######## block 1 ########
Block 1, the metal 4 layer:
Supply wires on this layer in grey.
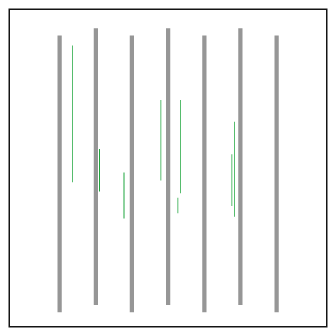
Block 1, routing congestion map:
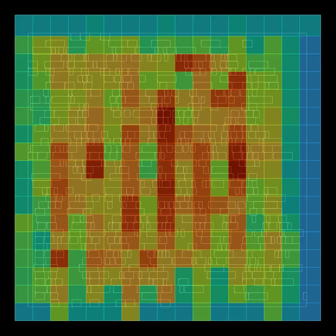
<file path="src/rtl/m6502_timer_pkg.sv">
// m6502_timer_pkg: register map, bit indices and reset constants for the M6502 timer slave
package m6502_timer_pkg;

    localparam logic [3:0] REG_CTRL      = 4'h0;
    localparam logic [3:0] REG_STATUS    = 4'h1;
    localparam logic [3:0] REG_RELOAD_LO = 4'h2;
    localparam logic [3:0] REG_RELOAD_HI = 4'h3;
    localparam logic [3:0] REG_COUNT_LO  = 4'h4;
    localparam logic [3:0] REG_COUNT_HI  = 4'h5;
    localparam logic [3:0] REG_SCRATCH0  = 4'h6;
    localparam logic [3:0] REG_SCRATCH1  = 4'h7;

    localparam int CTRL_EN          = 0;
    localparam int CTRL_IRQ_EN      = 1;
    localparam int CTRL_AUTO_RELOAD = 2;
    localparam int STATUS_UF        = 0;
    localparam int STATUS_RUN       = 1;

    localparam logic [7:0]  RST_BYTE  = 8'h00;
    localparam logic [15:0] RST_COUNT = 16'h0000;

    typedef enum logic {S_IDLE, S_WAIT} rd_state_e;

    typedef struct packed {
        logic auto_reload;
        logic irq_en;
        logic en;
    } ctrl_t;

    function automatic logic in_window(input logic [15:0] addr, input logic [15:0] base);
        return addr[15:4] == base[15:4];
    endfunction

endpackage

</file>
<file path="src/rtl/m6502_timer_slave_if.sv">
// m6502_timer_slave_if: CPU-side bus of the timer slave (address, data, strobes, ready, irq)
interface m6502_timer_slave_if;
    logic [15:0] addr;
    logic [7:0]  bus_wdata;
    logic        we_n;
    logic [7:0]  bus_rdata;
    logic        rdy;
    logic        irq_n;
    logic        hit;

    modport master (output addr, bus_wdata, we_n, input bus_rdata, rdy, irq_n, hit);
    modport slave  (input addr, bus_wdata, we_n, output bus_rdata, rdy, irq_n, hit);
endinterface

</file>
<file path="src/rtl/m6502_timer_core.sv">
// m6502_timer_core: prescaler plus 16-bit down-counter with reload/one-shot underflow handling
module m6502_timer_core #(
    parameter int PRESCALE = 8
) (
    input  logic        clk,
    input  logic        res_n,
    input  logic        en,
    input  logic        auto_reload,
    input  logic        load,
    input  logic [15:0] load_val,
    input  logic [15:0] reload,
    output logic [15:0] count,
    output logic        uf_pulse,
    output logic        en_clear
);
    import m6502_timer_pkg::*;

    localparam logic [7:0] PRE_MAX = 8'(PRESCALE - 1);

    logic [7:0] pre;
    logic       tick;

    assign tick     = en && pre == PRE_MAX;
    // a load in the same cycle swallows the tick entirely
    assign uf_pulse = tick && !load && count == RST_COUNT;
    assign en_clear = uf_pulse && !auto_reload;

    always_ff @(posedge clk) begin
        if (!res_n) begin
            pre   <= 8'h00;
            count <= RST_COUNT;
        end else if (load) begin
            pre   <= 8'h00;
            count <= load_val;
        end else if (en) begin
            pre <= tick ? 8'h00 : pre + 8'h01;
            if (tick)
                count <= count != RST_COUNT ? count - 16'h0001 : auto_reload ? reload : count;
        end
    end

endmodule

</file>
<file path="src/rtl/m6502_timer_slave.sv">
// m6502_timer_slave: M6502 bus timer slave; define M6502_TIMER_WAIT_EN for read wait states
module m6502_timer_slave
    import m6502_timer_pkg::*;
#(
    parameter logic [15:0] BASE_ADDR   = 16'hD000,
    parameter int          PRESCALE    = 8,
    parameter int          WAIT_CYCLES = 2
) (
    input logic                  clk,
    input logic                  res_n,
    m6502_timer_slave_if.slave   bus
);

    ctrl_t       ctrl;
    logic        uf;
    logic [7:0]  reload_lo, reload_hi, scratch0, scratch1, shadow;
    logic [7:0]  rdata_q, mux_data;
    logic        irq_q;
    logic [3:0]  off, mux_off;
    logic        acc, wr, rd, load, capture;
    logic        uf_pulse, en_clear;
    logic [15:0] count;

    assign bus.hit       = in_window(bus.addr, BASE_ADDR);
    assign bus.bus_rdata = rdata_q;
    assign bus.irq_n     = irq_q;
    assign off           = bus.addr[3:0];
    assign acc           = bus.hit && bus.rdy;
    assign wr            = acc && !bus.we_n;
    assign rd            = acc && bus.we_n;
    assign load          = wr && off == REG_RELOAD_HI;

    m6502_timer_core #(.PRESCALE(PRESCALE)) u_core (
        .clk         (clk),
        .res_n       (res_n),
        .en          (ctrl.en),
        .auto_reload (ctrl.auto_reload),
        .load        (load),
        .load_val    ({bus.bus_wdata, reload_lo}),
        .reload      ({reload_hi, reload_lo}),
        .count       (count),
        .uf_pulse    (uf_pulse),
        .en_clear    (en_clear)
    );

    always_comb begin
        mux_data = RST_BYTE;
        case (mux_off)
            REG_CTRL:      mux_data = {5'h00, ctrl};
            REG_STATUS:    mux_data = {6'h00, ctrl.en, uf};
            REG_RELOAD_LO: mux_data = reload_lo;
            REG_RELOAD_HI: mux_data = reload_hi;
            REG_COUNT_LO:  mux_data = count[7:0];
            REG_COUNT_HI:  mux_data = shadow;
            REG_SCRATCH0:  mux_data = scratch0;
            REG_SCRATCH1:  mux_data = scratch1;
            default:       mux_data = RST_BYTE;
        endcase
    end

    always_ff @(posedge clk) begin
        if (!res_n) begin
            ctrl      <= '0;
            uf        <= 1'b0;
            reload_lo <= RST_BYTE;
            reload_hi <= RST_BYTE;
            scratch0  <= RST_BYTE;
            scratch1  <= RST_BYTE;
            shadow    <= RST_BYTE;
            rdata_q   <= RST_BYTE;
            irq_q     <= 1'b1;
        end else begin
            irq_q <= !(uf && ctrl.irq_en);
            // a CTRL write overrides the one-shot auto-disable
            if (wr && off == REG_CTRL)
                ctrl <= ctrl_t'(bus.bus_wdata[2:0]);
            else if (en_clear)
                ctrl.en <= 1'b0;
            uf <= uf_pulse || (uf && !(wr && off == REG_STATUS && bus.bus_wdata[STATUS_UF]));
            if (wr && off == REG_RELOAD_LO) reload_lo <= bus.bus_wdata;
            if (wr && off == REG_RELOAD_HI) reload_hi <= bus.bus_wdata;
            if (wr && off == REG_SCRATCH0)  scratch0  <= bus.bus_wdata;
            if (wr && off == REG_SCRATCH1)  scratch1  <= bus.bus_wdata;
            if (capture) begin
                rdata_q <= mux_data;
                if (mux_off == REG_COUNT_LO) shadow <= count[15:8];
            end
        end
    end

`ifdef M6502_TIMER_WAIT_EN
    localparam logic [3:0] WAIT_LOAD = 4'(WAIT_CYCLES - 1);

    rd_state_e  state, state_n;
    logic [3:0] wcnt, wcnt_n, rd_off;
    logic       rdy_q, rdy_n;

    assign mux_off = rd_off;
    assign bus.rdy = rdy_q;

    always_ff @(posedge clk) begin
        if (!res_n) begin
            state  <= S_IDLE;
            wcnt   <= 4'h0;
            rdy_q  <= 1'b1;
            rd_off <= 4'h0;
        end else begin
            state <= state_n;
            wcnt  <= wcnt_n;
            rdy_q <= rdy_n;
            if (rd) rd_off <= off;
        end
    end

    always_comb begin
        state_n = state;
        wcnt_n  = wcnt;
        rdy_n   = rdy_q;
        capture = 1'b0;
        case (state)
            S_IDLE: begin
                if (rd) begin
                    state_n = S_WAIT;
                    wcnt_n  = WAIT_LOAD;
                    rdy_n   = 1'b0;
                end
            end
            S_WAIT: begin
                if (wcnt == 4'h0) begin
                    state_n = S_IDLE;
                    rdy_n   = 1'b1;
                    capture = 1'b1;
                end else begin
                    wcnt_n = wcnt - 4'h1;
                end
            end
            default: state_n = S_IDLE;
        endcase
    end
`else
    assign mux_off = off;
    assign capture = rd;
    assign bus.rdy = 1'b1;
`endif

endmodule
</file>
<file path="src/flat_wrapper.sv">
// flat-port wrapper written by rule: the top's interface ports become plain ports
module m6502_timer_slave_flat import m6502_timer_pkg::*;
#(
    parameter logic [15:0] BASE_ADDR   = 16'hD000,
    parameter int          PRESCALE    = 8,
    parameter int          WAIT_CYCLES = 2
)
  (clk, res_n, bus_addr, bus_bus_wdata, bus_we_n, bus_bus_rdata, bus_rdy, bus_irq_n, bus_hit);
  m6502_timer_slave_if bus_i ();
  input logic clk;
  input logic res_n;
  input wire logic [$bits(bus_i.addr)-1:0] bus_addr;
  input wire logic [$bits(bus_i.bus_wdata)-1:0] bus_bus_wdata;
  input wire logic [$bits(bus_i.we_n)-1:0] bus_we_n;
  output wire logic [$bits(bus_i.bus_rdata)-1:0] bus_bus_rdata;
  output wire logic [$bits(bus_i.rdy)-1:0] bus_rdy;
  output wire logic [$bits(bus_i.irq_n)-1:0] bus_irq_n;
  output wire logic [$bits(bus_i.hit)-1:0] bus_hit;
  assign bus_i.addr = bus_addr;
  assign bus_i.bus_wdata = bus_bus_wdata;
  assign bus_i.we_n = bus_we_n;
  assign bus_bus_rdata = bus_i.bus_rdata;
  assign bus_rdy = bus_i.rdy;
  assign bus_irq_n = bus_i.irq_n;
  assign bus_hit = bus_i.hit;
  m6502_timer_slave #(.BASE_ADDR(BASE_ADDR), .PRESCALE(PRESCALE), .WAIT_CYCLES(WAIT_CYCLES)) u_core (.clk(clk), .res_n(res_n), .bus(bus_i));
endmodule
</file>
<file path="config.mk">
export PLATFORM = sky130hd
export DESIGN_NAME = m6502_timer_slave_flat
export DESIGN_NICKNAME = d
export VERILOG_FILES = /design/src/rtl/m6502_timer_pkg.sv /design/src/rtl/m6502_timer_slave_if.sv /design/src/rtl/m6502_timer_core.sv /design/src/rtl/m6502_timer_slave.sv /design/src/flat_wrapper.sv
export SDC_FILE = /design/constraint.sdc
export NUM_CORES = 1
export LEC_CHECK = 0
export CAP_MARGIN = 5
export CORE_MARGIN = 5
export CORE_UTILIZATION = 35
export CTS_CLUSTER_SIZE = 14
export DETAILED_ROUTE_END_ITERATION = 8
export MAX_ROUTING_LAYER = met4
export PLACE_DENSITY_LB_ADDON = 0.05
export SETUP_SLACK_MARGIN = 0.3
export SYNTH_ARGS = -nofsm -noshare
export SYNTH_HDL_FRONTEND = slang
export SYNTH_SLANG_ARGS = --single-unit
</file>
<file path="constraint.sdc">
create_clock -name clk -period 2.8 [get_ports clk]
set_input_delay 0.56 -clock clk [delete_from_list [all_inputs] [get_ports clk]]
set_output_delay 0.56 -clock clk [all_outputs]
set_load 0.005 [all_outputs]
</file>
==> reports/qor.csv <==
metric;value;unit
status;complete, no violations;
CP bufs+invs;3;
Area growth syn-to-layout;27.5;%
Max-slew headroom;0.525;
Clock Sinks;77;
fraction of layout cells with a size suffix above 1;0.148;
# fillers;1156;
final instance area;5260;sq um
Tap Count;143;
post-synthesis sequential area ratio;0.374;
Clock Tree Root;clkbuf_16;
CTS buffer count;9;
area leader, netlist;dfxtp_1;
Detail Route met2 WL;6.30;mm
setup TNS;0;ps
Yosys top cell by instances;dfxtp_1;
Layout clock area frac;0.0633;
post-cts hold buffer count;0;
Final WS setup;343;ps
Post-Synth Adder-Cell Area;0.00910;
vias in the first global route;3954;
Layout Nets;580;
slowest stage delay, CP;510;ps
chip area;14100;sq um
FP Rows;39;
register area;1540;sq um
top cells, area;dfxtp_1 37%, mux2i_1 9.9%, nor2_1 5.4%, a21oi_1 3.6%, nand2_1 3.6%;
yosys cell count;496;
Nets at Floorplan;526;
P_comb;0.143;mW
DR top layer;met4;
Min Clock Period, post-route;2460;ps
cell family with the largest share of critical-path delay;simple AND/OR/NAND/NOR gates;
Yosys warnings;0;
sw frac;0.229;
Crit Path Class;input port to register;
M1 GR Usage;0.268;
post_cts resized;13;
flop count;77;
io pins;38;
WP data required;3050;ps
Post-synth ARST share;0;
Signal buffers;80;
## Picture notes: 'the metal 4 layer' of block 1
- nets with wire on the layer: 7
- share of all routed wire: 1.5%
- wire length on this layer: 208 microns
- longest straight run: 51.0 microns
- main direction: vertical
routed wire length: 13.7 mm
detailed-route via count: 3940

## Picture notes: 'routing congestion map' of block 1
Final Core Density: 0.459
met2 Use GR: 0.313
WL/cell: 19.7 microns
Most Crowded Layer GR: met2

worst paths after layout:
check / from / endpoint / slack, ps
min: u_core.uf$_SDFF_PN0_ / u_core.bus.irq_n$_SDFF_PN1_ / 450
min reg2reg: u_core.uf$_SDFF_PN0_ / u_core.bus.irq_n$_SDFF_PN1_ / 450
max reg2reg: u_core.u_core.pre[3]$_SDFFE_PP0P_ / u_core.u_core.count[9]$_SDFFE_PN0P_ / 430
max: bus_addr[8] / u_core.ctrl[0]$_SDFFE_PN0P_ / 340

######## block 2 ########
$ cat config.mk
export PLATFORM = sky130hd
export DESIGN_NAME = seg7_scan_n
export DESIGN_NICKNAME = d
export VERILOG_FILES = /design/src/rtl/seg7_pkg.sv /design/src/rtl/seg7_decode.sv /design/src/rtl/seg7_scan_n.sv
export SDC_FILE = /design/constraint.sdc
export NUM_CORES = 1
export LEC_CHECK = 0
export CORE_MARGIN = 3
export CORE_UTILIZATION = 33
export CTS_CLUSTER_DIAMETER = 80
export DETAILED_ROUTE_END_ITERATION = 8
export PLACE_DENSITY = 0.56
export SLEW_MARGIN = 40
export SYNTH_ARGS = -nofsm -noshare
export SYNTH_HDL_FRONTEND = slang
export SYNTH_HIERARCHICAL = 1
export SYNTH_SLANG_ARGS = --single-unit
$ cat constraint.sdc
create_clock -name clk -period 6.1 [get_ports clk]
set_input_delay 0.61 -clock clk [delete_from_list [all_inputs] [get_ports clk]]
set_output_delay 0.61 -clock clk [all_outputs]
set_load 0.05 [all_outputs]
$ cat src/rtl/seg7_pkg.sv
// Shared constants for the seven-segment display blocks: the hex font,
// the all-dark cathode pattern and the cathode bit positions.
package seg7_pkg;

  // Cathode bit positions; segments a..g occupy bits 0..6, decimal point bit 7.
  localparam int CAT_A  = 0;
  localparam int CAT_G  = 6;
  localparam int CAT_DP = 7;

  // All cathodes high: nothing lit.
  localparam logic [7:0] SEG_BLANK = 8'hFF;

  // Active-low hex font {dp,g..a} with the decimal point off.
  // Entry 0 is the rightmost element of the concatenation.
  localparam logic [15:0][7:0] FONT = {
    8'h8E, 8'h86, 8'hA1, 8'hC6,   // F E D C
    8'h83, 8'h88, 8'h90, 8'h80,   // B A 9 8
    8'hF8, 8'h82, 8'h92, 8'h99,   // 7 6 5 4
    8'hB0, 8'hA4, 8'hF9, 8'hC0    // 3 2 1 0
  };

endpackage

$ cat src/rtl/seg7_decode.sv
// Hex nibble to active-low segment pattern {g..a}. Purely combinational so
// other display blocks can drop it in front of their own output registers.
module seg7_decode
  import seg7_pkg::*;
(
  input  logic [3:0] nibble,
  output logic [6:0] seg_n
);

  // Font lookup; the decimal point bit of the font entry is not used here.
  always_comb begin
    seg_n = FONT[nibble][CAT_G:CAT_A];
  end

endmodule

$ cat src/rtl/seg7_scan_n.sv
// N-digit multiplexed seven-segment scanner with built-in prescaler,
// per-frame input snapshot, leading-zero blanking and PWM brightness.
// an/cat are registered together so a slot change never mixes the anode
// of one digit with the cathodes of another.
module seg7_scan_n
  import seg7_pkg::*;
#(
  parameter int DIGITS   = 4,
  parameter int CLK_DIV  = 100000,
  parameter int BRIGHT_W = 4
) (
  input  logic                  clk,
  input  logic                  rst,
  input  logic [4*DIGITS-1:0]   data,
  input  logic [DIGITS-1:0]     dp,
  input  logic [DIGITS-1:0]     digit_en,
  input  logic                  lz_blank,
  input  logic [BRIGHT_W-1:0]   brightness,
  output logic [DIGITS-1:0]     an,
  output logic [7:0]            cat,
  output logic                  frame_start
);

  localparam int PRE_W = (CLK_DIV > 1) ? $clog2(CLK_DIV) : 1;
  localparam int IDX_W = (DIGITS > 1) ? $clog2(DIGITS) : 1;
  localparam int STEP  = CLK_DIV >> BRIGHT_W;
  localparam logic [PRE_W-1:0] PRE_LAST = PRE_W'(CLK_DIV - 1);
  localparam logic [IDX_W-1:0] IDX_LAST = IDX_W'(DIGITS - 1);

  logic [PRE_W-1:0]    pre_q, pre_d;
  logic [IDX_W-1:0]    idx_q, idx_d;
  logic [4*DIGITS-1:0] snap_data_q, snap_data_d;
  logic [DIGITS-1:0]   snap_dp_q, snap_dp_d;
  logic [DIGITS-1:0]   snap_en_q, snap_en_d;
  logic                snap_lz_q, snap_lz_d;
  logic [BRIGHT_W-1:0] snap_bright_q, snap_bright_d;
  logic [DIGITS-1:0]   an_q, an_d;
  logic [7:0]          cat_q, cat_d;
  logic                frame_start_q, frame_start_d;

  logic                take;
  logic [DIGITS-1:0]   blank;
  logic [3:0]          cur_nib;
  logic                cur_dp;
  logic                cur_en;
  logic                cur_blank;
  logic [DIGITS-1:0]   cur_an;
  logic [31:0]         on_limit;
  logic                pwm_on;
  logic [6:0]          seg_n;

  // Prescaler and digit index: pre wraps every CLK_DIV cycles, idx steps on the wrap.
  always_comb begin
    pre_d = pre_q + 1'b1;
    idx_d = idx_q;
    if (pre_q == PRE_LAST) begin
      pre_d = '0;
      idx_d = (idx_q == IDX_LAST) ? '0 : idx_q + 1'b1;
    end
  end

  // Snapshot at the start of digit 0's slot; the _d values are also what the
  // output stage uses, so the first cycle of a frame already shows new data.
  always_comb begin
    take          = (pre_q == '0) && (idx_q == '0);
    snap_data_d   = snap_data_q;
    snap_dp_d     = snap_dp_q;
    snap_en_d     = snap_en_q;
    snap_lz_d     = snap_lz_q;
    snap_bright_d = snap_bright_q;
    frame_start_d = take;
    if (take) begin
      snap_data_d   = data;
      snap_dp_d     = dp;
      snap_en_d     = digit_en;
      snap_lz_d     = lz_blank;
      snap_bright_d = brightness;
    end
  end

  // Leading-zero blanking: walk down from the top digit while nibbles stay zero.
  always_comb begin
    logic tail_zero;
    tail_zero = 1'b1;
    blank     = '0;
    for (int k = DIGITS - 1; k >= 1; k--) begin
      tail_zero = tail_zero & (snap_data_d[4*k +: 4] == 4'd0);
      blank[k]  = snap_lz_d & tail_zero;
    end
  end

  // Select the current digit's nibble, dp, enable, blank flag and anode pattern.
  always_comb begin
    cur_nib   = 4'd0;
    cur_dp    = 1'b0;
    cur_en    = 1'b0;
    cur_blank = 1'b1;
    cur_an    = '1;
    for (int k = 0; k < DIGITS; k++) begin
      if (idx_q == IDX_W'(k)) begin
        cur_nib   = snap_data_d[4*k +: 4];
        cur_dp    = snap_dp_d[k];
        cur_en    = snap_en_d[k];
        cur_blank = blank[k];
        cur_an[k] = 1'b0;
      end
    end
  end

  seg7_decode u_decode (
    .nibble (cur_nib),
    .seg_n  (seg_n)
  );

  // Output stage: lit pattern inside the PWM on-window of a visible digit, dark otherwise.
  always_comb begin
    on_limit = (32'(snap_bright_d) + 32'd1) * 32'(STEP);
    pwm_on   = (32'(pre_q) < on_limit);
    an_d     = '1;
    cat_d    = SEG_BLANK;
    if (cur_en && !cur_blank && pwm_on) begin
      an_d               = cur_an;
      cat_d[CAT_G:CAT_A] = seg_n;
      cat_d[CAT_DP]      = ~cur_dp;
    end
  end

  // State and output registers; reset darkens the display and restarts at digit 0.
  always_ff @(posedge clk) begin
    if (rst) begin
      pre_q         <= '0;
      idx_q         <= '0;
      snap_data_q   <= '0;
      snap_dp_q     <= '0;
      snap_en_q     <= '0;
      snap_lz_q     <= 1'b0;
      snap_bright_q <= '0;
      an_q          <= '1;
      cat_q         <= SEG_BLANK;
      frame_start_q <= 1'b0;
    end else begin
      pre_q         <= pre_d;
      idx_q         <= idx_d;
      snap_data_q   <= snap_data_d;
      snap_dp_q     <= snap_dp_d;
      snap_en_q     <= snap_en_d;
      snap_lz_q     <= snap_lz_d;
      snap_bright_q <= snap_bright_d;
      an_q          <= an_d;
      cat_q         <= cat_d;
      frame_start_q <= frame_start_d;
    end
  end

  assign an          = an_q;
  assign cat         = cat_q;
  assign frame_start = frame_start_q;

endmodule

==> reports/qor.csv <==
metric;value;unit
largest class;multi-input combinational cells;
Layout clock area frac;0.0579;
worst hold stages;1;
drt pass-1 iters;4;
fp util;0.346;
Clock Tree Root;clkbuf_16;
Crit Path Class;register to register;
io pins;44;
CP endpoint kind;register;
MI comb cells;346;
WP data required;6260;ps
FP Rows;39;
final instance area;5400;sq um
fmax;174;MHz
Final Core Density;0.463;
dominant logic cell type in the layout;dfxtp_1;
CP bufs+invs;5;
status;complete, no violations;
post-cts hold buffer count;0;
Skew-Pair Late Insertion Delay;320;ps
Detail Route met2 WL;4.77;mm
register area;1220;sq um
synth unique cells;63;
cells after synthesis;448;
Commonest cells post-synth;61 x dfxtp_1, 60 x ha_1, 59 x nor2_1;
Min Clock Period, post-route;5740;ps
Largest register FFs;17;
Area growth syn-to-layout;33.8;%
ys flops;61;
Post-synth ARST share;0;
Multiplexer share;0.0986;
PD cells;312;nW/um^2
top cells, area;dfxtp_1 30%, ha_1 19%, mux2i_1 8.9%, nor2_1 5.5%, xor2_1 4.1%;
H-tree depth;3;
Main synth FF type;dfxtp_1;
Main logic family;adder cells;
slowest stage delay, CP;540;ps
Log Warnings;40;
clock slew seen by the registers of the worst setup and hold paths;50;ps
-- power by group --
group	internal (mW)	switching, mW
Combinational	0.336	0.390
Clock	0.349	0.175
Sequential	0.425	0.00991
Total	1.11	0.574
-- path summary, 6_finish.rpt --
kind | end | slack [ps]
max | an[1]$_SDFF_PP1_ | 360
max reg2reg | an[1]$_SDFF_PP1_ | 360
min | pre_q[0]$_SDFF_PP0_ | 450
min reg2reg | pre_q[0]$_SDFF_PP0_ | 450
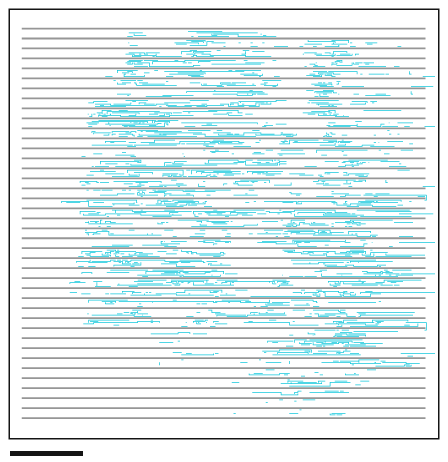
Block 2: the metal 1 layer
Bar = 20 microns. Supply wires on this layer in grey.
- wire length on this layer: 4660 microns
- main direction: horizontal
- share of all routed wire: 47%
- longest straight run: 25.8 microns
- nets with wire on the layer: 568
M1 GR Usage: 0.187
detailed-route via count: 3392

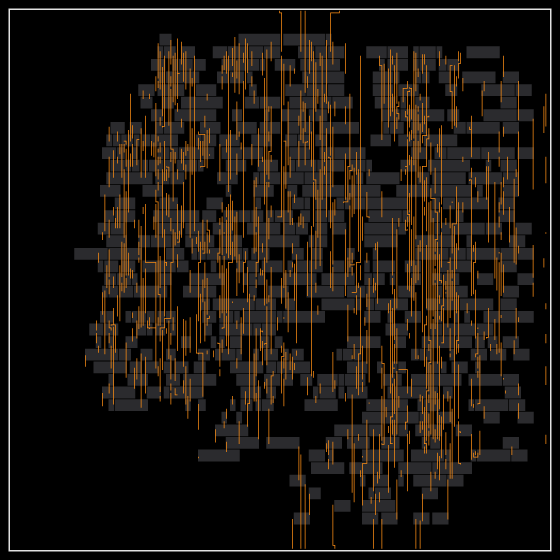
Block 2: the metal 2 layer
Cells faint in the background.
- longest straight run: 44.5 microns
- share of all routed wire: 48%
- nets with wire on the layer: 521
- wire length on this layer: 4770 microns
- main direction: vertical
met2 Use GR: 0.262
routed wire length: 9.99 mm


######## block 3 ########
<file path="src/rtl/id_exe_stage.sv">
// ID/EXE pipeline register with operand forwarding
// and load-use stall detection resolved in ID.
module id_exe_stage #(
  parameter int DATA_W = 32,
  parameter int RA_W   = 5
) (
  input  logic              clk,
  input  logic              rst,
  input  logic              id_valid,
  input  logic              wreg,
  input  logic              m2reg,
  input  logic              wmem,
  input  logic              aluimm,
  input  logic              regrt,
  input  logic [3:0]        aluc,
  input  logic [RA_W-1:0]   rs,
  input  logic [RA_W-1:0]   rt,
  input  logic [RA_W-1:0]   rd,
  input  logic [DATA_W-1:0] qa,
  input  logic [DATA_W-1:0] qb,
  input  logic [DATA_W-1:0] imm,
  input  logic [DATA_W-1:0] ealu,
  input  logic              mwreg,
  input  logic              mm2reg,
  input  logic [RA_W-1:0]   mwn,
  input  logic [DATA_W-1:0] malu,
  input  logic [DATA_W-1:0] mmo,
  output logic              stall,
  output logic              ewreg,
  output logic              em2reg,
  output logic              ewmem,
  output logic              ealuimm,
  output logic [3:0]        ealuc,
  output logic [RA_W-1:0]   ewn,
  output logic [DATA_W-1:0] ea,
  output logic [DATA_W-1:0] eb,
  output logic [DATA_W-1:0] eimm
);

  logic [RA_W-1:0]   wn;
  logic              rt_use;
  logic              e_a, e_b;
  logic              m_a, m_b;
  logic              load;
  logic [DATA_W-1:0] fa, fb;

  assign wn     = regrt ? rt : rd;
  assign rt_use = id_valid & (~aluimm | wmem);

  // r0 is never a producer, so a zero destination kills every match
  assign e_a = ewreg & (ewn != '0) & (ewn == rs);
  assign e_b = ewreg & (ewn != '0) & (ewn == rt);
  assign m_a = mwreg & (mwn != '0) & (mwn == rs);
  assign m_b = mwreg & (mwn != '0) & (mwn == rt);

  assign stall = id_valid & em2reg
               & (e_a | (rt_use & e_b));

  assign load = id_valid & ~stall;

  // EXE is the younger writer and takes priority over MEM
  always_comb begin
    fa = qa;
    if (e_a && !em2reg) begin
      fa = ealu;
    end else if (m_a) begin
      fa = mm2reg ? mmo : malu;
    end
  end

  always_comb begin
    fb = qb;
    if (e_b && !em2reg) begin
      fb = ealu;
    end else if (m_b) begin
      fb = mm2reg ? mmo : malu;
    end
  end

  always_ff @(posedge clk) begin
    if (rst || !load) begin
      ewreg   <= 1'b0;
      em2reg  <= 1'b0;
      ewmem   <= 1'b0;
      ealuimm <= 1'b0;
      ealuc   <= 4'b0000;
      ewn     <= '0;
      ea      <= '0;
      eb      <= '0;
      eimm    <= '0;
    end else begin
      ewreg   <= wreg;
      em2reg  <= m2reg;
      ewmem   <= wmem;
      ealuimm <= aluimm;
      ealuc   <= aluc;
      ewn     <= wn;
      ea      <= fa;
      eb      <= fb;
      eimm    <= imm;
    end
  end

endmodule

</file>
<file path="config.mk">
export PLATFORM = sky130hd
export DESIGN_NAME = id_exe_stage
export DESIGN_NICKNAME = d
export VERILOG_FILES = /design/src/rtl/id_exe_stage.sv
export SDC_FILE = /design/constraint.sdc
export NUM_CORES = 1
export LEC_CHECK = 0
export CAP_MARGIN = 20
export CORE_AREA = 2 2 129 131
export DETAILED_ROUTE_END_ITERATION = 7
export DIE_AREA = 0 0 131 133
export GPL_TIMING_DRIVEN = 1
export PLACE_DENSITY = 0.72
export SLEW_MARGIN = 30
export SYNTH_ARGS = -nofsm -noshare
export SYNTH_HDL_FRONTEND = slang
export SYNTH_SLANG_ARGS = --single-unit
export TNS_END_PERCENT = 100
</file>
<file path="constraint.sdc">
create_clock -name clk -period 3.05 [get_ports clk]
set_input_delay 0.915 -clock clk [delete_from_list [all_inputs] [get_ports clk]]
set_output_delay 0.915 -clock clk [all_outputs]
set_load 0.02 [all_outputs]
</file>
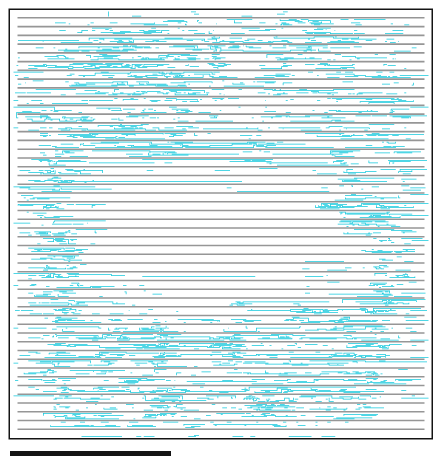
Block 3: the metal 1 layer
Bar = 50 microns. Supply wires on this layer in grey.
- longest straight run: 52.9 microns
- main direction: horizontal
M1 GR Usage: 0.228
detailed-route via count: 5189

==> reports/qor.csv <==
metric;value;unit
synth unique cells;31;
gr ovfl total;0;
Yosys Chip Area;5020;sq um
Hold Path End;ewmem$_SDFF_PP0_;
clock skew;14.2;ps
Post-Layout Cell Count;1036;
status;complete, no violations;
H-tree depth;3;
Largest regs;ea: 32 flops, eb: 32 flops, eimm: 32 flops;
sequential share of power;0.432;
Critical Path Source Type;input port;
hold path startpoint;wmem;
sw frac;0.264;
Power Clock;1.18;mW
# fillers;1347;
P_comb;0.799;mW
Final Core Density;0.564;
Avg Vias per Cell;5.01;
Final Cycle Share;0.996;
chip area;17400;sq um
Global Route Usage Sum;0.211;
Reg2Reg Depth;7;
dominant cell type by count on the critical path;buf_6;
VDD IR-drop max;257;uV
Sw Pwr;0.921;mW
Placed Area;8660;sq um
combinational share of power;0.229;
Clock Sinks;109;
flop2flop setup slack;670;ps
antenna-violating nets left;0;
placed cells;1012;
setup violators final;0;
vias in the first global route;5383;
WP data required;2130;ps
Post-synth EDFFs;0;
fp util;0.311;
FP Rows;47;
nonclk inv count;1;
Synth top area share;0.434;
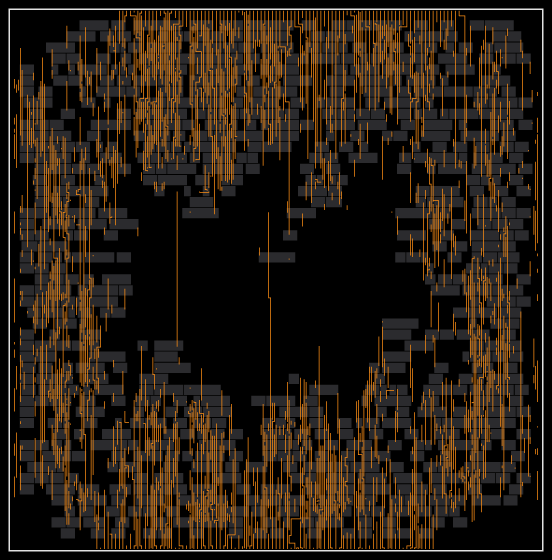
Block 3: the metal 2 layer
Cells faint in the background.
- main direction: vertical
- longest straight run: 54.5 microns
- nets with wire on the layer: 925
- wire length on this layer: 9750 microns
- share of all routed wire: 51%
met2 Use GR: 0.381
routed wire length: 19.1 mm

[cell usage in the layout, fill, tap and decap left out, types with 3 or more instances in the layout]
cell type	instances
xnor2_1	5
a211oi_1	64
clkinv_8	3
o21ai_0	64
and3_1	39
mux2_4	27
xor2_2	3
buf_4	33
nor3_1	9
mux2_2	5
clkdlybuf4s50_1	322
clkbuf_16	9
buf_12	5
mux2i_1	69
dfxtp_1	109
buf_2	4
xor2_1	10
buf_6	3
[metal layers]
metal	up-vias	wire, microns	GRT usage
met5	-	0	0
met4	0	762	0.107
met3	61	1470	0.0465
met2	270	9750	0.381
met1	2431	7110	0.228
li1	2427	-	-

######## block 4 ########
**src/rtl/lsu_bus_ctrl.sv**
```systemverilog
// lsu_bus_ctrl: load/store req/ack bus controller for the memory stage.
// Runs one bus transaction per request, stalls the pipeline meanwhile and
// returns lane-extracted, sign/zero-extended load data.
// Optional feature macro: LSU_MISALIGN_TRAP_EN (trap misaligned half/word
// accesses instead of issuing them on the bus).
module lsu_bus_ctrl #(
   parameter int unsigned TIMEOUT_CYCLES = 255
) (
   input  logic        clk,
   input  logic        rst,
   input  logic        memread,
   input  logic        memwrite,
   input  logic [31:0] addr,
   input  logic [2:0]  funct3,
   input  logic [31:0] wdata,
   input  logic [3:0]  mask,
   output logic        stall,
   output logic [31:0] rdata,
   output logic        rdata_valid,
   output logic        bus_err,
   output logic        misalign,
   output logic        bus_req,
   output logic        bus_we,
   output logic [31:0] bus_addr,
   output logic [31:0] bus_wdata,
   output logic [3:0]  bus_be,
   input  logic        bus_ack,
   input  logic [31:0] bus_rdata
);

   localparam int CNT_W = (TIMEOUT_CYCLES > 0) ? $clog2(TIMEOUT_CYCLES + 1) : 1;
   // Counter value seen in the last BUSY cycle before the access is abandoned
   localparam logic [CNT_W-1:0] CNT_LAST = CNT_W'(TIMEOUT_CYCLES - 1);

   typedef enum logic [1:0] {
      IDLE = 2'd0,
      BUSY = 2'd1,
      DONE = 2'd2
   } state_t;

   state_t           state;
   logic             req;
   logic             timeout_hit;
   logic [CNT_W-1:0] cnt;
   logic [1:0]       lat_lane;
   logic [2:0]       lat_f3;
   logic             lat_we;

   // Pick the addressed byte/half out of the bus word and extend it to 32 bits
   function automatic logic [31:0] extract(input logic [31:0] word,
                                           input logic [1:0]  lane,
                                           input logic [2:0]  f3);
      logic signed [7:0]  b;
      logic signed [15:0] h;
      logic signed [31:0] sx;
      b  = word[{lane, 3'b000} +: 8];
      h  = lane[1] ? word[31:16] : word[15:0];
      sx = 32'sd0;
      case (f3)
         3'b000:  begin sx = b; extract = sx; end
         3'b100:  extract = {24'd0, b};
         3'b001:  begin sx = h; extract = sx; end
         3'b101:  extract = {16'd0, h};
         default: extract = word;
      endcase
   endfunction

   // Replicate store data across lanes so the byte enables pick the right copy
   function automatic logic [31:0] replicate(input logic [31:0] d, input logic [1:0] sz);
      case (sz)
         2'b00:   replicate = {4{d[7:0]}};
         2'b01:   replicate = {2{d[15:0]}};
         default: replicate = d;
      endcase
   endfunction

   assign req         = memread | memwrite;
   assign timeout_hit = (TIMEOUT_CYCLES != 0) && (cnt == CNT_LAST);

   // Pipeline hold: combinational on the request while idle, then for all of BUSY
   always_comb begin
      stall = 1'b0;
      if (!rst)
         stall = ((state == IDLE) && req) || (state == BUSY);
   end

`ifdef LSU_MISALIGN_TRAP_EN
   logic trap;

   // Half with odd address or word not on a 4-byte boundary
   always_comb begin
      trap = 1'b0;
      if (funct3[1:0] == 2'b01)
         trap = addr[0];
      else if (funct3[1:0] == 2'b10)
         trap = (addr[1:0] != 2'b00);
   end
`else
   assign misalign = 1'b0;
`endif

   // Controller FSM with all bus and result outputs registered
   always_ff @(posedge clk or posedge rst) begin
      if (rst) begin
         state       <= IDLE;
         cnt         <= '0;
         lat_lane    <= 2'b00;
         lat_f3      <= 3'b000;
         lat_we      <= 1'b0;
         rdata       <= 32'd0;
         rdata_valid <= 1'b0;
         bus_err     <= 1'b0;
         bus_req     <= 1'b0;
         bus_we      <= 1'b0;
         bus_addr    <= 32'd0;
         bus_wdata   <= 32'd0;
         bus_be      <= 4'd0;
`ifdef LSU_MISALIGN_TRAP_EN
         misalign    <= 1'b0;
`endif
      end else begin
         rdata_valid <= 1'b0;
         bus_err     <= 1'b0;
`ifdef LSU_MISALIGN_TRAP_EN
         misalign    <= 1'b0;
`endif
         case (state)
            IDLE: begin
               if (req) begin
`ifdef LSU_MISALIGN_TRAP_EN
                  if (trap) begin
                     state    <= DONE;
                     misalign <= 1'b1;
                  end else
`endif
                  begin
                     state     <= BUSY;
                     cnt       <= '0;
                     lat_lane  <= addr[1:0];
                     lat_f3    <= funct3;
                     lat_we    <= memwrite;
                     bus_req   <= 1'b1;
                     bus_we    <= memwrite;
                     bus_addr  <= {addr[31:2], 2'b00};
                     bus_wdata <= replicate(wdata, funct3[1:0]);
                     bus_be    <= memwrite ? mask : 4'b1111;
                  end
               end
            end
            BUSY: begin
               if (bus_ack) begin
                  state   <= DONE;
                  bus_req <= 1'b0;
                  bus_we  <= 1'b0;
                  if (!lat_we) begin
                     rdata       <= extract(bus_rdata, lat_lane, lat_f3);
                     rdata_valid <= 1'b1;
                  end
               end else if (timeout_hit) begin
                  state   <= DONE;
                  bus_req <= 1'b0;
                  bus_we  <= 1'b0;
                  bus_err <= 1'b1;
                  rdata   <= 32'd0;
               end else begin
                  cnt <= cnt + CNT_W'(1);
               end
            end
            default: begin
               state <= IDLE;
            end
         endcase
      end
   end

endmodule

```
**config.mk**
```make
export PLATFORM = sky130hd
export DESIGN_NAME = lsu_bus_ctrl
export DESIGN_NICKNAME = d
export VERILOG_FILES = /design/src/rtl/lsu_bus_ctrl.sv
export SDC_FILE = /design/constraint.sdc
export NUM_CORES = 1
export LEC_CHECK = 0
export ABC_AREA = 1
export CAP_MARGIN = 15
export CORE_ASPECT_RATIO = 1.2
export CORE_MARGIN = 8
export CORE_UTILIZATION = 46
export CTS_BUF_LIST = sky130_fd_sc_hd__clkbuf_8
export CTS_CLUSTER_SIZE = 8
export DETAILED_ROUTE_END_ITERATION = 16
export PLACE_DENSITY = 0.83
export SYNTH_ARGS = -nofsm -noshare
export SYNTH_HDL_FRONTEND = slang
export SYNTH_SLANG_ARGS = --single-unit
```
**constraint.sdc**
```tcl
create_clock -name clk -period 5 [get_ports clk]
set_input_delay 1 -clock clk [delete_from_list [all_inputs] [get_ports clk]]
set_output_delay 1 -clock clk [all_outputs]
set_load 0.05 [all_outputs]
```
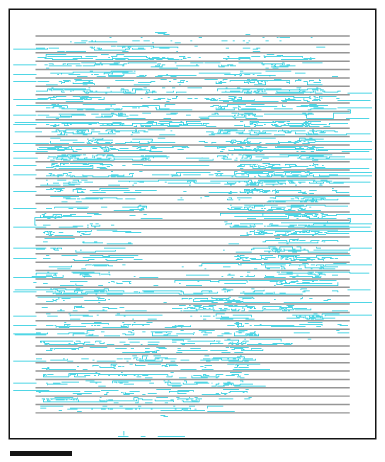
Block 4: the metal 1 layer
Bar = 20 microns. Supply wires on this layer in grey.
- nets with wire on the layer: 909
- wire length on this layer: 6780 microns
- longest straight run: 39.1 microns
detailed-route via count: 5545
M1 GR Usage: 0.233
routed wire length: 17.3 mm

==> reports/qor.csv <==
metric;value;unit
Layout non-clock buf frac;0.257;
Multiplexer share;0;
max-cap violations;0;
Post-CTS Setup Bufs;0;
Reg2Reg Depth;7;
yosys cell count;726;
Tap Count;164;
antenna-violating nets left;0;
Most Crowded Layer GR;met2;
fp util;0.464;
Avg Vias per Cell;5.05;
PD cells;731;nW/um^2
Sw Pwr;3.10;mW
status;complete, no violations;
Arrival @ worst endpoint;2560;ps
Hold Crit Class;register to register;
final instance area;8320;sq um
CP bufs+invs;2;
Detail Route met2 WL;8.23;mm
P_comb;3.50;mW
sw frac;0.510;
Clock power frac;0.145;
AO/OA Area Share;0.0878;
post-cts hold buffer count;0;
# fillers;1052;
Initial DRC Count;475;
Crit path depth;4;
Final Hold Fails;0;
FP Rows;45;
register area;2950;sq um
crit path capture;stall;
r2r startpoint;cnt[0]$_DFFE_PP0P_;
met3 wire len;1.92;mm
WP data required;4000;ps
flop count;118;
mapped cell area;5800;sq um
# diodes;0;
clock slew seen by the registers of the worst setup and hold paths;60;ps
combinational share of power;0.576;
nonclk inv count;52;
synth unique cells;34;
first-pass GRT wire length;27.8;mm
per-stage QoR:
step | hold slack [ps] | instances | util | setup WS, ps | power, mW
floorplan | 481 | 728 | - | 871 | 4.07
global placement | 461 | 1067 | 0.634 | 1440 | 5.18
detailed placement | 465 | 1067 | 0.634 | 1450 | 5.22
CTS | 482 | 1099 | 0.666 | 1430 | 6.12
global route | 496 | 1099 | 0.666 | 1370 | 6.42
finish | 480 | 1099 | 0.666 | 1440 | 6.08

######## block 5 ########
Block 5, the metal 1 layer:
Bar = 50 microns. Supply wires on this layer in grey.
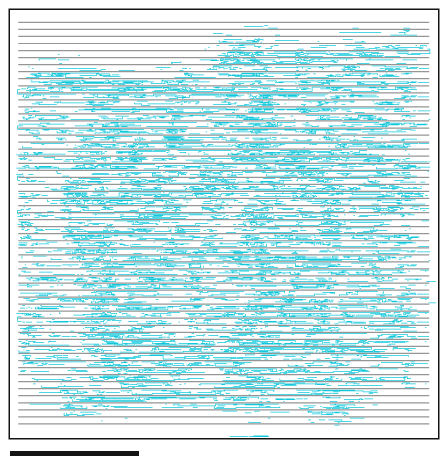
Block 5, the metal 2 layer:
Cells faint in the background.
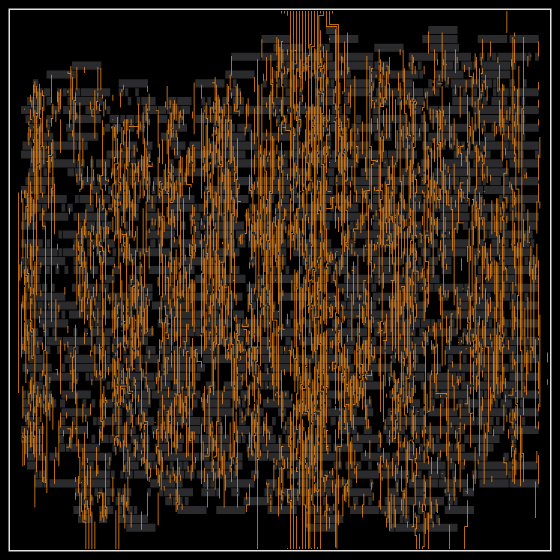
Block 5, signal wires on met3:
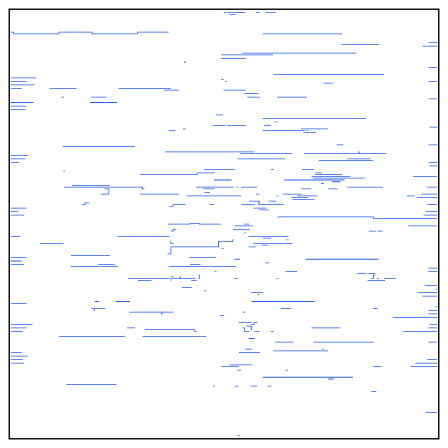
<file path="src/rtl/div_unit.sv">
// div_unit: sequential restoring HI/LO divider (DIV/DIVU) with MFHI/MFLO read port.
// Remainder goes to HI and quotient to LO after a fixed 33-edge latency.
module div_unit #(
  parameter int         WIDTH   = 32,
  parameter logic [3:0] OP_DIV  = 4'b0110,
  parameter logic [3:0] OP_DIVU = 4'b0111,
  parameter logic [3:0] OP_MFHI = 4'b0100,
  parameter logic [3:0] OP_MFLO = 4'b0101
) (
  input  logic             clk,
  input  logic             rst_n,
  input  logic [WIDTH-1:0] a,
  input  logic [WIDTH-1:0] b,
  input  logic [3:0]       divwe,
  output logic [WIDTH-1:0] rdata,
  output logic             muxdiv,
  output logic             busy,
  output logic             done,
  output logic             stall
);
  localparam int CW = $clog2(WIDTH);
  typedef enum logic [1:0] {IDLE, CALC, FIX} state_t;
  state_t           r_state;
  logic [WIDTH-1:0] r_hi, r_lo, r_rdata, r_rem, r_quo, r_bmag, r_a;
  logic [CW-1:0]    r_cnt;
  logic             r_qneg, r_rneg, r_dz, r_busy, r_done;
  logic             w_sgn, w_start, w_rd;
  logic [WIDTH-1:0] w_amag, w_bmag;
  logic [WIDTH:0]   w_trial;
  assign w_sgn   = divwe == OP_DIV;
  assign w_start = w_sgn || divwe == OP_DIVU;
  assign w_rd    = divwe == OP_MFHI || divwe == OP_MFLO;
  assign w_amag  = (w_sgn && a[WIDTH-1]) ? -a : a;
  assign w_bmag  = (w_sgn && b[WIDTH-1]) ? -b : b;
  // Shifted partial remainder needs one extra bit so the trial subtract cannot wrap.
  assign w_trial = {r_rem, r_quo[WIDTH-1]} - {1'b0, r_bmag};
  assign muxdiv  = !w_rd;
  assign stall   = r_busy && (w_start || w_rd);
  assign rdata   = r_rdata;
  assign busy    = r_busy;
  assign done    = r_done;
  always_ff @(posedge clk or negedge rst_n) begin
    if (!rst_n) begin
      r_state <= IDLE;
      r_hi    <= '0;
      r_lo    <= '0;
      r_rdata <= '0;
      r_rem   <= '0;
      r_quo   <= '0;
      r_bmag  <= '0;
      r_a     <= '0;
      r_cnt   <= '0;
      r_qneg  <= 1'b0;
      r_rneg  <= 1'b0;
      r_dz    <= 1'b0;
      r_busy  <= 1'b0;
      r_done  <= 1'b0;
    end else begin
      case (r_state)
        IDLE: begin
          r_done <= 1'b0;
          if (w_start) begin
            r_rem   <= '0;
            r_quo   <= w_amag;
            r_bmag  <= w_bmag;
            r_a     <= a;
            r_qneg  <= w_sgn && (a[WIDTH-1] ^ b[WIDTH-1]);
            r_rneg  <= w_sgn && a[WIDTH-1];
            r_dz    <= b == '0;
            r_cnt   <= '0;
            r_busy  <= 1'b1;
            r_state <= CALC;
          end else if (w_rd) begin
            r_rdata <= divwe == OP_MFHI ? r_hi : r_lo;
          end
        end
        CALC: begin
          r_rem   <= w_trial[WIDTH] ? {r_rem[WIDTH-2:0], r_quo[WIDTH-1]} : w_trial[WIDTH-1:0];
          r_quo   <= {r_quo[WIDTH-2:0], ~w_trial[WIDTH]};
          r_cnt   <= r_cnt + 1'b1;
          r_state <= r_cnt == CW'(WIDTH - 1) ? FIX : CALC;
        end
        FIX: begin
          r_lo    <= r_dz ? '1 : (r_qneg ? -r_quo : r_quo);
          r_hi    <= r_dz ? r_a : (r_rneg ? -r_rem : r_rem);
          r_done  <= 1'b1;
          r_busy  <= 1'b0;
          r_state <= IDLE;
        end
        default: r_state <= IDLE;
      endcase
    end
  end
endmodule

</file>
<file path="config.mk">
export PLATFORM = sky130hd
export DESIGN_NAME = div_unit
export DESIGN_NICKNAME = d
export VERILOG_FILES = /design/src/rtl/div_unit.sv
export SDC_FILE = /design/constraint.sdc
export NUM_CORES = 1
export LEC_CHECK = 0
export CAP_MARGIN = 0
export CORE_MARGIN = 3
export CORE_UTILIZATION = 55
export DETAILED_ROUTE_END_ITERATION = 6
export DONT_BUFFER_PORTS = 1
export MAX_ROUTING_LAYER = met4
export PLACE_DENSITY = 0.73
export SYNTH_ARGS = -nofsm -noshare
export SYNTH_HDL_FRONTEND = slang
export SYNTH_SLANG_ARGS = --single-unit
export TNS_END_PERCENT = 20
</file>
<file path="constraint.sdc">
create_clock -name clk -period 3.4 [get_ports clk]
set_input_delay 0.85 -clock clk [delete_from_list [all_inputs] [get_ports clk]]
set_output_delay 0.85 -clock clk [all_outputs]
set_load 0.02 [all_outputs]
</file>
==> reports/qor.csv <==
metric;value;unit
setup violators final;0;
status;finished, violations left;
Initial DRC Count;1066;
Final Hold Fails;4;
Seq group;5.09;mW
Post-synth EDFFs;0;
Top Layout Cells;274 x nand2_1, 235 x dfrtp_1, 208 x o21ai_0;
fraction of layout cells with a size suffix above 1;0.0868;
synth unique cells;63;
Hold WS;-7.21;ps
Skew-Pair Late Insertion Delay;560;ps
setup TNS;0;ps
Yosys top cell by instances;nand2_1;
violated checks;negative hold slack;
# diodes;0;
die width;165;microns
Yosys warnings;0;
nonclk inv count;52;
WP data required;3790;ps
Pint;9.46;mW
## Picture notes: 'the metal 1 layer' of block 5
- nets with wire on the layer: 1625
- longest straight run: 61.2 microns
- wire length on this layer: 16000 microns
- share of all routed wire: 44%
- main direction: horizontal
routed wire length: 36.6 mm
detailed-route via count: 11600
M1 GR Usage: 0.367

## Picture notes: 'the metal 2 layer' of block 5
- share of all routed wire: 46%
- main direction: vertical
- longest straight run: 70.5 microns
- nets with wire on the layer: 1322
- wire length on this layer: 17000 microns
met2 Use GR: 0.436

## Picture notes: 'signal wires on met3' of block 5
- main direction: horizontal
- share of all routed wire: 5.2%
grt met3 use: 0.0322

path summary, 6_finish.rpt:
path	startpoint	end	slack, ps	cells after the start
max	r_rem[16]$_DFFE_PN0P_	r_rem[11]$_DFFE_PN0P_	190	12
min	rst_n	rdata[3]$_DFFE_PN0P_	-7	0
max reg2reg	r_rem[16]$_DFFE_PN0P_	r_rem[11]$_DFFE_PN0P_	190	12
min reg2reg	r_a[11]$_DFFE_PN0P_	r_a[11]$_DFFE_PN0P_	470	2
max in group asynchronous	rst_n	r_a[11]$_DFFE_PN0P_	3110	0
min in group clk	a[18]	r_a[18]$_DFFE_PN0P_	400	2

######## block 6 ########
Block 6, the metal 1 layer:
Bar = 20 microns. Supply wires on this layer in grey.
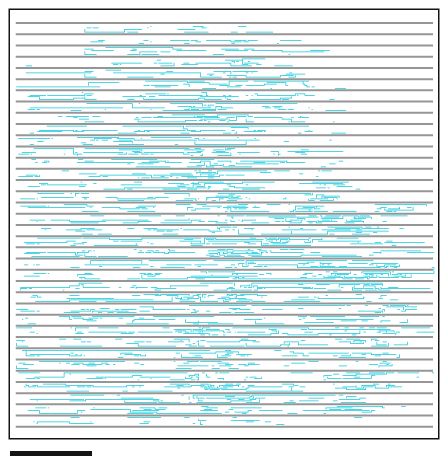
Block 6, the metal 2 layer:
Cells faint in the background.
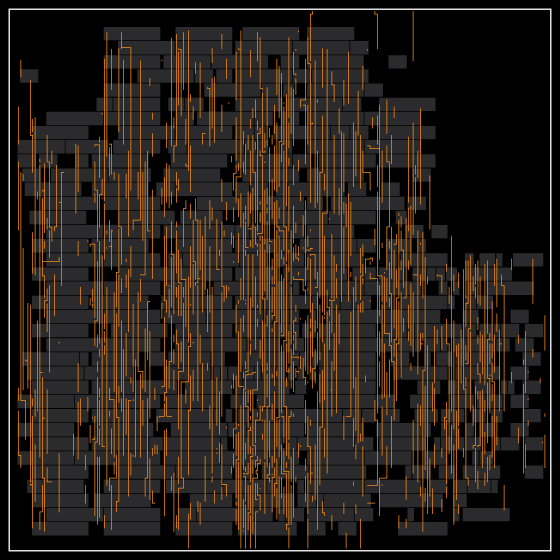
--- config.mk ---
export PLATFORM = sky130hd
export DESIGN_NAME = packer_feeder
export DESIGN_NICKNAME = d
export VERILOG_FILES = /design/src/rtl/packer_feeder_pkg.sv /design/src/rtl/feeder_fifo_mem.sv /design/src/rtl/packer_feeder.sv
export SDC_FILE = /design/constraint.sdc
export NUM_CORES = 1
export LEC_CHECK = 0
export CORE_UTILIZATION = 58
export DETAILED_ROUTE_END_ITERATION = 12
export PLACE_DENSITY = 0.87
export SLEW_MARGIN = 20
export SYNTH_ARGS = -nofsm -noshare
export SYNTH_HDL_FRONTEND = slang
export SYNTH_SLANG_ARGS = --single-unit
--- constraint.sdc ---
create_clock -name clk -period 4.2 [get_ports clk]
set_clock_uncertainty 0.15 [all_clocks]
set_input_delay 1.05 -clock clk [delete_from_list [all_inputs] [get_ports clk]]
set_output_delay 1.05 -clock clk [all_outputs]
set_load 0.005 [all_outputs]
--- src/rtl/packer_feeder_pkg.sv ---
// Shared constants and width helpers for packer_feeder and the packer that consumes it.
package packer_feeder_pkg;

    localparam int unsigned DEFAULT_DATA_WIDTH = 8;
    localparam int unsigned DEFAULT_DEPTH      = 16;
    localparam int unsigned STALL_CNT_W        = 16;

    // Ceiling log2; clog2(1) = 0.
    function automatic int unsigned clog2(input int unsigned value);
        int unsigned res;
        res = 0;
        for (int unsigned i = 0; i < 32; i++) begin
            if ((64'(1) << i) < 64'(value)) begin
                res = i + 1;
            end
        end
        return res;
    endfunction

    // Address width for a buffer of 'depth' entries; never narrower than one bit.
    function automatic int unsigned ptr_width(input int unsigned depth);
        return (depth < 2) ? 1 : clog2(depth);
    endfunction

endpackage

--- src/rtl/feeder_fifo_mem.sv ---
// Register-array storage for packer_feeder: one synchronous write port, one combinational read port.
module feeder_fifo_mem #(
    parameter int unsigned DATA_WIDTH = 8,
    parameter int unsigned DEPTH      = 16,
    parameter int unsigned ADDR_W     = 4
) (
    input  logic                  clk,
    input  logic                  wr_en,
    input  logic [ADDR_W-1:0]     wr_addr,
    input  logic [DATA_WIDTH-1:0] wr_data,
    input  logic [ADDR_W-1:0]     rd_addr,
    output logic [DATA_WIDTH-1:0] rd_data_c
);

    logic [DATA_WIDTH-1:0] mem [DEPTH];

    // Storage is deliberately not reset; pointers define what is valid.
    always_ff @(posedge clk) begin
        if (wr_en) begin
            mem[wr_addr] <= wr_data;
        end
    end

    assign rd_data_c = mem[rd_addr];

endmodule

--- src/rtl/packer_feeder.sv ---
// packer_feeder: byte-stream FIFO feeding the packer's ReqDat/ValDat handshake.
// Each ReqDat seen while data is buffered yields ValDat one clock later.
// Optional: define PACKER_FEEDER_STALL_CNT_EN to add the saturating StallCnt output.
module packer_feeder
    import packer_feeder_pkg::*;
#(
    parameter  int unsigned DATA_WIDTH = DEFAULT_DATA_WIDTH,
    parameter  int unsigned DEPTH      = DEFAULT_DEPTH,
    localparam int unsigned PTR_W      = ptr_width(DEPTH)
) (
    input  logic                  clk,
    input  logic                  rst_n,
    input  logic                  Flush,
    input  logic                  InVld,
    output logic                  InRdy,
    input  logic [DATA_WIDTH-1:0] InDat,
    input  logic                  ReqDat,
    output logic                  ValDat,
    output logic [DATA_WIDTH-1:0] Dat,
    output logic [PTR_W:0]        Level,
    output logic                  Empty,
    output logic                  Full
`ifdef PACKER_FEEDER_STALL_CNT_EN
    ,
    output logic [STALL_CNT_W-1:0] StallCnt
`endif
);

    localparam int unsigned PTR_LEN = PTR_W + 1;

    logic [PTR_W:0]        wr_ptr;
    logic [PTR_W:0]        rd_ptr;
    logic                  empty_c;
    logic                  full_c;
    logic                  push_c;
    logic                  pop_c;
    logic [DATA_WIDTH-1:0] rd_data_c;

    // Occupancy flags decoded from the wrap-bit pointers.
    always_comb begin
        empty_c = (wr_ptr == rd_ptr);
        full_c  = (wr_ptr[PTR_W] != rd_ptr[PTR_W]) &&
                  (wr_ptr[PTR_W-1:0] == rd_ptr[PTR_W-1:0]);
    end

    // Flush wins over both ports; a full FIFO refuses pushes even if a pop frees a slot this cycle.
    always_comb begin
        push_c = InVld && !full_c && !Flush;
        pop_c  = ReqDat && !empty_c && !Flush;
    end

    assign InRdy = !full_c;
    assign Empty = empty_c;
    assign Full  = full_c;
    assign Level = wr_ptr - rd_ptr;

    feeder_fifo_mem #(
        .DATA_WIDTH (DATA_WIDTH),
        .DEPTH      (DEPTH),
        .ADDR_W     (PTR_W)
    ) u_mem (
        .clk       (clk),
        .wr_en     (push_c),
        .wr_addr   (wr_ptr[PTR_W-1:0]),
        .wr_data   (InDat),
        .rd_addr   (rd_ptr[PTR_W-1:0]),
        .rd_data_c (rd_data_c)
    );

    // Read/write pointer update; flush returns both to zero.
    always_ff @(posedge clk or negedge rst_n) begin
        if (!rst_n) begin
            wr_ptr <= '0;
            rd_ptr <= '0;
        end else if (Flush) begin
            wr_ptr <= '0;
            rd_ptr <= '0;
        end else begin
            if (push_c) begin
                wr_ptr <= wr_ptr + PTR_LEN'(1);
            end
            if (pop_c) begin
                rd_ptr <= rd_ptr + PTR_LEN'(1);
            end
        end
    end

    // Output register: ValDat follows an accepted request by one clock; Dat holds when idle.
    always_ff @(posedge clk or negedge rst_n) begin
        if (!rst_n) begin
            ValDat <= 1'b0;
            Dat    <= '0;
        end else begin
            ValDat <= pop_c;
            if (pop_c) begin
                Dat <= rd_data_c;
            end
        end
    end

`ifdef PACKER_FEEDER_STALL_CNT_EN
    // Saturating count of cycles where the packer asked while nothing was buffered.
    always_ff @(posedge clk or negedge rst_n) begin
        if (!rst_n) begin
            StallCnt <= '0;
        end else if (Flush) begin
            StallCnt <= '0;
        end else if (ReqDat && empty_c && (StallCnt != {STALL_CNT_W{1'b1}})) begin
            StallCnt <= StallCnt + STALL_CNT_W'(1);
        end
    end
`endif

endmodule

==> reports/qor.csv <==
metric;value;unit
Reg2Reg Depth;6;
Final Core Density;0.712;
status;complete, no violations;
fmax;257;MHz
Hold Crit Class;register to register;
largest class;flip-flops and latches;
Final Hold Fails;0;
final instance area;7050;sq um
mapped cell area;6010;sq um
Tot Pwr;3.72;mW
critical register-to-register path endpoint;u_mem.mem[10][1]$_DFFE_PP_;
post-synthesis sequential area ratio;0.718;
sequential share of power;0.453;
Clock Sinks;147;
Critical Path Start;wr_ptr[0]$_DFFE_PN0P_;
sw frac;0.249;
Worst path slowest cell;clkdlybuf4s50_1;
Critical Path Source Type;register;
Main synth FF type;edfxtp_1;
Tap Count;133;
Pint;2.79;mW
Static Leak;2.31;nW
Post-CTS Setup Bufs;0;
Layout clock buffers;17;
Min Clock Period, post-route;3900;ps
yosys cell count;355;
Initial DRC Count;301;
Yosys Chip Area;6010;sq um
MI comb cells;181;
Syn Area/Cell;16.9;sq um
Placed Area;6470;sq um
GPL Wtd Cong;0.857;
Seq group;1.68;mW
hold path startpoint;Dat[3]$_DFFE_PN0P_;
About 'the metal 1 layer' of block 6:
- longest straight run: 45.5 microns
- share of all routed wire: 39%
- wire length on this layer: 4920 microns
- nets with wire on the layer: 398
- main direction: horizontal
M1 GR Usage: 0.325
routed wire length: 12.6 mm
detailed-route via count: 3394

About 'the metal 2 layer' of block 6:
- longest straight run: 56.1 microns
- nets with wire on the layer: 378
- share of all routed wire: 50%
met2 Use GR: 0.417

[cells by family (layout without fill, tap and decap cells)]
logic type               Yosys count  after routing  share of synthesized area
AND-OR/OR-AND                     48             48                     0.0556
XOR/XNOR                          11             11                     0.0173
adder cells (fa/ha/maj)           10             10                     0.0221
buffers and inverters             27             87                     0.0250
flip-flops                       147            147                      0.718
multiplexers                      50             50                      0.117
AND/OR/NAND/NOR                   62             62                     0.0452
[sequential cells by signal, indices dropped and copies added, names as in the netlist]
register,count
ValDat,1
wr_ptr,5
u_mem.mem,128
Dat,8
rd_ptr,5

######## block 7 ########
Block 7, the metal 1 layer:
Bar = 100 microns. Supply wires on this layer in grey.
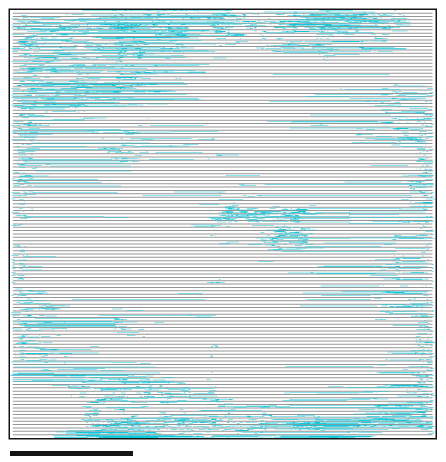
Block 7, the metal 2 layer:
Cells faint in the background.
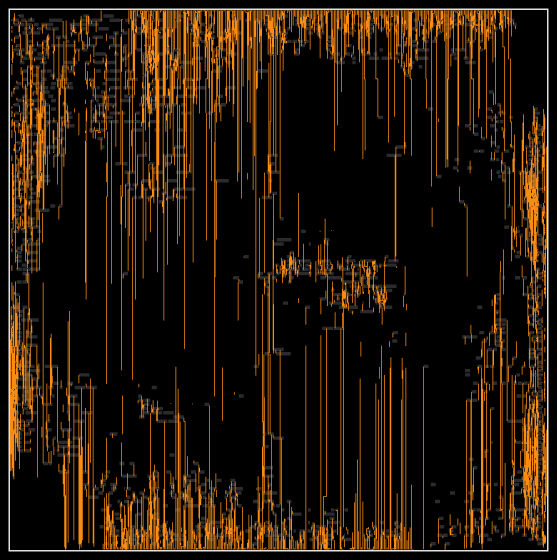
**config.mk**
```make
export PLATFORM = sky130hd
export DESIGN_NAME = l2_port_arbiter
export DESIGN_NICKNAME = d
export VERILOG_FILES = /design/src/rtl/l2_arb_pkg.sv /design/src/rtl/l2_arb_watchdog.sv /design/src/rtl/l2_port_arbiter.sv
export SDC_FILE = /design/constraint.sdc
export NUM_CORES = 1
export LEC_CHECK = 0
export CORE_AREA = 2 2 344 346
export CTS_CLUSTER_DIAMETER = 80
export DETAILED_ROUTE_END_ITERATION = 10
export DIE_AREA = 0 0 346 348
export PLACE_DENSITY = 0.34
export RECOVER_POWER = 100
export SLEW_MARGIN = 20
export SYNTH_ARGS = -nofsm -noshare
export SYNTH_HDL_FRONTEND = slang
export SYNTH_SLANG_ARGS = --single-unit
```
**constraint.sdc**
```tcl
create_clock -name clk -period 1.64 [get_ports clk]
set_input_delay 0.41 -clock clk [delete_from_list [all_inputs] [get_ports clk]]
set_output_delay 0.41 -clock clk [all_outputs]
set_load 0.02 [all_outputs]
```
**src/rtl/l2_arb_pkg.sv**
```systemverilog
// rtl/l2_arb_pkg.sv - shared types and constants for the L2 port arbiter
package l2_arb_pkg;

    localparam int L2_ADDR_W  = 30;
    localparam int L2_BLOCK_W = 128;

    // Requester identities, also used as the one-bit owner/last encoding
    localparam logic REQ_IC = 1'b0;
    localparam logic REQ_DC = 1'b1;

    typedef enum logic [1:0] {
        IDLE = 2'd0,
        BUSY = 2'd1,
        HOLD = 2'd2
    } state_t;

    // Pick a winner among pending requests; ties go to the side not granted last
    function automatic logic arb_pick(input logic ic_req, input logic dc_req, input logic last);
        logic winner;
        if (ic_req && dc_req) begin
            winner = (last == REQ_IC) ? REQ_DC : REQ_IC;
        end else if (dc_req) begin
            winner = REQ_DC;
        end else begin
            winner = REQ_IC;
        end
        return winner;
    endfunction

endpackage

```
**src/rtl/l2_arb_watchdog.sv**
```systemverilog
// rtl/l2_arb_watchdog.sv - progress counter that flags a hung L2 transaction
module l2_arb_watchdog #(
    parameter int TIMEOUT = 1023,
    parameter int CNTW    = 10
) (
    input  logic clk,
    input  logic rst_n,
    input  logic clear,
    input  logic enable,
    output logic expired
);

    localparam logic [CNTW-1:0] LIMIT = CNTW'(TIMEOUT);
    localparam logic [CNTW-1:0] ONE   = CNTW'(1);

    logic [CNTW-1:0] cnt;

    // Count non-stalled, not-yet-ready cycles; held at zero whenever cleared
    always_ff @(posedge clk or negedge rst_n) begin
        if (!rst_n) begin
            cnt <= '0;
        end else if (clear) begin
            cnt <= '0;
        end else if (enable) begin
            cnt <= cnt + ONE;
        end
    end

    assign expired = (cnt == LIMIT);

endmodule

```
**src/rtl/l2_port_arbiter.sv**
```systemverilog
// rtl/l2_port_arbiter.sv - shares one L2 port between I-side and D-side L1 caches
module l2_port_arbiter
    import l2_arb_pkg::*;
#(
    parameter int TIMEOUT = 1023,
    parameter int CNTW    = 10
) (
    input  logic                  clk,
    input  logic                  proc_reset_n,
    input  logic                  ic_read,
    input  logic                  ic_write,
    input  logic [L2_ADDR_W-1:0]  ic_addr,
    input  logic [L2_BLOCK_W-1:0] ic_wdata,
    output logic [L2_BLOCK_W-1:0] ic_rdata,
    output logic                  ic_ready,
    output logic                  ic_stall,
    input  logic                  dc_read,
    input  logic                  dc_write,
    input  logic [L2_ADDR_W-1:0]  dc_addr,
    input  logic [L2_BLOCK_W-1:0] dc_wdata,
    output logic [L2_BLOCK_W-1:0] dc_rdata,
    output logic                  dc_ready,
    output logic                  dc_stall,
    output logic                  mem_read,
    output logic                  mem_write,
    output logic [L2_ADDR_W-1:0]  mem_addr,
    output logic [L2_BLOCK_W-1:0] mem_wdata,
    input  logic [L2_BLOCK_W-1:0] mem_rdata,
    input  logic                  mem_ready,
    input  logic                  mem_stall,
    output logic                  err_timeout
);

    state_t state, state_nxt;
    logic   owner, owner_nxt;
    logic   last, last_nxt;
    logic   was_write, was_write_nxt;
    logic   err_nxt;

    logic   ic_req, dc_req, own_req, own_write;
    logic   busy, own_dc, winner;
    logic   wd_clear, wd_enable, wd_expired;

    assign ic_req    = ic_read | ic_write;
    assign dc_req    = dc_read | dc_write;
    assign busy      = (state == BUSY);
    assign own_dc    = (owner == REQ_DC);
    assign own_req   = own_dc ? dc_req : ic_req;
    assign own_write = own_dc ? dc_write : ic_write;
    assign winner    = arb_pick(ic_req, dc_req, last);

    // Counter only runs in BUSY, so every entry into BUSY starts from zero
    assign wd_clear  = !busy;
    assign wd_enable = busy && !mem_stall && !mem_ready;

    l2_arb_watchdog #(
        .TIMEOUT (TIMEOUT),
        .CNTW    (CNTW)
    ) u_watchdog (
        .clk     (clk),
        .rst_n   (proc_reset_n),
        .clear   (wd_clear),
        .enable  (wd_enable),
        .expired (wd_expired)
    );

    // State and ownership registers
    always_ff @(posedge clk or negedge proc_reset_n) begin
        if (!proc_reset_n) begin
            state       <= IDLE;
            owner       <= REQ_IC;
            last        <= REQ_IC;
            was_write   <= 1'b0;
            err_timeout <= 1'b0;
        end else begin
            state       <= state_nxt;
            owner       <= owner_nxt;
            last        <= last_nxt;
            was_write   <= was_write_nxt;
            err_timeout <= err_nxt;
        end
    end

    // Grant, completion, writeback hold and abort decisions
    always_comb begin
        state_nxt     = state;
        owner_nxt     = owner;
        last_nxt      = last;
        was_write_nxt = was_write;
        err_nxt       = err_timeout;
        case (state)
            IDLE: begin
                if (ic_req || dc_req) begin
                    state_nxt     = BUSY;
                    owner_nxt     = winner;
                    last_nxt      = winner;
                    was_write_nxt = (winner == REQ_DC) ? dc_write : ic_write;
                end
            end
            BUSY: begin
                if (mem_ready) begin
                    state_nxt = was_write ? HOLD : IDLE;
                end else if (wd_expired) begin
                    err_nxt   = 1'b1;
                    state_nxt = IDLE;
                end
            end
            HOLD: begin
                // Keeps a writeback and its allocate read together as one grant
                if (own_req) begin
                    state_nxt     = BUSY;
                    was_write_nxt = own_write;
                end else begin
                    state_nxt = IDLE;
                end
            end
            default: begin
                state_nxt = IDLE;
            end
        endcase
    end

    // Port mux toward L2 and response steering back to the owner
    always_comb begin
        mem_read  = 1'b0;
        mem_write = 1'b0;
        mem_addr  = '0;
        mem_wdata = '0;
        ic_ready  = 1'b0;
        ic_stall  = 1'b0;
        dc_ready  = 1'b0;
        dc_stall  = 1'b0;
        ic_rdata  = '0;
        dc_rdata  = '0;
        if (busy) begin
            ic_rdata = mem_rdata;
            dc_rdata = mem_rdata;
            if (own_dc) begin
                mem_read  = dc_read;
                mem_write = dc_write;
                mem_addr  = dc_addr;
                mem_wdata = dc_wdata;
                dc_ready  = mem_ready;
                dc_stall  = mem_stall;
            end else begin
                mem_read  = ic_read;
                mem_write = ic_write;
                mem_addr  = ic_addr;
                mem_wdata = ic_wdata;
                ic_ready  = mem_ready;
                ic_stall  = mem_stall;
            end
        end
    end

endmodule

```
==> reports/qor.csv <==
metric;value;unit
Most Crowded Layer GR;met2;
Sw Pwr;16.1;mW
Max-slew headroom;0.570;
Post-synth ARST share;1.00;
Layout clock buffers;4;
r2r startpoint;last$_DFFE_PN0P_;
combinational share of power;0.969;
Final Hold Fails;0;
Pint;16.0;mW
sw frac;0.503;
FP Rows;126;
register area;379;sq um
Clock power frac;0.015;
CP bufs+invs;3;
clock skew;2.69;ps
dominant cell type by count on the critical path;buf_4;
worst slew pin tran;646;ps
Skew-Pair Late Insertion Delay;240;ps
DP Wirelength;64.9;mm
Layout clock area frac;0.00437;
Clock Sinks;15;
Final WS setup;-646;ps
Synth top area share;0.323;
gr ovfl total;0;
P_comb;31.1;mW
Commonest cells post-synth;176 x nor2_1, 161 x mux2i_1, 129 x and2_1, 129 x buf_4, 30 x buf_2;
violated checks;negative setup slack;
status;finished, violations left;
crit path cell chain;buf_6 -> mux2i_2 -> buf_4 -> nor2_1 -> buf_4;
Seq group;0.513;mW
setup violators final;429;
die height;348;microns
dominant logic cell type in the layout;clkdlybuf4s50_1;
Notes on 'the metal 1 layer' of block 7 above:
- main direction: horizontal
- share of all routed wire: 40%
- wire length on this layer: 28.5 mm
- nets with wire on the layer: 1703
- longest straight run: 138 microns
routed wire length: 71.7 mm
detailed-route via count: 8409

Notes on 'the metal 2 layer' of block 7 above:
- share of all routed wire: 49%
- wire length on this layer: 35.0 mm
- longest straight run: 235 microns
- nets with wire on the layer: 1836
- main direction: vertical
met2 Use GR: 0.194

cell families after synthesis:
group	after synthesis	synth area share
adders and majority gates	1	0.00250
AOI/OAI and AO/OA	12	0.0185
and+or+nand+nor	333	0.325
DFF	15	0.0751
xor gates and xnor gates	8	0.0140
muxes	161	0.323
buffers and inverters	181	0.242
what timing repair did:
item	CTS	global route
cloned	5	8
setup endpoints to repair	432	431
pin swaps	8	16
gates resized	617	539
setup buffers	11	15
state kept, by name, indices dropped and copies added, names as in the netlist:
register	count
err_timeout	1
u_watchdog.cnt	10
was_write	1
state	2
last	1

######## block 8 ########
$ cat config.mk
export PLATFORM = sky130hd
export DESIGN_NAME = dut_bus_master
export DESIGN_NICKNAME = d
export VERILOG_FILES = /design/src/rtl/dut_bus_pkg.sv /design/src/rtl/bus_rsp_fifo.sv /design/src/rtl/dut_bus_master.sv
export SDC_FILE = /design/constraint.sdc
export NUM_CORES = 1
export LEC_CHECK = 0
export CORE_AREA = 10 10 69 71
export CTS_CLUSTER_SIZE = 25
export DETAILED_ROUTE_END_ITERATION = 8
export DIE_AREA = 0 0 79 81
export PLACE_DENSITY = 0.73
export SYNTH_ARGS = -nofsm -noshare
export SYNTH_HDL_FRONTEND = slang
export SYNTH_SLANG_ARGS = --single-unit
$ cat constraint.sdc
create_clock -name clk -period 2.6 [get_ports clk]
set_input_delay 0.52 -clock clk [delete_from_list [all_inputs] [get_ports clk]]
set_output_delay 0.52 -clock clk [all_outputs]
set_load 0.05 [all_outputs]
$ cat src/rtl/dut_bus_pkg.sv
`default_nettype none
// ============================================================================
// Module      : dut_bus_pkg
// Description : Shared types and default widths for the DUT bus master:
//               FSM state encoding, response entry layout, default widths.
// Revision    : 1.0 - initial release
// ============================================================================
package dut_bus_pkg;

    localparam int C_DEF_ADDR_W = 3;
    localparam int C_DEF_DATA_W = 1;

    // One command in flight: idle, driving a write, or driving a read
    typedef enum logic [1:0] {
        IDLE = 2'd0,
        WR   = 2'd1,
        RD   = 2'd2
    } state_t;

    // Response FIFO entry at the default widths; packs as {addr, data, is_write}
    typedef struct packed {
        logic [C_DEF_ADDR_W-1:0] addr;
        logic [C_DEF_DATA_W-1:0] data;
        logic                    is_write;
    } rsp_entry_t;

endpackage : dut_bus_pkg
`default_nettype wire

$ cat src/rtl/bus_rsp_fifo.sv
`default_nettype none
// ============================================================================
// Module      : bus_rsp_fifo
// Description : Synchronous FIFO with registered storage and a combinational
//               head. Push while full and pop while empty are ignored.
//               DEPTH must be a power of two so pointers wrap naturally.
// Revision    : 1.0 - initial release
// ============================================================================
module bus_rsp_fifo #(
    parameter int WIDTH = 5,
    parameter int DEPTH = 4
) (
    input  logic                       clk,
    input  logic                       rst,
    input  logic                       i_push,
    input  logic [WIDTH-1:0]           i_push_data,
    input  logic                       i_pop,
    output logic [WIDTH-1:0]           o_head,
    output logic                       o_full,
    output logic                       o_empty,
    output logic [$clog2(DEPTH):0]     o_count
);

    localparam int PTR_W = $clog2(DEPTH);
    localparam int CNT_W = PTR_W + 1;
    localparam logic [CNT_W-1:0] c_FULL = CNT_W'(DEPTH);

    logic [WIDTH-1:0] r_mem [DEPTH];
    logic [PTR_W-1:0] r_wr_ptr;
    logic [PTR_W-1:0] r_rd_ptr;
    logic [CNT_W-1:0] r_count;
    logic             w_do_push;
    logic             w_do_pop;

    assign o_full    = (r_count == c_FULL);
    assign o_empty   = (r_count == '0);
    assign o_count   = r_count;
    assign o_head    = r_mem[r_rd_ptr];
    assign w_do_push = i_push && !o_full;
    assign w_do_pop  = i_pop && !o_empty;

    // Storage write; contents need no reset because occupancy gates visibility
    always_ff @(posedge clk) begin
        if (w_do_push) begin
            r_mem[r_wr_ptr] <= i_push_data;
        end
    end

    // Pointer and occupancy tracking; push+pop together keeps the count
    always_ff @(posedge clk) begin
        if (rst) begin
            r_wr_ptr <= '0;
            r_rd_ptr <= '0;
            r_count  <= '0;
        end else begin
            if (w_do_push) begin
                r_wr_ptr <= r_wr_ptr + PTR_W'(1);
            end
            if (w_do_pop) begin
                r_rd_ptr <= r_rd_ptr + PTR_W'(1);
            end
            case ({w_do_push, w_do_pop})
                2'b10:   r_count <= r_count + CNT_W'(1);
                2'b01:   r_count <= r_count - CNT_W'(1);
                default: r_count <= r_count;
            endcase
        end
    end

endmodule : bus_rsp_fifo
`default_nettype wire

$ cat src/rtl/dut_bus_master.sv
`default_nettype none
// ============================================================================
// Module      : dut_bus_master
// Description : Issues one command at a time from a valid/ready command
//               channel onto the DUT write or read port, strobing only while
//               the matching ready is high, and queues read results in a
//               response FIFO.
//               Optional macro WRITE_ACK_EN: writes also push an ack entry
//               and are then held off while the response FIFO is full.
// Revision    : 1.0 - initial release
// ============================================================================
module dut_bus_master
    import dut_bus_pkg::*;
#(
    parameter int ADDR_W    = C_DEF_ADDR_W,
    parameter int DATA_W    = C_DEF_DATA_W,
    parameter int RSP_DEPTH = 4
) (
    input  logic              clk,
    input  logic              reset,
    input  logic              cmd_valid,
    output logic              cmd_ready,
    input  logic              cmd_write,
    input  logic [ADDR_W-1:0] cmd_addr,
    input  logic [DATA_W-1:0] cmd_wdata,
    output logic              rsp_valid,
    input  logic              rsp_ready,
    output logic [DATA_W-1:0] rsp_data,
    output logic [ADDR_W-1:0] rsp_addr,
    output logic              rsp_is_write,
    output logic [ADDR_W-1:0] write_addr,
    output logic [DATA_W-1:0] write_data,
    output logic              write_en,
    input  logic              write_ready,
    output logic [ADDR_W-1:0] read_addr,
    output logic              read_en,
    input  logic [DATA_W-1:0] read_data,
    input  logic              read_ready,
    output logic              busy
);

    localparam int c_ENTRY_W = ADDR_W + DATA_W + 1;
    localparam int c_CNT_W   = $clog2(RSP_DEPTH) + 1;

`ifdef WRITE_ACK_EN
    localparam logic c_ACK_EN = 1'b1;
`else
    localparam logic c_ACK_EN = 1'b0;
`endif

    state_t              r_state;
    logic [ADDR_W-1:0]   r_write_addr;
    logic [DATA_W-1:0]   r_write_data;
    logic [ADDR_W-1:0]   r_read_addr;

    logic                w_rsp_full;
    logic                w_rsp_empty;
    logic [c_CNT_W-1:0]  w_rsp_count;
    logic [c_ENTRY_W-1:0] w_rsp_head;
    logic                w_push;
    logic [c_ENTRY_W-1:0] w_push_data;
    logic                w_pop;

    assign cmd_ready  = (r_state == IDLE) && !reset;
    assign busy       = (r_state != IDLE);
    assign write_addr = r_write_addr;
    assign write_data = r_write_data;
    assign read_addr  = r_read_addr;

    // Strobes are gated by reset so an abandoned command never reaches the DUT
    assign write_en = (r_state == WR) && write_ready && !reset
                      && (!c_ACK_EN || !w_rsp_full);
    assign read_en  = (r_state == RD) && read_ready && !reset && !w_rsp_full;

    assign w_push      = read_en || (c_ACK_EN && write_en);
    assign w_push_data = read_en ? {r_read_addr, read_data, 1'b0}
                                 : {r_write_addr, r_write_data, 1'b1};
    assign w_pop       = rsp_valid && rsp_ready;

    // Head fields read as zero while the queue is empty
    assign rsp_valid    = (w_rsp_count != '0);
    assign rsp_addr     = w_rsp_empty ? '0 : w_rsp_head[c_ENTRY_W-1 -: ADDR_W];
    assign rsp_data     = w_rsp_empty ? '0 : w_rsp_head[DATA_W:1];
    assign rsp_is_write = !w_rsp_empty && w_rsp_head[0] && c_ACK_EN;

    // Command FSM: capture on acceptance, return to IDLE when the strobe fires
    always_ff @(posedge clk) begin
        if (reset) begin
            r_state      <= IDLE;
            r_write_addr <= '0;
            r_write_data <= '0;
            r_read_addr  <= '0;
        end else begin
            case (r_state)
                IDLE: begin
                    if (cmd_valid && cmd_ready) begin
                        if (cmd_write) begin
                            r_write_addr <= cmd_addr;
                            r_write_data <= cmd_wdata;
                            r_state      <= WR;
                        end else begin
                            r_read_addr  <= cmd_addr;
                            r_state      <= RD;
                        end
                    end
                end
                WR: begin
                    if (write_en) begin
                        r_state <= IDLE;
                    end
                end
                RD: begin
                    if (read_en) begin
                        r_state <= IDLE;
                    end
                end
                default: r_state <= IDLE;
            endcase
        end
    end

    bus_rsp_fifo #(
        .WIDTH (c_ENTRY_W),
        .DEPTH (RSP_DEPTH)
    ) u_rsp_fifo (
        .clk         (clk),
        .rst         (reset),
        .i_push      (w_push),
        .i_push_data (w_push_data),
        .i_pop       (w_pop),
        .o_head      (w_rsp_head),
        .o_full      (w_rsp_full),
        .o_empty     (w_rsp_empty),
        .o_count     (w_rsp_count)
    );

endmodule : dut_bus_master
`default_nettype wire

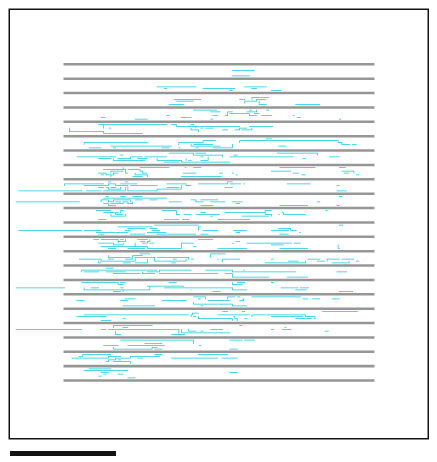
Block 8: the metal 1 layer
Bar = 20 microns. Supply wires on this layer in grey.
- main direction: horizontal
- longest straight run: 19.8 microns
- wire length on this layer: 1240 microns
- share of all routed wire: 41%
- nets with wire on the layer: 157
routed wire length: 3.02 mm
M1 GR Usage: 0.102
detailed-route via count: 1088

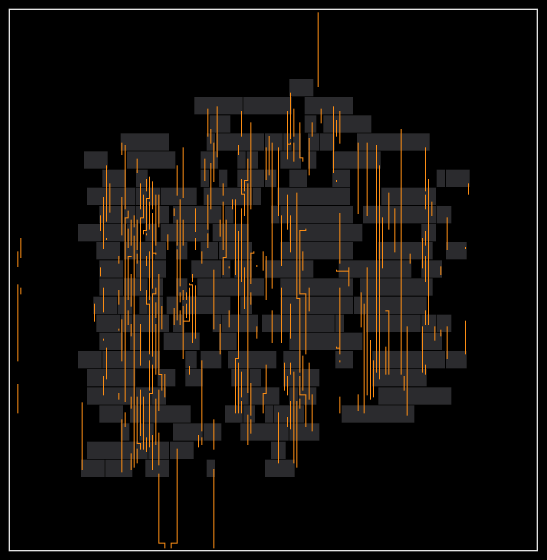
Block 8: the metal 2 layer
Cells faint in the background.
- longest straight run: 36.7 microns
- wire length on this layer: 1390 microns
- main direction: vertical
met2 Use GR: 0.168

-- worst reg2reg max path, delay by kind of cell, from the launching register on --
family,cells,cell delay (ps)
AND-OR/OR-AND,1,160
XOR/XNOR,1,160
AND/OR/NAND/NOR,3,1020
flip-flops,1,400
buffers and inverters,2,110
adder cells (fa/ha/maj),2,540
-- repair_timing --
item,in CTS,in global routing
setup endpoints to repair,4,0
endpoints found under the hold margin,0,0
gates resized,4,0
==> reports/qor.csv <==
metric;value;unit
Most Crowded Layer GR;met2;
slowest stage delay, CP;480;ps
logic share of the area;0.323;
vias in the first global route;1151;
GPL Wtd Cong;0.794;
Log Warnings;29;
Reg2Reg Depth;9;
Yosys Chip Area;1540;sq um
status;complete, no violations;
drt pass-1 iters;4;
synth unique cells;35;
antenna-violating nets left;0;
CP endpoint kind;register;
highest-power group;sequential cells;
Crit path depth;10;
met1 WL;1.24;mm
CP max FO;2;
Post-CTS Setup Bufs;0;
hold path startpoint;u_rsp_fifo.r_rd_ptr[1]$_SDFFE_PP0P_;
gr ovfl total;0;
Post-Place Setup Slack;-237;ps
WL/cell;14.2;microns
crit path cell chain;clkdlybuf4s50_1 -> and4bb_2 -> and2_4 -> inv_1 -> ha_1 -> inv_1 -> fa_1 -> xor2_1 -> or3_2 -> a21oi_1;
setup violators final;0;

######## block 9 ########
Block 9, the metal 1 layer:
Bar = 20 microns. Supply wires on this layer in grey.
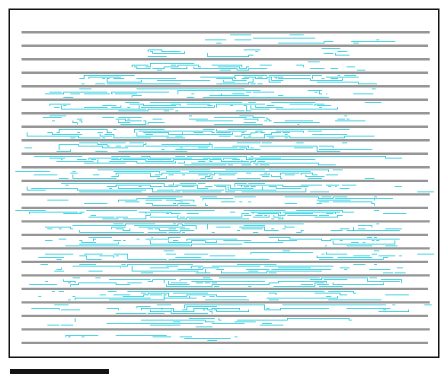
==> config.mk <==
export PLATFORM = sky130hd
export DESIGN_NAME = captura_operandos
export DESIGN_NICKNAME = d
export VERILOG_FILES = /design/src/rtl/calc_pkg.sv /design/src/rtl/captura_operandos.sv
export SDC_FILE = /design/constraint.sdc
export NUM_CORES = 1
export LEC_CHECK = 0
export CELL_PAD_IN_SITES_DETAIL_PLACEMENT = 1
export CELL_PAD_IN_SITES_GLOBAL_PLACEMENT = 1
export CORE_ASPECT_RATIO = 0.8
export CORE_MARGIN = 2
export CORE_UTILIZATION = 38
export CTS_BUF_LIST = sky130_fd_sc_hd__clkbuf_16
export DETAILED_ROUTE_END_ITERATION = 8
export PLACE_DENSITY = 0.79
export SYNTH_ARGS = -nofsm -noshare
export SYNTH_HDL_FRONTEND = slang
export SYNTH_SLANG_ARGS = --single-unit
export TNS_END_PERCENT = 10
==> constraint.sdc <==
create_clock -name clk -period 3.9 [get_ports clk]
set_input_delay 0.78 -clock clk [delete_from_list [all_inputs] [get_ports clk]]
set_output_delay 0.78 -clock clk [all_outputs]
set_load 0.005 [all_outputs]
==> src/rtl/calc_pkg.sv <==
// ---------------------------------------------------------------------------
// calc_pkg
// Shared definitions for the keypad calculator front end: the capture FSM
// phase encoding, the special key codes, the empty-digit marker and the
// helper that turns a BCD operand pair into its 0..15 value. The display
// path reuses bcd_valor, so keep it free of any state.
// ---------------------------------------------------------------------------
package calc_pkg;

    // Capture phases, encoded exactly as they appear on the fase output
    typedef enum logic [1:0] {
        CAP_A  = 2'd0,
        CAP_B  = 2'd1,
        ESPERA = 2'd2,
        LISTO  = 2'd3
    } fase_t;

    localparam logic [3:0] KEY_ENTER = 4'hA;
    localparam logic [3:0] KEY_CLEAR = 4'hB;
    localparam logic [3:0] BCD_VACIO = 4'hF;
    localparam int         OP_MAX    = 15;

    // True for the ten digit keys 0..9
    function automatic logic es_digito(input logic [3:0] codigo);
        return (codigo <= 4'd9);
    endfunction

    // BCD pair {decenas, unidades} to its numeric value. Only 0, 1 and the
    // empty marker ever appear as tens digit, so a tens of 1 means ten and
    // anything else contributes nothing. An empty units digit counts as 0.
    function automatic logic [4:0] bcd_valor(input logic [7:0] par);
        logic [4:0] decenas;
        logic [4:0] unidades;
        decenas  = (par[7:4] == 4'd1) ? 5'd10 : 5'd0;
        unidades = (par[3:0] == BCD_VACIO) ? 5'd0 : {1'b0, par[3:0]};
        return decenas + unidades;
    endfunction

endpackage : calc_pkg

==> src/rtl/captura_operandos.sv <==
// ---------------------------------------------------------------------------
// captura_operandos
// Keypad entry stage in front of the restoring divider. Debounced key codes
// build the dividend (A) and divisor (B) as BCD pairs, an accepted ENTER on
// the divisor fires a one-cycle start pulse, the operands are then frozen
// while the divider iterates, and listo reports when its results are final.
//
// Ports
//   clk        system clock, rising edge
//   rst_n      asynchronous active-low reset
//   key_valid  one-cycle strobe qualifying key_code
//   key_code   0..9 digit, A ENTER, B CLEAR, C..F silently ignored
//   a_bcd      dividend {decenas, unidades}, F marks an empty digit
//   b_bcd      divisor, same encoding
//   start      one-cycle pulse to the divider
//   listo      high while divider outputs are final
//   err        one-cycle pulse for every rejected key
//   fase       current phase (0 CAP_A, 1 CAP_B, 2 ESPERA, 3 LISTO)
// ---------------------------------------------------------------------------
module captura_operandos
    import calc_pkg::*;
#(
    parameter int DIV_LAT = 5
) (
    input  logic       clk,
    input  logic       rst_n,
    input  logic       key_valid,
    input  logic [3:0] key_code,
    output logic [7:0] a_bcd,
    output logic [7:0] b_bcd,
    output logic       start,
    output logic       listo,
    output logic       err,
    output logic [1:0] fase
);

    localparam int CNT_W = (DIV_LAT > 1) ? $clog2(DIV_LAT) : 1;
    localparam logic [CNT_W-1:0] CNT_FIN = CNT_W'(DIV_LAT - 1);

    fase_t            fase_q, fase_d;
    logic [7:0]       a_q, a_d;
    logic [7:0]       b_q, b_d;
    logic [1:0]       na_q, na_d;
    logic [1:0]       nb_q, nb_d;
    logic [CNT_W-1:0] cnt_q, cnt_d;
    logic             start_q, start_d;
    logic             err_q, err_d;

    logic [7:0]       op_act;
    logic [1:0]       n_act;
    logic [6:0]       valor_dos;
    logic             dig_ok;
    logic [7:0]       op_nuevo;
    logic [1:0]       n_nuevo;

    // The digit logic is shared by both operands: pick whichever one the
    // current phase is filling. Outside CAP_B this is always A, which is
    // harmless because digits are only applied in CAP_A/CAP_B.
    assign op_act = (fase_q == CAP_B) ? b_q : a_q;
    assign n_act  = (fase_q == CAP_B) ? nb_q : na_q;

    // Value the operand would take if the incoming digit became the new
    // units digit. The held units digit is always a real digit when n=1,
    // so the product never exceeds 99 and fits in 7 bits.
    assign valor_dos = ({3'b000, op_act[3:0]} * 7'd10) + {3'b000, key_code};

    // Decide whether a digit key can be appended to the active operand and
    // what the operand and its digit count become if it is.
    always_comb begin
        dig_ok   = 1'b0;
        op_nuevo = op_act;
        n_nuevo  = n_act;
        case (n_act)
            2'd0: begin
                dig_ok   = 1'b1;
                op_nuevo = {BCD_VACIO, key_code};
                n_nuevo  = 2'd1;
            end
            2'd1: begin
                if (valor_dos <= 7'(OP_MAX)) begin
                    dig_ok   = 1'b1;
                    op_nuevo = {op_act[3:0], key_code};
                    n_nuevo  = 2'd2;
                end
            end
            default: begin
                dig_ok = 1'b0;
            end
        endcase
    end

    // Next-state logic for the whole capture stage. A rejected key only
    // raises err; every other register keeps its value. While the divider
    // runs (ESPERA) keys are dropped without err so the operands it reads
    // combinationally stay frozen, and only the latency counter moves.
    always_comb begin
        fase_d  = fase_q;
        a_d     = a_q;
        b_d     = b_q;
        na_d    = na_q;
        nb_d    = nb_q;
        cnt_d   = cnt_q;
        start_d = 1'b0;
        err_d   = 1'b0;

        case (fase_q)
            CAP_A, CAP_B: begin
                if (key_valid) begin
                    if (es_digito(key_code)) begin
                        if (!dig_ok) begin
                            err_d = 1'b1;
                        end else if (fase_q == CAP_A) begin
                            a_d  = op_nuevo;
                            na_d = n_nuevo;
                        end else begin
                            b_d  = op_nuevo;
                            nb_d = n_nuevo;
                        end
                    end else if (key_code == KEY_ENTER) begin
                        if (fase_q == CAP_A) begin
                            if (na_q == 2'd0) begin
                                err_d = 1'b1;
                            end else begin
                                fase_d = CAP_B;
                            end
                        end else begin
                            // A zero divisor would make the divider
                            // meaningless, so it is refused here.
                            if ((nb_q == 2'd0) || (bcd_valor(b_q) == 5'd0)) begin
                                err_d = 1'b1;
                            end else begin
                                start_d = 1'b1;
                                cnt_d   = '0;
                                fase_d  = ESPERA;
                            end
                        end
                    end else if (key_code == KEY_CLEAR) begin
                        a_d    = 8'hFF;
                        b_d    = 8'hFF;
                        na_d   = 2'd0;
                        nb_d   = 2'd0;
                        fase_d = CAP_A;
                    end
                end
            end

            ESPERA: begin
                // The start cycle counts as cycle 0, so after DIV_LAT-1
                // further cycles the divider has finished its iterations.
                if (cnt_q == CNT_FIN) begin
                    fase_d = LISTO;
                end else begin
                    cnt_d = cnt_q + CNT_W'(1);
                end
            end

            LISTO: begin
                if (key_valid) begin
                    if (es_digito(key_code)) begin
                        // A digit starts a fresh calculation with this
                        // digit already entered as the dividend.
                        a_d    = {BCD_VACIO, key_code};
                        b_d    = 8'hFF;
                        na_d   = 2'd1;
                        nb_d   = 2'd0;
                        fase_d = CAP_A;
                    end else if (key_code == KEY_ENTER) begin
                        err_d = 1'b1;
                    end else if (key_code == KEY_CLEAR) begin
                        a_d    = 8'hFF;
                        b_d    = 8'hFF;
                        na_d   = 2'd0;
                        nb_d   = 2'd0;
                        fase_d = CAP_A;
                    end
                end
            end

            default: begin
                fase_d = CAP_A;
            end
        endcase
    end

    // State registers. The divider shares rst_n, so clearing start here
    // along with everything else guarantees no stale pulse reaches it.
    always_ff @(posedge clk or negedge rst_n) begin
        if (!rst_n) begin
            fase_q  <= CAP_A;
            a_q     <= 8'hFF;
            b_q     <= 8'hFF;
            na_q    <= 2'd0;
            nb_q    <= 2'd0;
            cnt_q   <= '0;
            start_q <= 1'b0;
            err_q   <= 1'b0;
        end else begin
            fase_q  <= fase_d;
            a_q     <= a_d;
            b_q     <= b_d;
            na_q    <= na_d;
            nb_q    <= nb_d;
            cnt_q   <= cnt_d;
            start_q <= start_d;
            err_q   <= err_d;
        end
    end

    assign a_bcd = a_q;
    assign b_bcd = b_q;
    assign start = start_q;
    assign err   = err_q;
    assign listo = (fase_q == LISTO);
    assign fase  = fase_q;

endmodule : captura_operandos

==> reports/qor.csv <==
metric;value;unit
Worst path slowest cell;fa_2;
Critical Path Source Type;register;
Layout clock area frac;0.0318;
PD cells;1000;nW/um^2
post-synthesis sequential area ratio;0.339;
Power Clock;0.249;mW
FP Rows;23;
Layout non-clock buf frac;0.163;
# diodes;0;
sw frac;0.466;
Final WS setup;115;ps
Core Footprint;5120;sq um
Combinational Area;1240;sq um
io pins;28;
Nets at Floorplan;246;
flop count;27;
Avg Vias per Cell;6.10;
CP bufs+invs;3;
flop share of the area;0.268;
MI comb cells;167;
yosys cell count;225;
detailed-route via count;1994;
Yosys warnings;0;
Log Warnings;30;
DR DRC count;0;
Placed Area;2430;sq um
CP max FO;9;
Layout clock buffers;3;
DR top layer;met4;
CTS buffer count;3;
Hold Crit Class;register to register;
status;complete, no violations;
Commonest cells post-synth;20 x inv_1, 20 x nand2_1, 16 x dfstp_2;
die width;86.2;microns
Final Core Density;0.508;
Post-synth EDFFs;0;
fp util;0.401;
Detail Route met2 WL;2.94;mm
Slew Viols, Final;0;
met3 wire len;307;microns
Area growth syn-to-layout;26.6;%
ys flops;27;
About 'the metal 1 layer' of block 9:
- nets with wire on the layer: 263
- main direction: horizontal
- longest straight run: 39.6 microns
M1 GR Usage: 0.357
routed wire length: 6.63 mm

-- cells by family (layout without fill, tap and decap cells) --
| group | count (synthesis) | in the layout | share of synthesized area |
|---|---|---|---|
| buffers and inverters | 31 | 71 | 0.0652 |
| muxes | 13 | 13 | 0.0700 |
| adders and majority gates | 14 | 14 | 0.0926 |
| DFF | 27 | 27 | 0.339 |
| AOI/OAI and AO/OA | 81 | 81 | 0.292 |
| xor gates and xnor gates | 1 | 1 | 0.00426 |
| and+or+nand+nor | 58 | 58 | 0.138 |

######## block 10 ########
Block 10, the metal 1 layer:
Bar = 50 microns. Supply wires on this layer in grey.
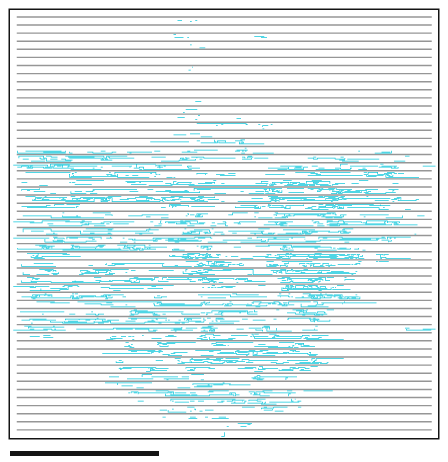
## src/rtl/imem_loader.sv

```systemverilog
// imem_loader: byte-stream program loader in front of the instruction RAM.
// Holds the CPU core in reset, takes a length-prefixed little-endian image
// (CNT_L, CNT_H, then 4*N payload bytes, LSB first per word), writes each
// assembled word to consecutive word addresses from 0, then releases the core.
//
// Build option: define LOADER_CHECKSUM_EN to require one trailing byte equal
// to the XOR of every accepted byte (header included); mismatch aborts.
//
// Parameters:
//   ADDR_W      instruction-memory word-address width (capacity 2**ADDR_W)
// Ports:
//   CLK         system clock, rising edge
//   RSTn        asynchronous active-low reset
//   rx_valid    byte present on rx_data
//   rx_data     stream byte
//   rx_ready    loader can accept a byte (decoded from state)
//   load_req    single-cycle pulse: restart the load from any state
//   imem_we     write strobe, one cycle per completed word
//   imem_addr   word index being written
//   imem_wdata  assembled instruction word
//   core_rstn   active-low core reset, released one cycle after done
//   done        image loaded, core running
//   error       load aborted, core held in reset
module imem_loader #(
  parameter int unsigned ADDR_W = 10
) (
  input  logic              CLK,
  input  logic              RSTn,
  input  logic              rx_valid,
  input  logic [7:0]        rx_data,
  output logic              rx_ready,
  input  logic              load_req,
  output logic              imem_we,
  output logic [ADDR_W-1:0] imem_addr,
  output logic [31:0]       imem_wdata,
  output logic              core_rstn,
  output logic              done,
  output logic              error
);

  localparam int unsigned WI_W = ADDR_W + 1;
  localparam logic [WI_W-1:0] CAP = {1'b1, {ADDR_W{1'b0}}};

  typedef enum logic [2:0] {
    S_HDR0,
    S_HDR1,
    S_DATA,
`ifdef LOADER_CHECKSUM_EN
    S_CSUM,
`endif
    S_RUN,
    S_ERR
  } state_t;

  state_t            state_q, state_d;
  logic [7:0]        cnt_lo_q, cnt_lo_d;
  logic [WI_W-1:0]   n_q, n_d;
  logic [WI_W-1:0]   widx_q, widx_d;
  logic [1:0]        bidx_q, bidx_d;
  logic [23:0]       asm_q, asm_d;
  logic              we_q, we_d;
  logic [ADDR_W-1:0] addr_q, addr_d;
  logic [31:0]       wdata_q, wdata_d;
  logic              core_rstn_q, core_rstn_d;
`ifdef LOADER_CHECKSUM_EN
  logic [7:0]        csum_q, csum_d;
`endif

  logic        accept;
  logic [15:0] n16;
  logic        last_word;

  assign rx_ready   = (state_q != S_RUN) && (state_q != S_ERR);
  assign done       = (state_q == S_RUN);
  assign error      = (state_q == S_ERR);
  assign imem_we    = we_q;
  assign imem_addr  = addr_q;
  assign imem_wdata = wdata_q;
  assign core_rstn  = core_rstn_q;

  assign accept    = rx_valid && rx_ready;
  assign n16       = {rx_data, cnt_lo_q};
  assign last_word = (widx_q == (n_q - WI_W'(1)));

  always_comb begin
    state_d     = state_q;
    cnt_lo_d    = cnt_lo_q;
    n_d         = n_q;
    widx_d      = widx_q;
    bidx_d      = bidx_q;
    asm_d       = asm_q;
    we_d        = 1'b0;
    addr_d      = addr_q;
    wdata_d     = wdata_q;
    core_rstn_d = core_rstn_q;
`ifdef LOADER_CHECKSUM_EN
    csum_d      = csum_q;
`endif

    if (load_req) begin
      // Restart wins over a coincident byte: the byte is dropped.
      state_d     = S_HDR0;
      widx_d      = '0;
      bidx_d      = '0;
      asm_d       = '0;
      core_rstn_d = 1'b0;
`ifdef LOADER_CHECKSUM_EN
      csum_d      = '0;
`endif
    end else begin
      // Registered from state so the core leaves reset one edge after RUN
      // is entered, after the final write has landed.
      core_rstn_d = (state_q == S_RUN);
      if (accept) begin
`ifdef LOADER_CHECKSUM_EN
        csum_d = csum_q ^ rx_data;
`endif
        case (state_q)
          S_HDR0: begin
            cnt_lo_d = rx_data;
            state_d  = S_HDR1;
          end
          S_HDR1: begin
            if (32'(n16) > 32'(CAP)) begin
              state_d = S_ERR;
            end else if (n16 == 16'd0) begin
`ifdef LOADER_CHECKSUM_EN
              state_d = S_CSUM;
`else
              state_d = S_RUN;
`endif
            end else begin
              n_d     = WI_W'(n16);
              widx_d  = '0;
              bidx_d  = '0;
              state_d = S_DATA;
            end
          end
          S_DATA: begin
            case (bidx_q)
              2'd0: asm_d[7:0]   = rx_data;
              2'd1: asm_d[15:8]  = rx_data;
              2'd2: asm_d[23:16] = rx_data;
              default: begin
                we_d    = 1'b1;
                addr_d  = widx_q[ADDR_W-1:0];
                wdata_d = {rx_data, asm_q};
                widx_d  = widx_q + WI_W'(1);
                if (last_word) begin
`ifdef LOADER_CHECKSUM_EN
                  state_d = S_CSUM;
`else
                  state_d = S_RUN;
`endif
                end
              end
            endcase
            bidx_d = bidx_q + 2'd1;
          end
`ifdef LOADER_CHECKSUM_EN
          S_CSUM: state_d = (rx_data == csum_q) ? S_RUN : S_ERR;
`endif
          default: ;
        endcase
      end
    end
  end

  always_ff @(posedge CLK or negedge RSTn) begin
    if (!RSTn) begin
      state_q     <= S_HDR0;
      cnt_lo_q    <= '0;
      n_q         <= '0;
      widx_q      <= '0;
      bidx_q      <= '0;
      asm_q       <= '0;
      we_q        <= 1'b0;
      addr_q      <= '0;
      wdata_q     <= '0;
      core_rstn_q <= 1'b0;
`ifdef LOADER_CHECKSUM_EN
      csum_q      <= '0;
`endif
    end else begin
      state_q     <= state_d;
      cnt_lo_q    <= cnt_lo_d;
      n_q         <= n_d;
      widx_q      <= widx_d;
      bidx_q      <= bidx_d;
      asm_q       <= asm_d;
      we_q        <= we_d;
      addr_q      <= addr_d;
      wdata_q     <= wdata_d;
      core_rstn_q <= core_rstn_d;
`ifdef LOADER_CHECKSUM_EN
      csum_q      <= csum_d;
`endif
    end
  end

endmodule

```

## config.mk

```make
export PLATFORM = sky130hd
export DESIGN_NAME = imem_loader
export DESIGN_NICKNAME = d
export VERILOG_FILES = /design/src/rtl/imem_loader.sv
export SDC_FILE = /design/constraint.sdc
export NUM_CORES = 1
export LEC_CHECK = 0
export ABC_AREA = 1
export CAP_MARGIN = 20
export CORE_MARGIN = 2
export CORE_UTILIZATION = 25
export CTS_CLUSTER_SIZE = 25
export DETAILED_ROUTE_END_ITERATION = 10
export SLEW_MARGIN = 20
export SYNTH_ARGS = -nofsm -noshare
export SYNTH_HDL_FRONTEND = slang
export SYNTH_SLANG_ARGS = --single-unit
```

## constraint.sdc

```tcl
create_clock -name CLK -period 2.23 [get_ports CLK]
set_input_delay 0.223 -clock CLK [delete_from_list [all_inputs] [get_ports CLK]]
set_output_delay 0.223 -clock CLK [all_outputs]
set_load 0.1 [all_outputs]
```

==> reports/qor.csv <==
metric;value;unit
fraction of layout cells with a size suffix above 1;0.152;
status;complete, no violations;
GPL Wtd Cong;0.892;
first-pass GRT wire length;19.8;mm
Post-Layout Cell Count;930;
Skew-Pair Late Insertion Delay;350;ps
Tap Count;265;
Area growth syn-to-layout;22.6;%
Signal buffers;69;
Nets at Floorplan;618;
flop count;103;
WP data required;2470;ps
Clock Sinks;103;
AO/OA Area Share;0.115;
CTS tree;built;
VDD IR-drop max;401;uV
CP max FO;6;
## Picture notes: 'the metal 1 layer' of block 10
- wire length on this layer: 5570 microns
- nets with wire on the layer: 604
- longest straight run: 35.4 microns
routed wire length: 11.8 mm
detailed-route via count: 3978
M1 GR Usage: 0.165

[where the power goes]
group	switching [mW]	leakage, nW	internal [mW]
combinational	0.633	1.35	0.279
sequential	0.0749	1.40	2.00
clock	0.716	0.146	0.889
total	1.42	2.90	3.17
[flip-flops by register name (all words and copies together) (netlist names)]
name	flops
imem_wdata	32
cnt_lo_q	8
n_q	11
imem_we	1
widx_q	11
state_q	3
core_rstn	1
imem_addr	10
bidx_q	2
asm_q	24

######## block 11 ########
Block 11, the metal 1 layer:
Bar = 20 microns. Supply wires on this layer in grey.
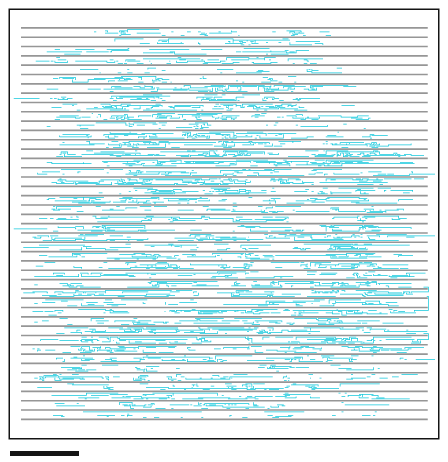
File: src/rtl/mandel_iter_ctrl.sv
// Mandelbrot iteration sequencer for one pixel: drives a shared serial multiplier
// through x*x, y*y, x*y per iteration, tests |z|^2 > 4 and updates z = z^2 + c.
module mandel_iter_ctrl #(
  parameter int WIDTH  = 8,
  parameter int FRAC   = 5,
  parameter int ITER_W = 8
) (
  input  logic                 clk,
  input  logic                 rst,
  input  logic                 start,
  input  logic [WIDTH-1:0]     cr,
  input  logic [WIDTH-1:0]     ci,
  input  logic [ITER_W-1:0]    max_iter,
  output logic                 busy,
  output logic                 done,
  output logic                 escaped,
  output logic [ITER_W-1:0]    iter_count,
  output logic [WIDTH-1:0]     mul_x,
  output logic [WIDTH-1:0]     mul_y,
  output logic                 mul_start,
  input  logic [2*WIDTH-1:0]   mul_out,
  input  logic                 mul_finished
);

  localparam int PW = 2 * WIDTH;
  localparam int SW = 2 * WIDTH + 1;
  localparam logic signed [SW-1:0] ESC_LIMIT = SW'(4) << (2 * FRAC);

  typedef enum logic [2:0] {IDLE, ISSUE, WAIT, CHECK, UPDATE, DONE} state_t;
  typedef enum logic [1:0] {SEL_XX, SEL_YY, SEL_XY} sel_t;

  state_t state_reg, state_next;
  sel_t   sel_reg;

  logic signed [WIDTH-1:0] cr_reg, ci_reg, x_reg, y_reg;
  logic [ITER_W-1:0]       max_reg, iter_reg;
  logic signed [PW-1:0]    xx_reg, yy_reg, xy_reg;

  logic signed [SW-1:0] cr_ext, ci_ext, xy_ext;
  logic signed [SW-1:0] sum_wide, diff_wide, diff_shift, xy_shift;
  logic [WIDTH-1:0]     x_next, y_next;
  logic                 escape_hit, limit_hit;

  // All z arithmetic is done one bit wider than a product so that xx+yy and
  // xx-yy never overflow before the compare or the final wrap to WIDTH bits.
  assign cr_ext     = {{(SW-WIDTH){cr_reg[WIDTH-1]}}, cr_reg};
  assign ci_ext     = {{(SW-WIDTH){ci_reg[WIDTH-1]}}, ci_reg};
  assign xy_ext     = {xy_reg[PW-1], xy_reg};
  assign sum_wide   = {xx_reg[PW-1], xx_reg} + {yy_reg[PW-1], yy_reg};
  assign diff_wide  = {xx_reg[PW-1], xx_reg} - {yy_reg[PW-1], yy_reg};
  assign diff_shift = diff_wide >>> FRAC;
  assign xy_shift   = xy_ext >>> (FRAC - 1);
  assign x_next     = WIDTH'(diff_shift + cr_ext);
  assign y_next     = WIDTH'(xy_shift + ci_ext);

  assign escape_hit = sum_wide > ESC_LIMIT;
  assign limit_hit  = iter_reg == max_reg;

  assign busy      = state_reg != IDLE;
  assign done      = state_reg == DONE;
  assign mul_start = state_reg == ISSUE;

  always_comb begin
    mul_x = x_reg;
    mul_y = x_reg;
    case (sel_reg)
      SEL_YY: begin
        mul_x = y_reg;
        mul_y = y_reg;
      end
      SEL_XY: mul_y = y_reg;
      default: ;
    endcase
  end

  always_ff @(posedge clk or posedge rst) begin
    if (rst) state_reg <= IDLE;
    else     state_reg <= state_next;
  end

  always_comb begin
    state_next = state_reg;
    case (state_reg)
      IDLE:   if (start) state_next = ISSUE;
      ISSUE:  state_next = WAIT;
      WAIT: begin
        if (mul_finished) begin
          case (sel_reg)
            SEL_XX:  state_next = ISSUE;
            SEL_YY:  state_next = CHECK;
            default: state_next = UPDATE;
          endcase
        end
      end
      CHECK:  state_next = (escape_hit || limit_hit) ? DONE : ISSUE;
      UPDATE: state_next = ISSUE;
      DONE:   state_next = IDLE;
      default: state_next = IDLE;
    endcase
  end

  always_ff @(posedge clk or posedge rst) begin
    if (rst) begin
      sel_reg    <= SEL_XX;
      cr_reg     <= '0;
      ci_reg     <= '0;
      max_reg    <= '0;
      x_reg      <= '0;
      y_reg      <= '0;
      iter_reg   <= '0;
      xx_reg     <= '0;
      yy_reg     <= '0;
      xy_reg     <= '0;
      escaped    <= 1'b0;
      iter_count <= '0;
    end else begin
      case (state_reg)
        IDLE: begin
          if (start) begin
            cr_reg     <= cr;
            ci_reg     <= ci;
            max_reg    <= max_iter;
            x_reg      <= '0;
            y_reg      <= '0;
            iter_reg   <= '0;
            sel_reg    <= SEL_XX;
            escaped    <= 1'b0;
            iter_count <= '0;
          end
        end
        WAIT: begin
          if (mul_finished) begin
            case (sel_reg)
              SEL_XX: begin
                xx_reg  <= mul_out;
                sel_reg <= SEL_YY;
              end
              SEL_YY:  yy_reg <= mul_out;
              default: xy_reg <= mul_out;
            endcase
          end
        end
        CHECK: begin
          // Equality with 4.0 is not an escape; the limit test only runs when not escaping.
          if (escape_hit) begin
            escaped    <= 1'b1;
            iter_count <= iter_reg;
          end else if (limit_hit) begin
            escaped    <= 1'b0;
            iter_count <= iter_reg;
          end else begin
            sel_reg <= SEL_XY;
          end
        end
        UPDATE: begin
          x_reg    <= x_next;
          y_reg    <= y_next;
          iter_reg <= iter_reg + 1'b1;
          sel_reg  <= SEL_XX;
        end
        default: ;
      endcase
    end
  end

endmodule

File: config.mk
export PLATFORM = sky130hd
export DESIGN_NAME = mandel_iter_ctrl
export DESIGN_NICKNAME = d
export VERILOG_FILES = /design/src/rtl/mandel_iter_ctrl.sv
export SDC_FILE = /design/constraint.sdc
export NUM_CORES = 1
export LEC_CHECK = 0
export ABC_AREA = 1
export CORE_MARGIN = 3
export CORE_UTILIZATION = 45
export CTS_BUF_LIST = sky130_fd_sc_hd__clkbuf_8
export CTS_CLUSTER_SIZE = 25
export DETAILED_ROUTE_END_ITERATION = 12
export GPL_TIMING_DRIVEN = 1
export PLACE_DENSITY = 0.66
export SLEW_MARGIN = 20
export SYNTH_ARGS = -nofsm -noshare
export SYNTH_HDL_FRONTEND = slang
export SYNTH_SLANG_ARGS = --single-unit
File: constraint.sdc
create_clock -name clk -period 7.6 [get_ports clk]
set_clock_uncertainty 0.2 [all_clocks]
set_input_delay 1.52 -clock clk [delete_from_list [all_inputs] [get_ports clk]]
set_output_delay 1.52 -clock clk [all_outputs]
set_load 0.1 [all_outputs]
==> reports/qor.csv <==
metric;value;unit
Tot Pwr;3.38;mW
Detail Route met2 WL;6.96;mm
Critical Path Start;sel_reg[0]$_DFFE_PP0P_;
Hold Path End;ci_reg[0]$_DFFE_PP0P_;
status;complete, no violations;
initial antenna violation count;0;
flop2flop setup slack;3900;ps
vias in the first global route;5187;
hold path startpoint;ci_reg[0]$_DFFE_PP0P_;
Synth top area share;0.401;
Seq group;0.878;mW
post_cts resized;0;
H-tree depth;3;
DP Wirelength;11.0;mm
dominant logic cell type in the layout;nand2_1;
Static Leak;3.75;nW
Nets at Floorplan;925;
## Picture notes: 'the metal 1 layer' of block 11
- wire length on this layer: 6850 microns
- nets with wire on the layer: 900
- main direction: horizontal
- share of all routed wire: 47%
detailed-route via count: 5337
routed wire length: 14.6 mm

cell type report:
| class | count | area, sq um |
|---|---|---|
| Timing Repair Buffer | 77 | 759 |
| Tap cell | 176 | 220 |
| Multi-Input combinational cell | 596 | 3270 |
| Clock buffer | 11 | 151 |
| Fill cell | 1338 | 6130 |
| Sequential cell | 102 | 2550 |
| Inverter | 110 | 415 |
| Clock inverter | 5 | 57.6 |

######## block 12 ########
**src/rtl/btb_pkg.sv**
```systemverilog
// Shared types and constants for the branch target buffer update path.
package btb_pkg;

    localparam int IDX_W = 7;
    localparam int PC_W  = 30;

    localparam logic [1:0] CTR_SNT = 2'b00;
    localparam logic [1:0] CTR_WNT = 2'b01;
    localparam logic [1:0] CTR_WT  = 2'b10;
    localparam logic [1:0] CTR_ST  = 2'b11;

    typedef struct packed {
        logic            valid;
        logic [PC_W-1:0] tag;
        logic [PC_W-1:0] target;
        logic [1:0]      ctr;
    } btb_entry_t;

    typedef enum logic [1:0] {
        ST_START,
        ST_CLEAR,
        ST_RUN
    } btb_state_e;

    function automatic logic [1:0] ctr_next(input logic [1:0] c,
                                            input logic       taken);
        if (taken)
            return (c == CTR_ST) ? CTR_ST : c + 2'd1;
        return (c == CTR_SNT) ? CTR_SNT : c - 2'd1;
    endfunction

endpackage

```
**src/rtl/btb_upd_fifo.sv**
```systemverilog
// Two-push / one-pop update queue; lane a lands ahead of lane b.
module btb_upd_fifo #(
    parameter int DW    = 61,
    parameter int DEPTH = 4,
    localparam int AW   = $clog2(DEPTH),
    localparam int CW   = AW + 1
) (
    input  logic          CLK,
    input  logic          RST,
    input  logic          clear,
    input  logic          push_a,
    input  logic [DW-1:0] data_a,
    input  logic          push_b,
    input  logic [DW-1:0] data_b,
    input  logic          pop,
    output logic [DW-1:0] head,
    output logic          empty,
    output logic [CW-1:0] free
);

    logic [DW-1:0] mem [DEPTH];
    logic [AW-1:0] wptr;
    logic [AW-1:0] rptr;
    logic [AW-1:0] wptr_b;
    logic [CW-1:0] count;
    logic [CW-1:0] n_push;

    assign n_push = CW'(push_a) + CW'(push_b);
    assign wptr_b = push_a ? wptr + 1'b1 : wptr;
    assign head   = mem[rptr];
    assign empty  = (count == '0);
    assign free   = CW'(DEPTH) - count;

    always_ff @(posedge CLK) begin
        if (push_a)
            mem[wptr] <= data_a;
        if (push_b)
            mem[wptr_b] <= data_b;
    end

    always_ff @(posedge CLK or negedge RST) begin
        if (!RST) begin
            wptr  <= '0;
            rptr  <= '0;
            count <= '0;
        end else if (clear) begin
            wptr  <= '0;
            rptr  <= '0;
            count <= '0;
        end else begin
            wptr  <= wptr + AW'(n_push);
            rptr  <= rptr + AW'(pop);
            count <= count + n_push - CW'(pop);
        end
    end

endmodule

```
**src/rtl/btb_update_arbiter.sv**
```systemverilog
// Merges lane a/b branch updates onto the predictor RMW port and clears the table.
// Optional stats counters: define BTB_ARB_STATS_EN.
module btb_update_arbiter #(
    parameter int IDX_W  = btb_pkg::IDX_W,
    parameter int PC_W   = btb_pkg::PC_W,
    parameter int QDEPTH = 4,
    localparam int EW    = 2 * PC_W + 3,
    localparam int FW    = 2 * PC_W + 1,
    localparam int CW    = $clog2(QDEPTH) + 1
) (
    input  logic             CLK,
    input  logic             RST,
    input  logic             a_upd_valid,
    input  logic [PC_W-1:0]  a_upd_pc,
    input  logic [PC_W-1:0]  a_upd_target,
    input  logic             a_upd_taken,
    input  logic             b_upd_valid,
    input  logic [PC_W-1:0]  b_upd_pc,
    input  logic [PC_W-1:0]  b_upd_target,
    input  logic             b_upd_taken,
    output logic             upd_ready,
    input  logic             flush_req,
    output logic             busy,
    output logic [IDX_W-1:0] rd_idx,
    input  logic [EW-1:0]    rd_entry,
    output logic             wr_en,
    output logic [IDX_W-1:0] wr_idx,
    output logic [EW-1:0]    wr_entry,
    output logic [15:0]      alloc_cnt,
    output logic [15:0]      hit_cnt
);

    import btb_pkg::*;

    btb_state_e       state;
    logic [IDX_W-1:0] clr_idx;
    logic             run;
    logic             clearing;
    logic             push_a;
    logic             push_b;
    logic             pop;
    logic             fifo_clr;
    logic             empty;
    logic [CW-1:0]    free;
    logic [FW-1:0]    head;
    logic [PC_W-1:0]  h_pc;
    logic [PC_W-1:0]  h_tgt;
    logic             h_tk;
    logic             hit;
    btb_entry_t       cur;
    btb_entry_t       nxt;

    assign run       = (state == ST_RUN);
    assign clearing  = (state == ST_CLEAR);
    assign busy      = ~run;
    assign upd_ready = run && (free >= CW'(2));

    // Pushes racing a flush are dropped along with the queue contents.
    assign push_a   = a_upd_valid & upd_ready & ~flush_req;
    assign push_b   = b_upd_valid & upd_ready & ~flush_req;
    assign fifo_clr = run & flush_req;
    assign pop      = run & ~flush_req & ~empty;

    btb_upd_fifo #(
        .DW    (FW),
        .DEPTH (QDEPTH)
    ) u_fifo (
        .CLK    (CLK),
        .RST    (RST),
        .clear  (fifo_clr),
        .push_a (push_a),
        .data_a ({a_upd_pc, a_upd_target, a_upd_taken}),
        .push_b (push_b),
        .data_b ({b_upd_pc, b_upd_target, b_upd_taken}),
        .pop    (pop),
        .head   (head),
        .empty  (empty),
        .free   (free)
    );

    assign h_pc  = head[FW-1 -: PC_W];
    assign h_tgt = head[PC_W:1];
    assign h_tk  = head[0];

    assign cur = rd_entry;
    assign hit = cur.valid && (cur.tag == h_pc);

    always_comb begin
        nxt       = '0;
        nxt.valid = 1'b1;
        if (hit) begin
            nxt.tag    = cur.tag;
            nxt.target = h_tk ? h_tgt : cur.target;
            nxt.ctr    = ctr_next(cur.ctr, h_tk);
        end else begin
            nxt.tag    = h_pc;
            nxt.target = h_tgt;
            nxt.ctr    = h_tk ? CTR_WT : CTR_WNT;
        end
    end

    always_comb begin
        wr_en    = 1'b0;
        rd_idx   = '0;
        wr_entry = '0;
        unique case (1'b1)
            clearing: begin
                wr_en  = 1'b1;
                rd_idx = clr_idx;
            end
            pop: begin
                wr_en    = 1'b1;
                rd_idx   = h_pc[IDX_W-1:0];
                wr_entry = nxt;
            end
            default: ;
        endcase
    end

    assign wr_idx = rd_idx;

    always_ff @(posedge CLK or negedge RST) begin
        if (!RST) begin
            state   <= ST_START;
            clr_idx <= '0;
        end else begin
            case (state)
                ST_START: begin
                    state   <= ST_CLEAR;
                    clr_idx <= '0;
                end
                ST_CLEAR: begin
                    if (flush_req)
                        clr_idx <= '0;
                    else begin
                        clr_idx <= clr_idx + 1'b1;
                        if (clr_idx == '1)
                            state <= ST_RUN;
                    end
                end
                ST_RUN: begin
                    if (flush_req) begin
                        state   <= ST_CLEAR;
                        clr_idx <= '0;
                    end
                end
                default: state <= ST_START;
            endcase
        end
    end

`ifdef BTB_ARB_STATS_EN
    logic [15:0] alloc_q;
    logic [15:0] hit_q;

    always_ff @(posedge CLK or negedge RST) begin
        if (!RST) begin
            alloc_q <= '0;
            hit_q   <= '0;
        end else if (pop) begin
            if (hit && hit_q != 16'hFFFF)
                hit_q <= hit_q + 16'd1;
            if (!hit && alloc_q != 16'hFFFF)
                alloc_q <= alloc_q + 16'd1;
        end
    end

    assign alloc_cnt = alloc_q;
    assign hit_cnt   = hit_q;
`else
    assign alloc_cnt = '0;
    assign hit_cnt   = '0;
`endif

endmodule

```
**config.mk**
```make
export PLATFORM = sky130hd
export DESIGN_NAME = btb_update_arbiter
export DESIGN_NICKNAME = d
export VERILOG_FILES = /design/src/rtl/btb_pkg.sv /design/src/rtl/btb_upd_fifo.sv /design/src/rtl/btb_update_arbiter.sv
export SDC_FILE = /design/constraint.sdc
export NUM_CORES = 1
export LEC_CHECK = 0
export CAP_MARGIN = 20
export CORE_MARGIN = 4
export CORE_UTILIZATION = 49
export DETAILED_ROUTE_END_ITERATION = 6
export GPL_TIMING_DRIVEN = 0
export PLACE_DENSITY = 0.83
export SLEW_MARGIN = 20
export SYNTH_ARGS = -nofsm -noshare
export SYNTH_HDL_FRONTEND = slang
export SYNTH_SLANG_ARGS = --single-unit
```
**constraint.sdc**
```tcl
create_clock -name CLK -period 5 [get_ports CLK]
set_input_delay 1 -clock CLK [delete_from_list [all_inputs] [get_ports CLK]]
set_output_delay 1 -clock CLK [all_outputs]
set_load 0.05 [all_outputs]
```
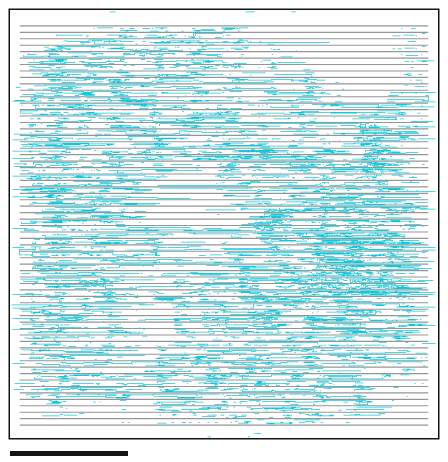
Block 12: the metal 1 layer
Bar = 50 microns. Supply wires on this layer in grey.
- longest straight run: 84.2 microns
- main direction: horizontal
- wire length on this layer: 16200 microns
routed wire length: 41.1 mm
detailed-route via count: 10100
M1 GR Usage: 0.315

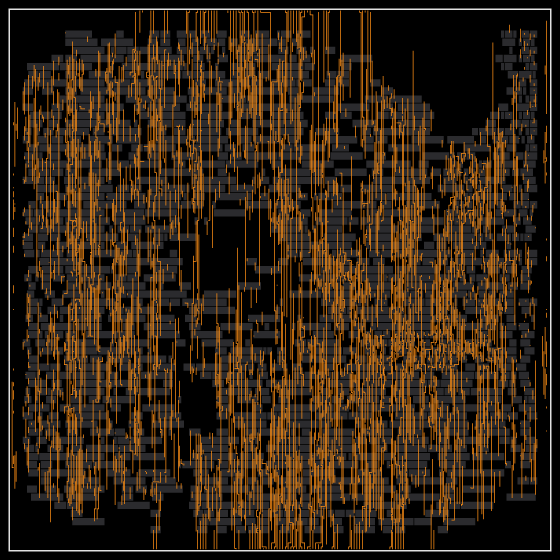
Block 12: the metal 2 layer
Cells faint in the background.
- wire length on this layer: 20000 microns
- nets with wire on the layer: 1391
- longest straight run: 74.5 microns
met2 Use GR: 0.408

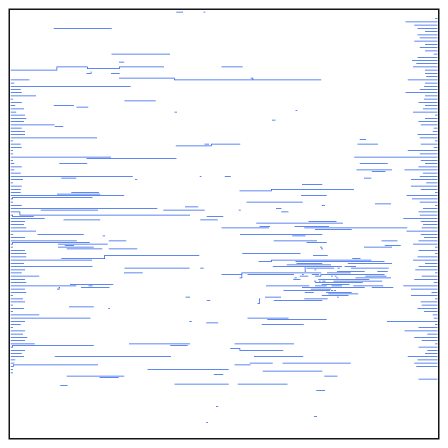
Block 12: signal wires on met3
- main direction: horizontal
- wire length on this layer: 3910 microns
- nets with wire on the layer: 306
grt met3 use: 0.0603

==> reports/qor.csv <==
metric;value;unit
critical register-to-register path endpoint;u_fifo.mem[2][5]$_DFFE_PP_;
Global Route Usage Sum;0.242;
Slew Viols, Final;0;
Multiplexer share;0.303;
first-pass GRT wire length;62.0;mm
flop share of the area;0.402;
simple share;0.0619;
top cells, area;edfxtp_1 50%, mux2_2 19%, mux4_2 7.7%, mux2i_1 3.3%, dfrtp_1 2.7%;
status;complete, no violations;
Post-synth ARST share;0.0615;
Tap Count;384;
Log Warnings;30;
cells after synthesis;1029;
antenna-violating nets left;0;
worst slew pin tran;1010;ps
Yosys top cell by instances;mux2_2;
hold path startpoint;clr_idx[6]$_DFFE_PN0P_;
DP Wirelength;29.0;mm
worst hold stages;1;
H-tree depth;1;
clock skew;6.54;ps
fmax;202;MHz
Critical Path Start;rd_entry[39];
Static Leak;6.94;nW
Worst path slowest cell;clkdlybuf4s50_1;
clock slew seen by the registers of the worst setup and hold paths;60;ps
-- stage by stage --
step	power, mW	worst slack [ps]	util	TNS, ps
detailed placement	3.21	-1130	0.620	-39550
floorplan	2.91	193	-	0
global route	5.56	-68.6	0.661	-1340
CTS	5.39	4.29	0.654	0
global placement	3.20	-1880	0.616	-444220
finish	5.39	45.1	0.661	0
-- repair_timing --
action / 4_1_cts / 5_1_grt
setup buffers: 2 / 2
resized: 213 / 56
setup endpoints to repair: 69 / 47
hold buffers: 0 / 0
pin swaps: 3 / 3


==> notes/layouts.md <==
Pictures saved along the way, in no particular order.

Routed metal per tile.
Plate I
The die is cut into 16 by 16 equal tiles; dark blue is low, red is high, scaled to the fullest tile. Values are wire area over tile area, all layers added.
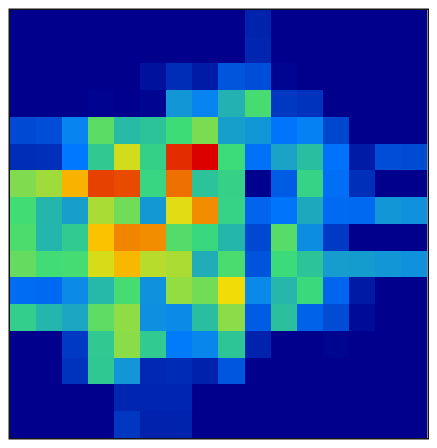
Plate II
The die is cut into 23 by 23 equal tiles; dark blue is low, red is high, scaled to the fullest tile. Values are wire area over tile area, all layers added.
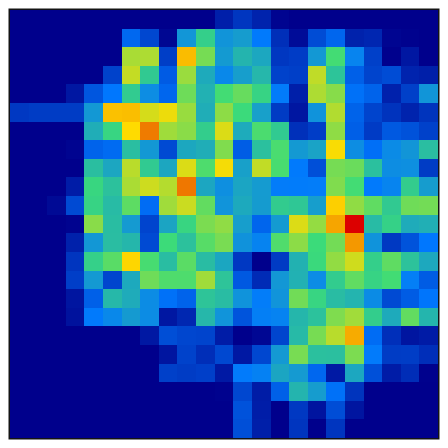
Plate III
The die is cut into 17 by 14 equal tiles; dark blue is low, red is high, scaled to the fullest tile. Values are wire area over tile area, all layers added.
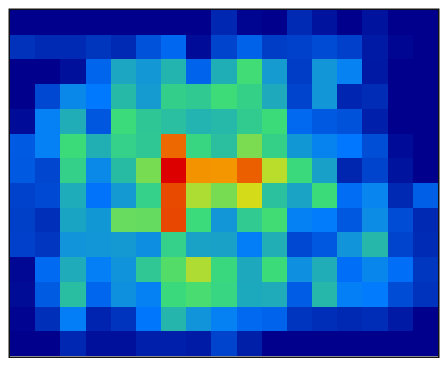
Plate IV
The die is cut into 29 by 29 equal tiles; dark blue is low, red is high, scaled to the fullest tile. Values are wire area over tile area, all layers added.
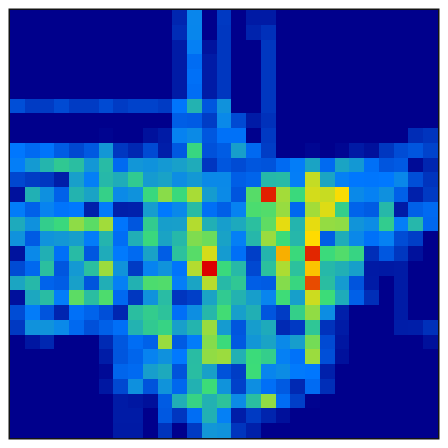
| from | picture |
|---|---|
| block 8 | Plate I |
| block 9 | Plate III |
| block 2 | Plate II |
| block 10 | Plate IV |

Key to Plate III:
- fullest tile: 0.69
- emptiest ninth of the die: upper right
- densest ninth of the die: centre
- mean over tiles: 0.17


==> screenshots <==
Signal wires on met3.
picture 1
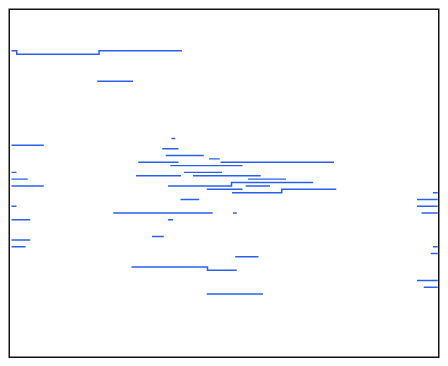
picture 2
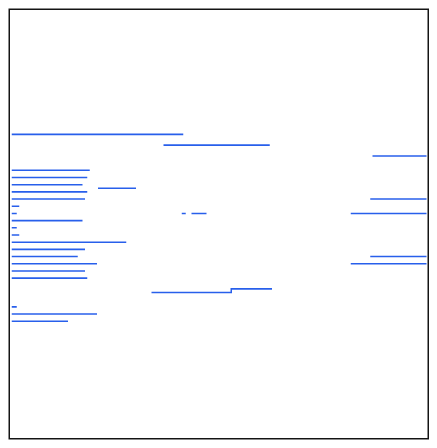
picture 3
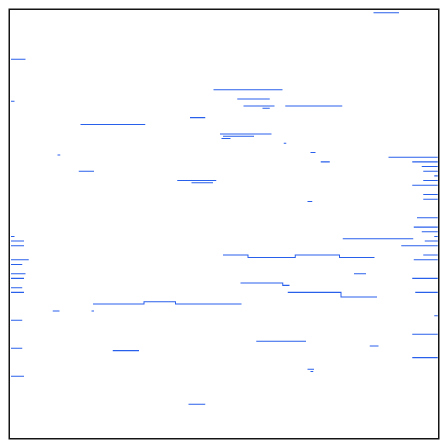
picture 4
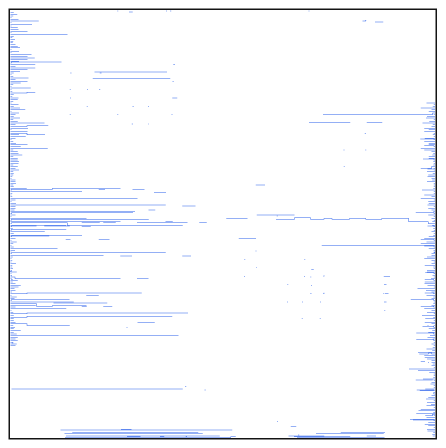
picture 5
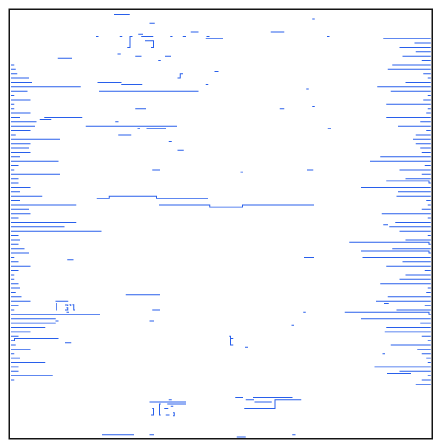
picture 6
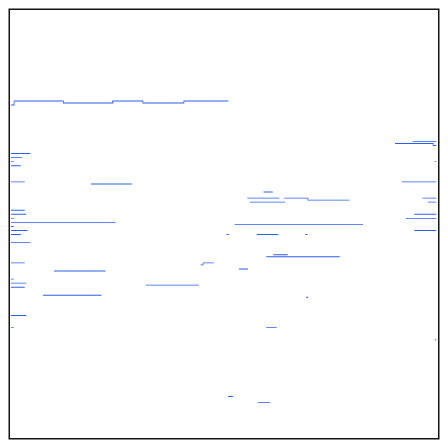
block 10: picture 6
block 3: picture 5
block 11: picture 3
block 9: picture 1
block 7: picture 4
block 8: picture 2

Power figures rest on the tool's default switching activity, not on a simulated workload.
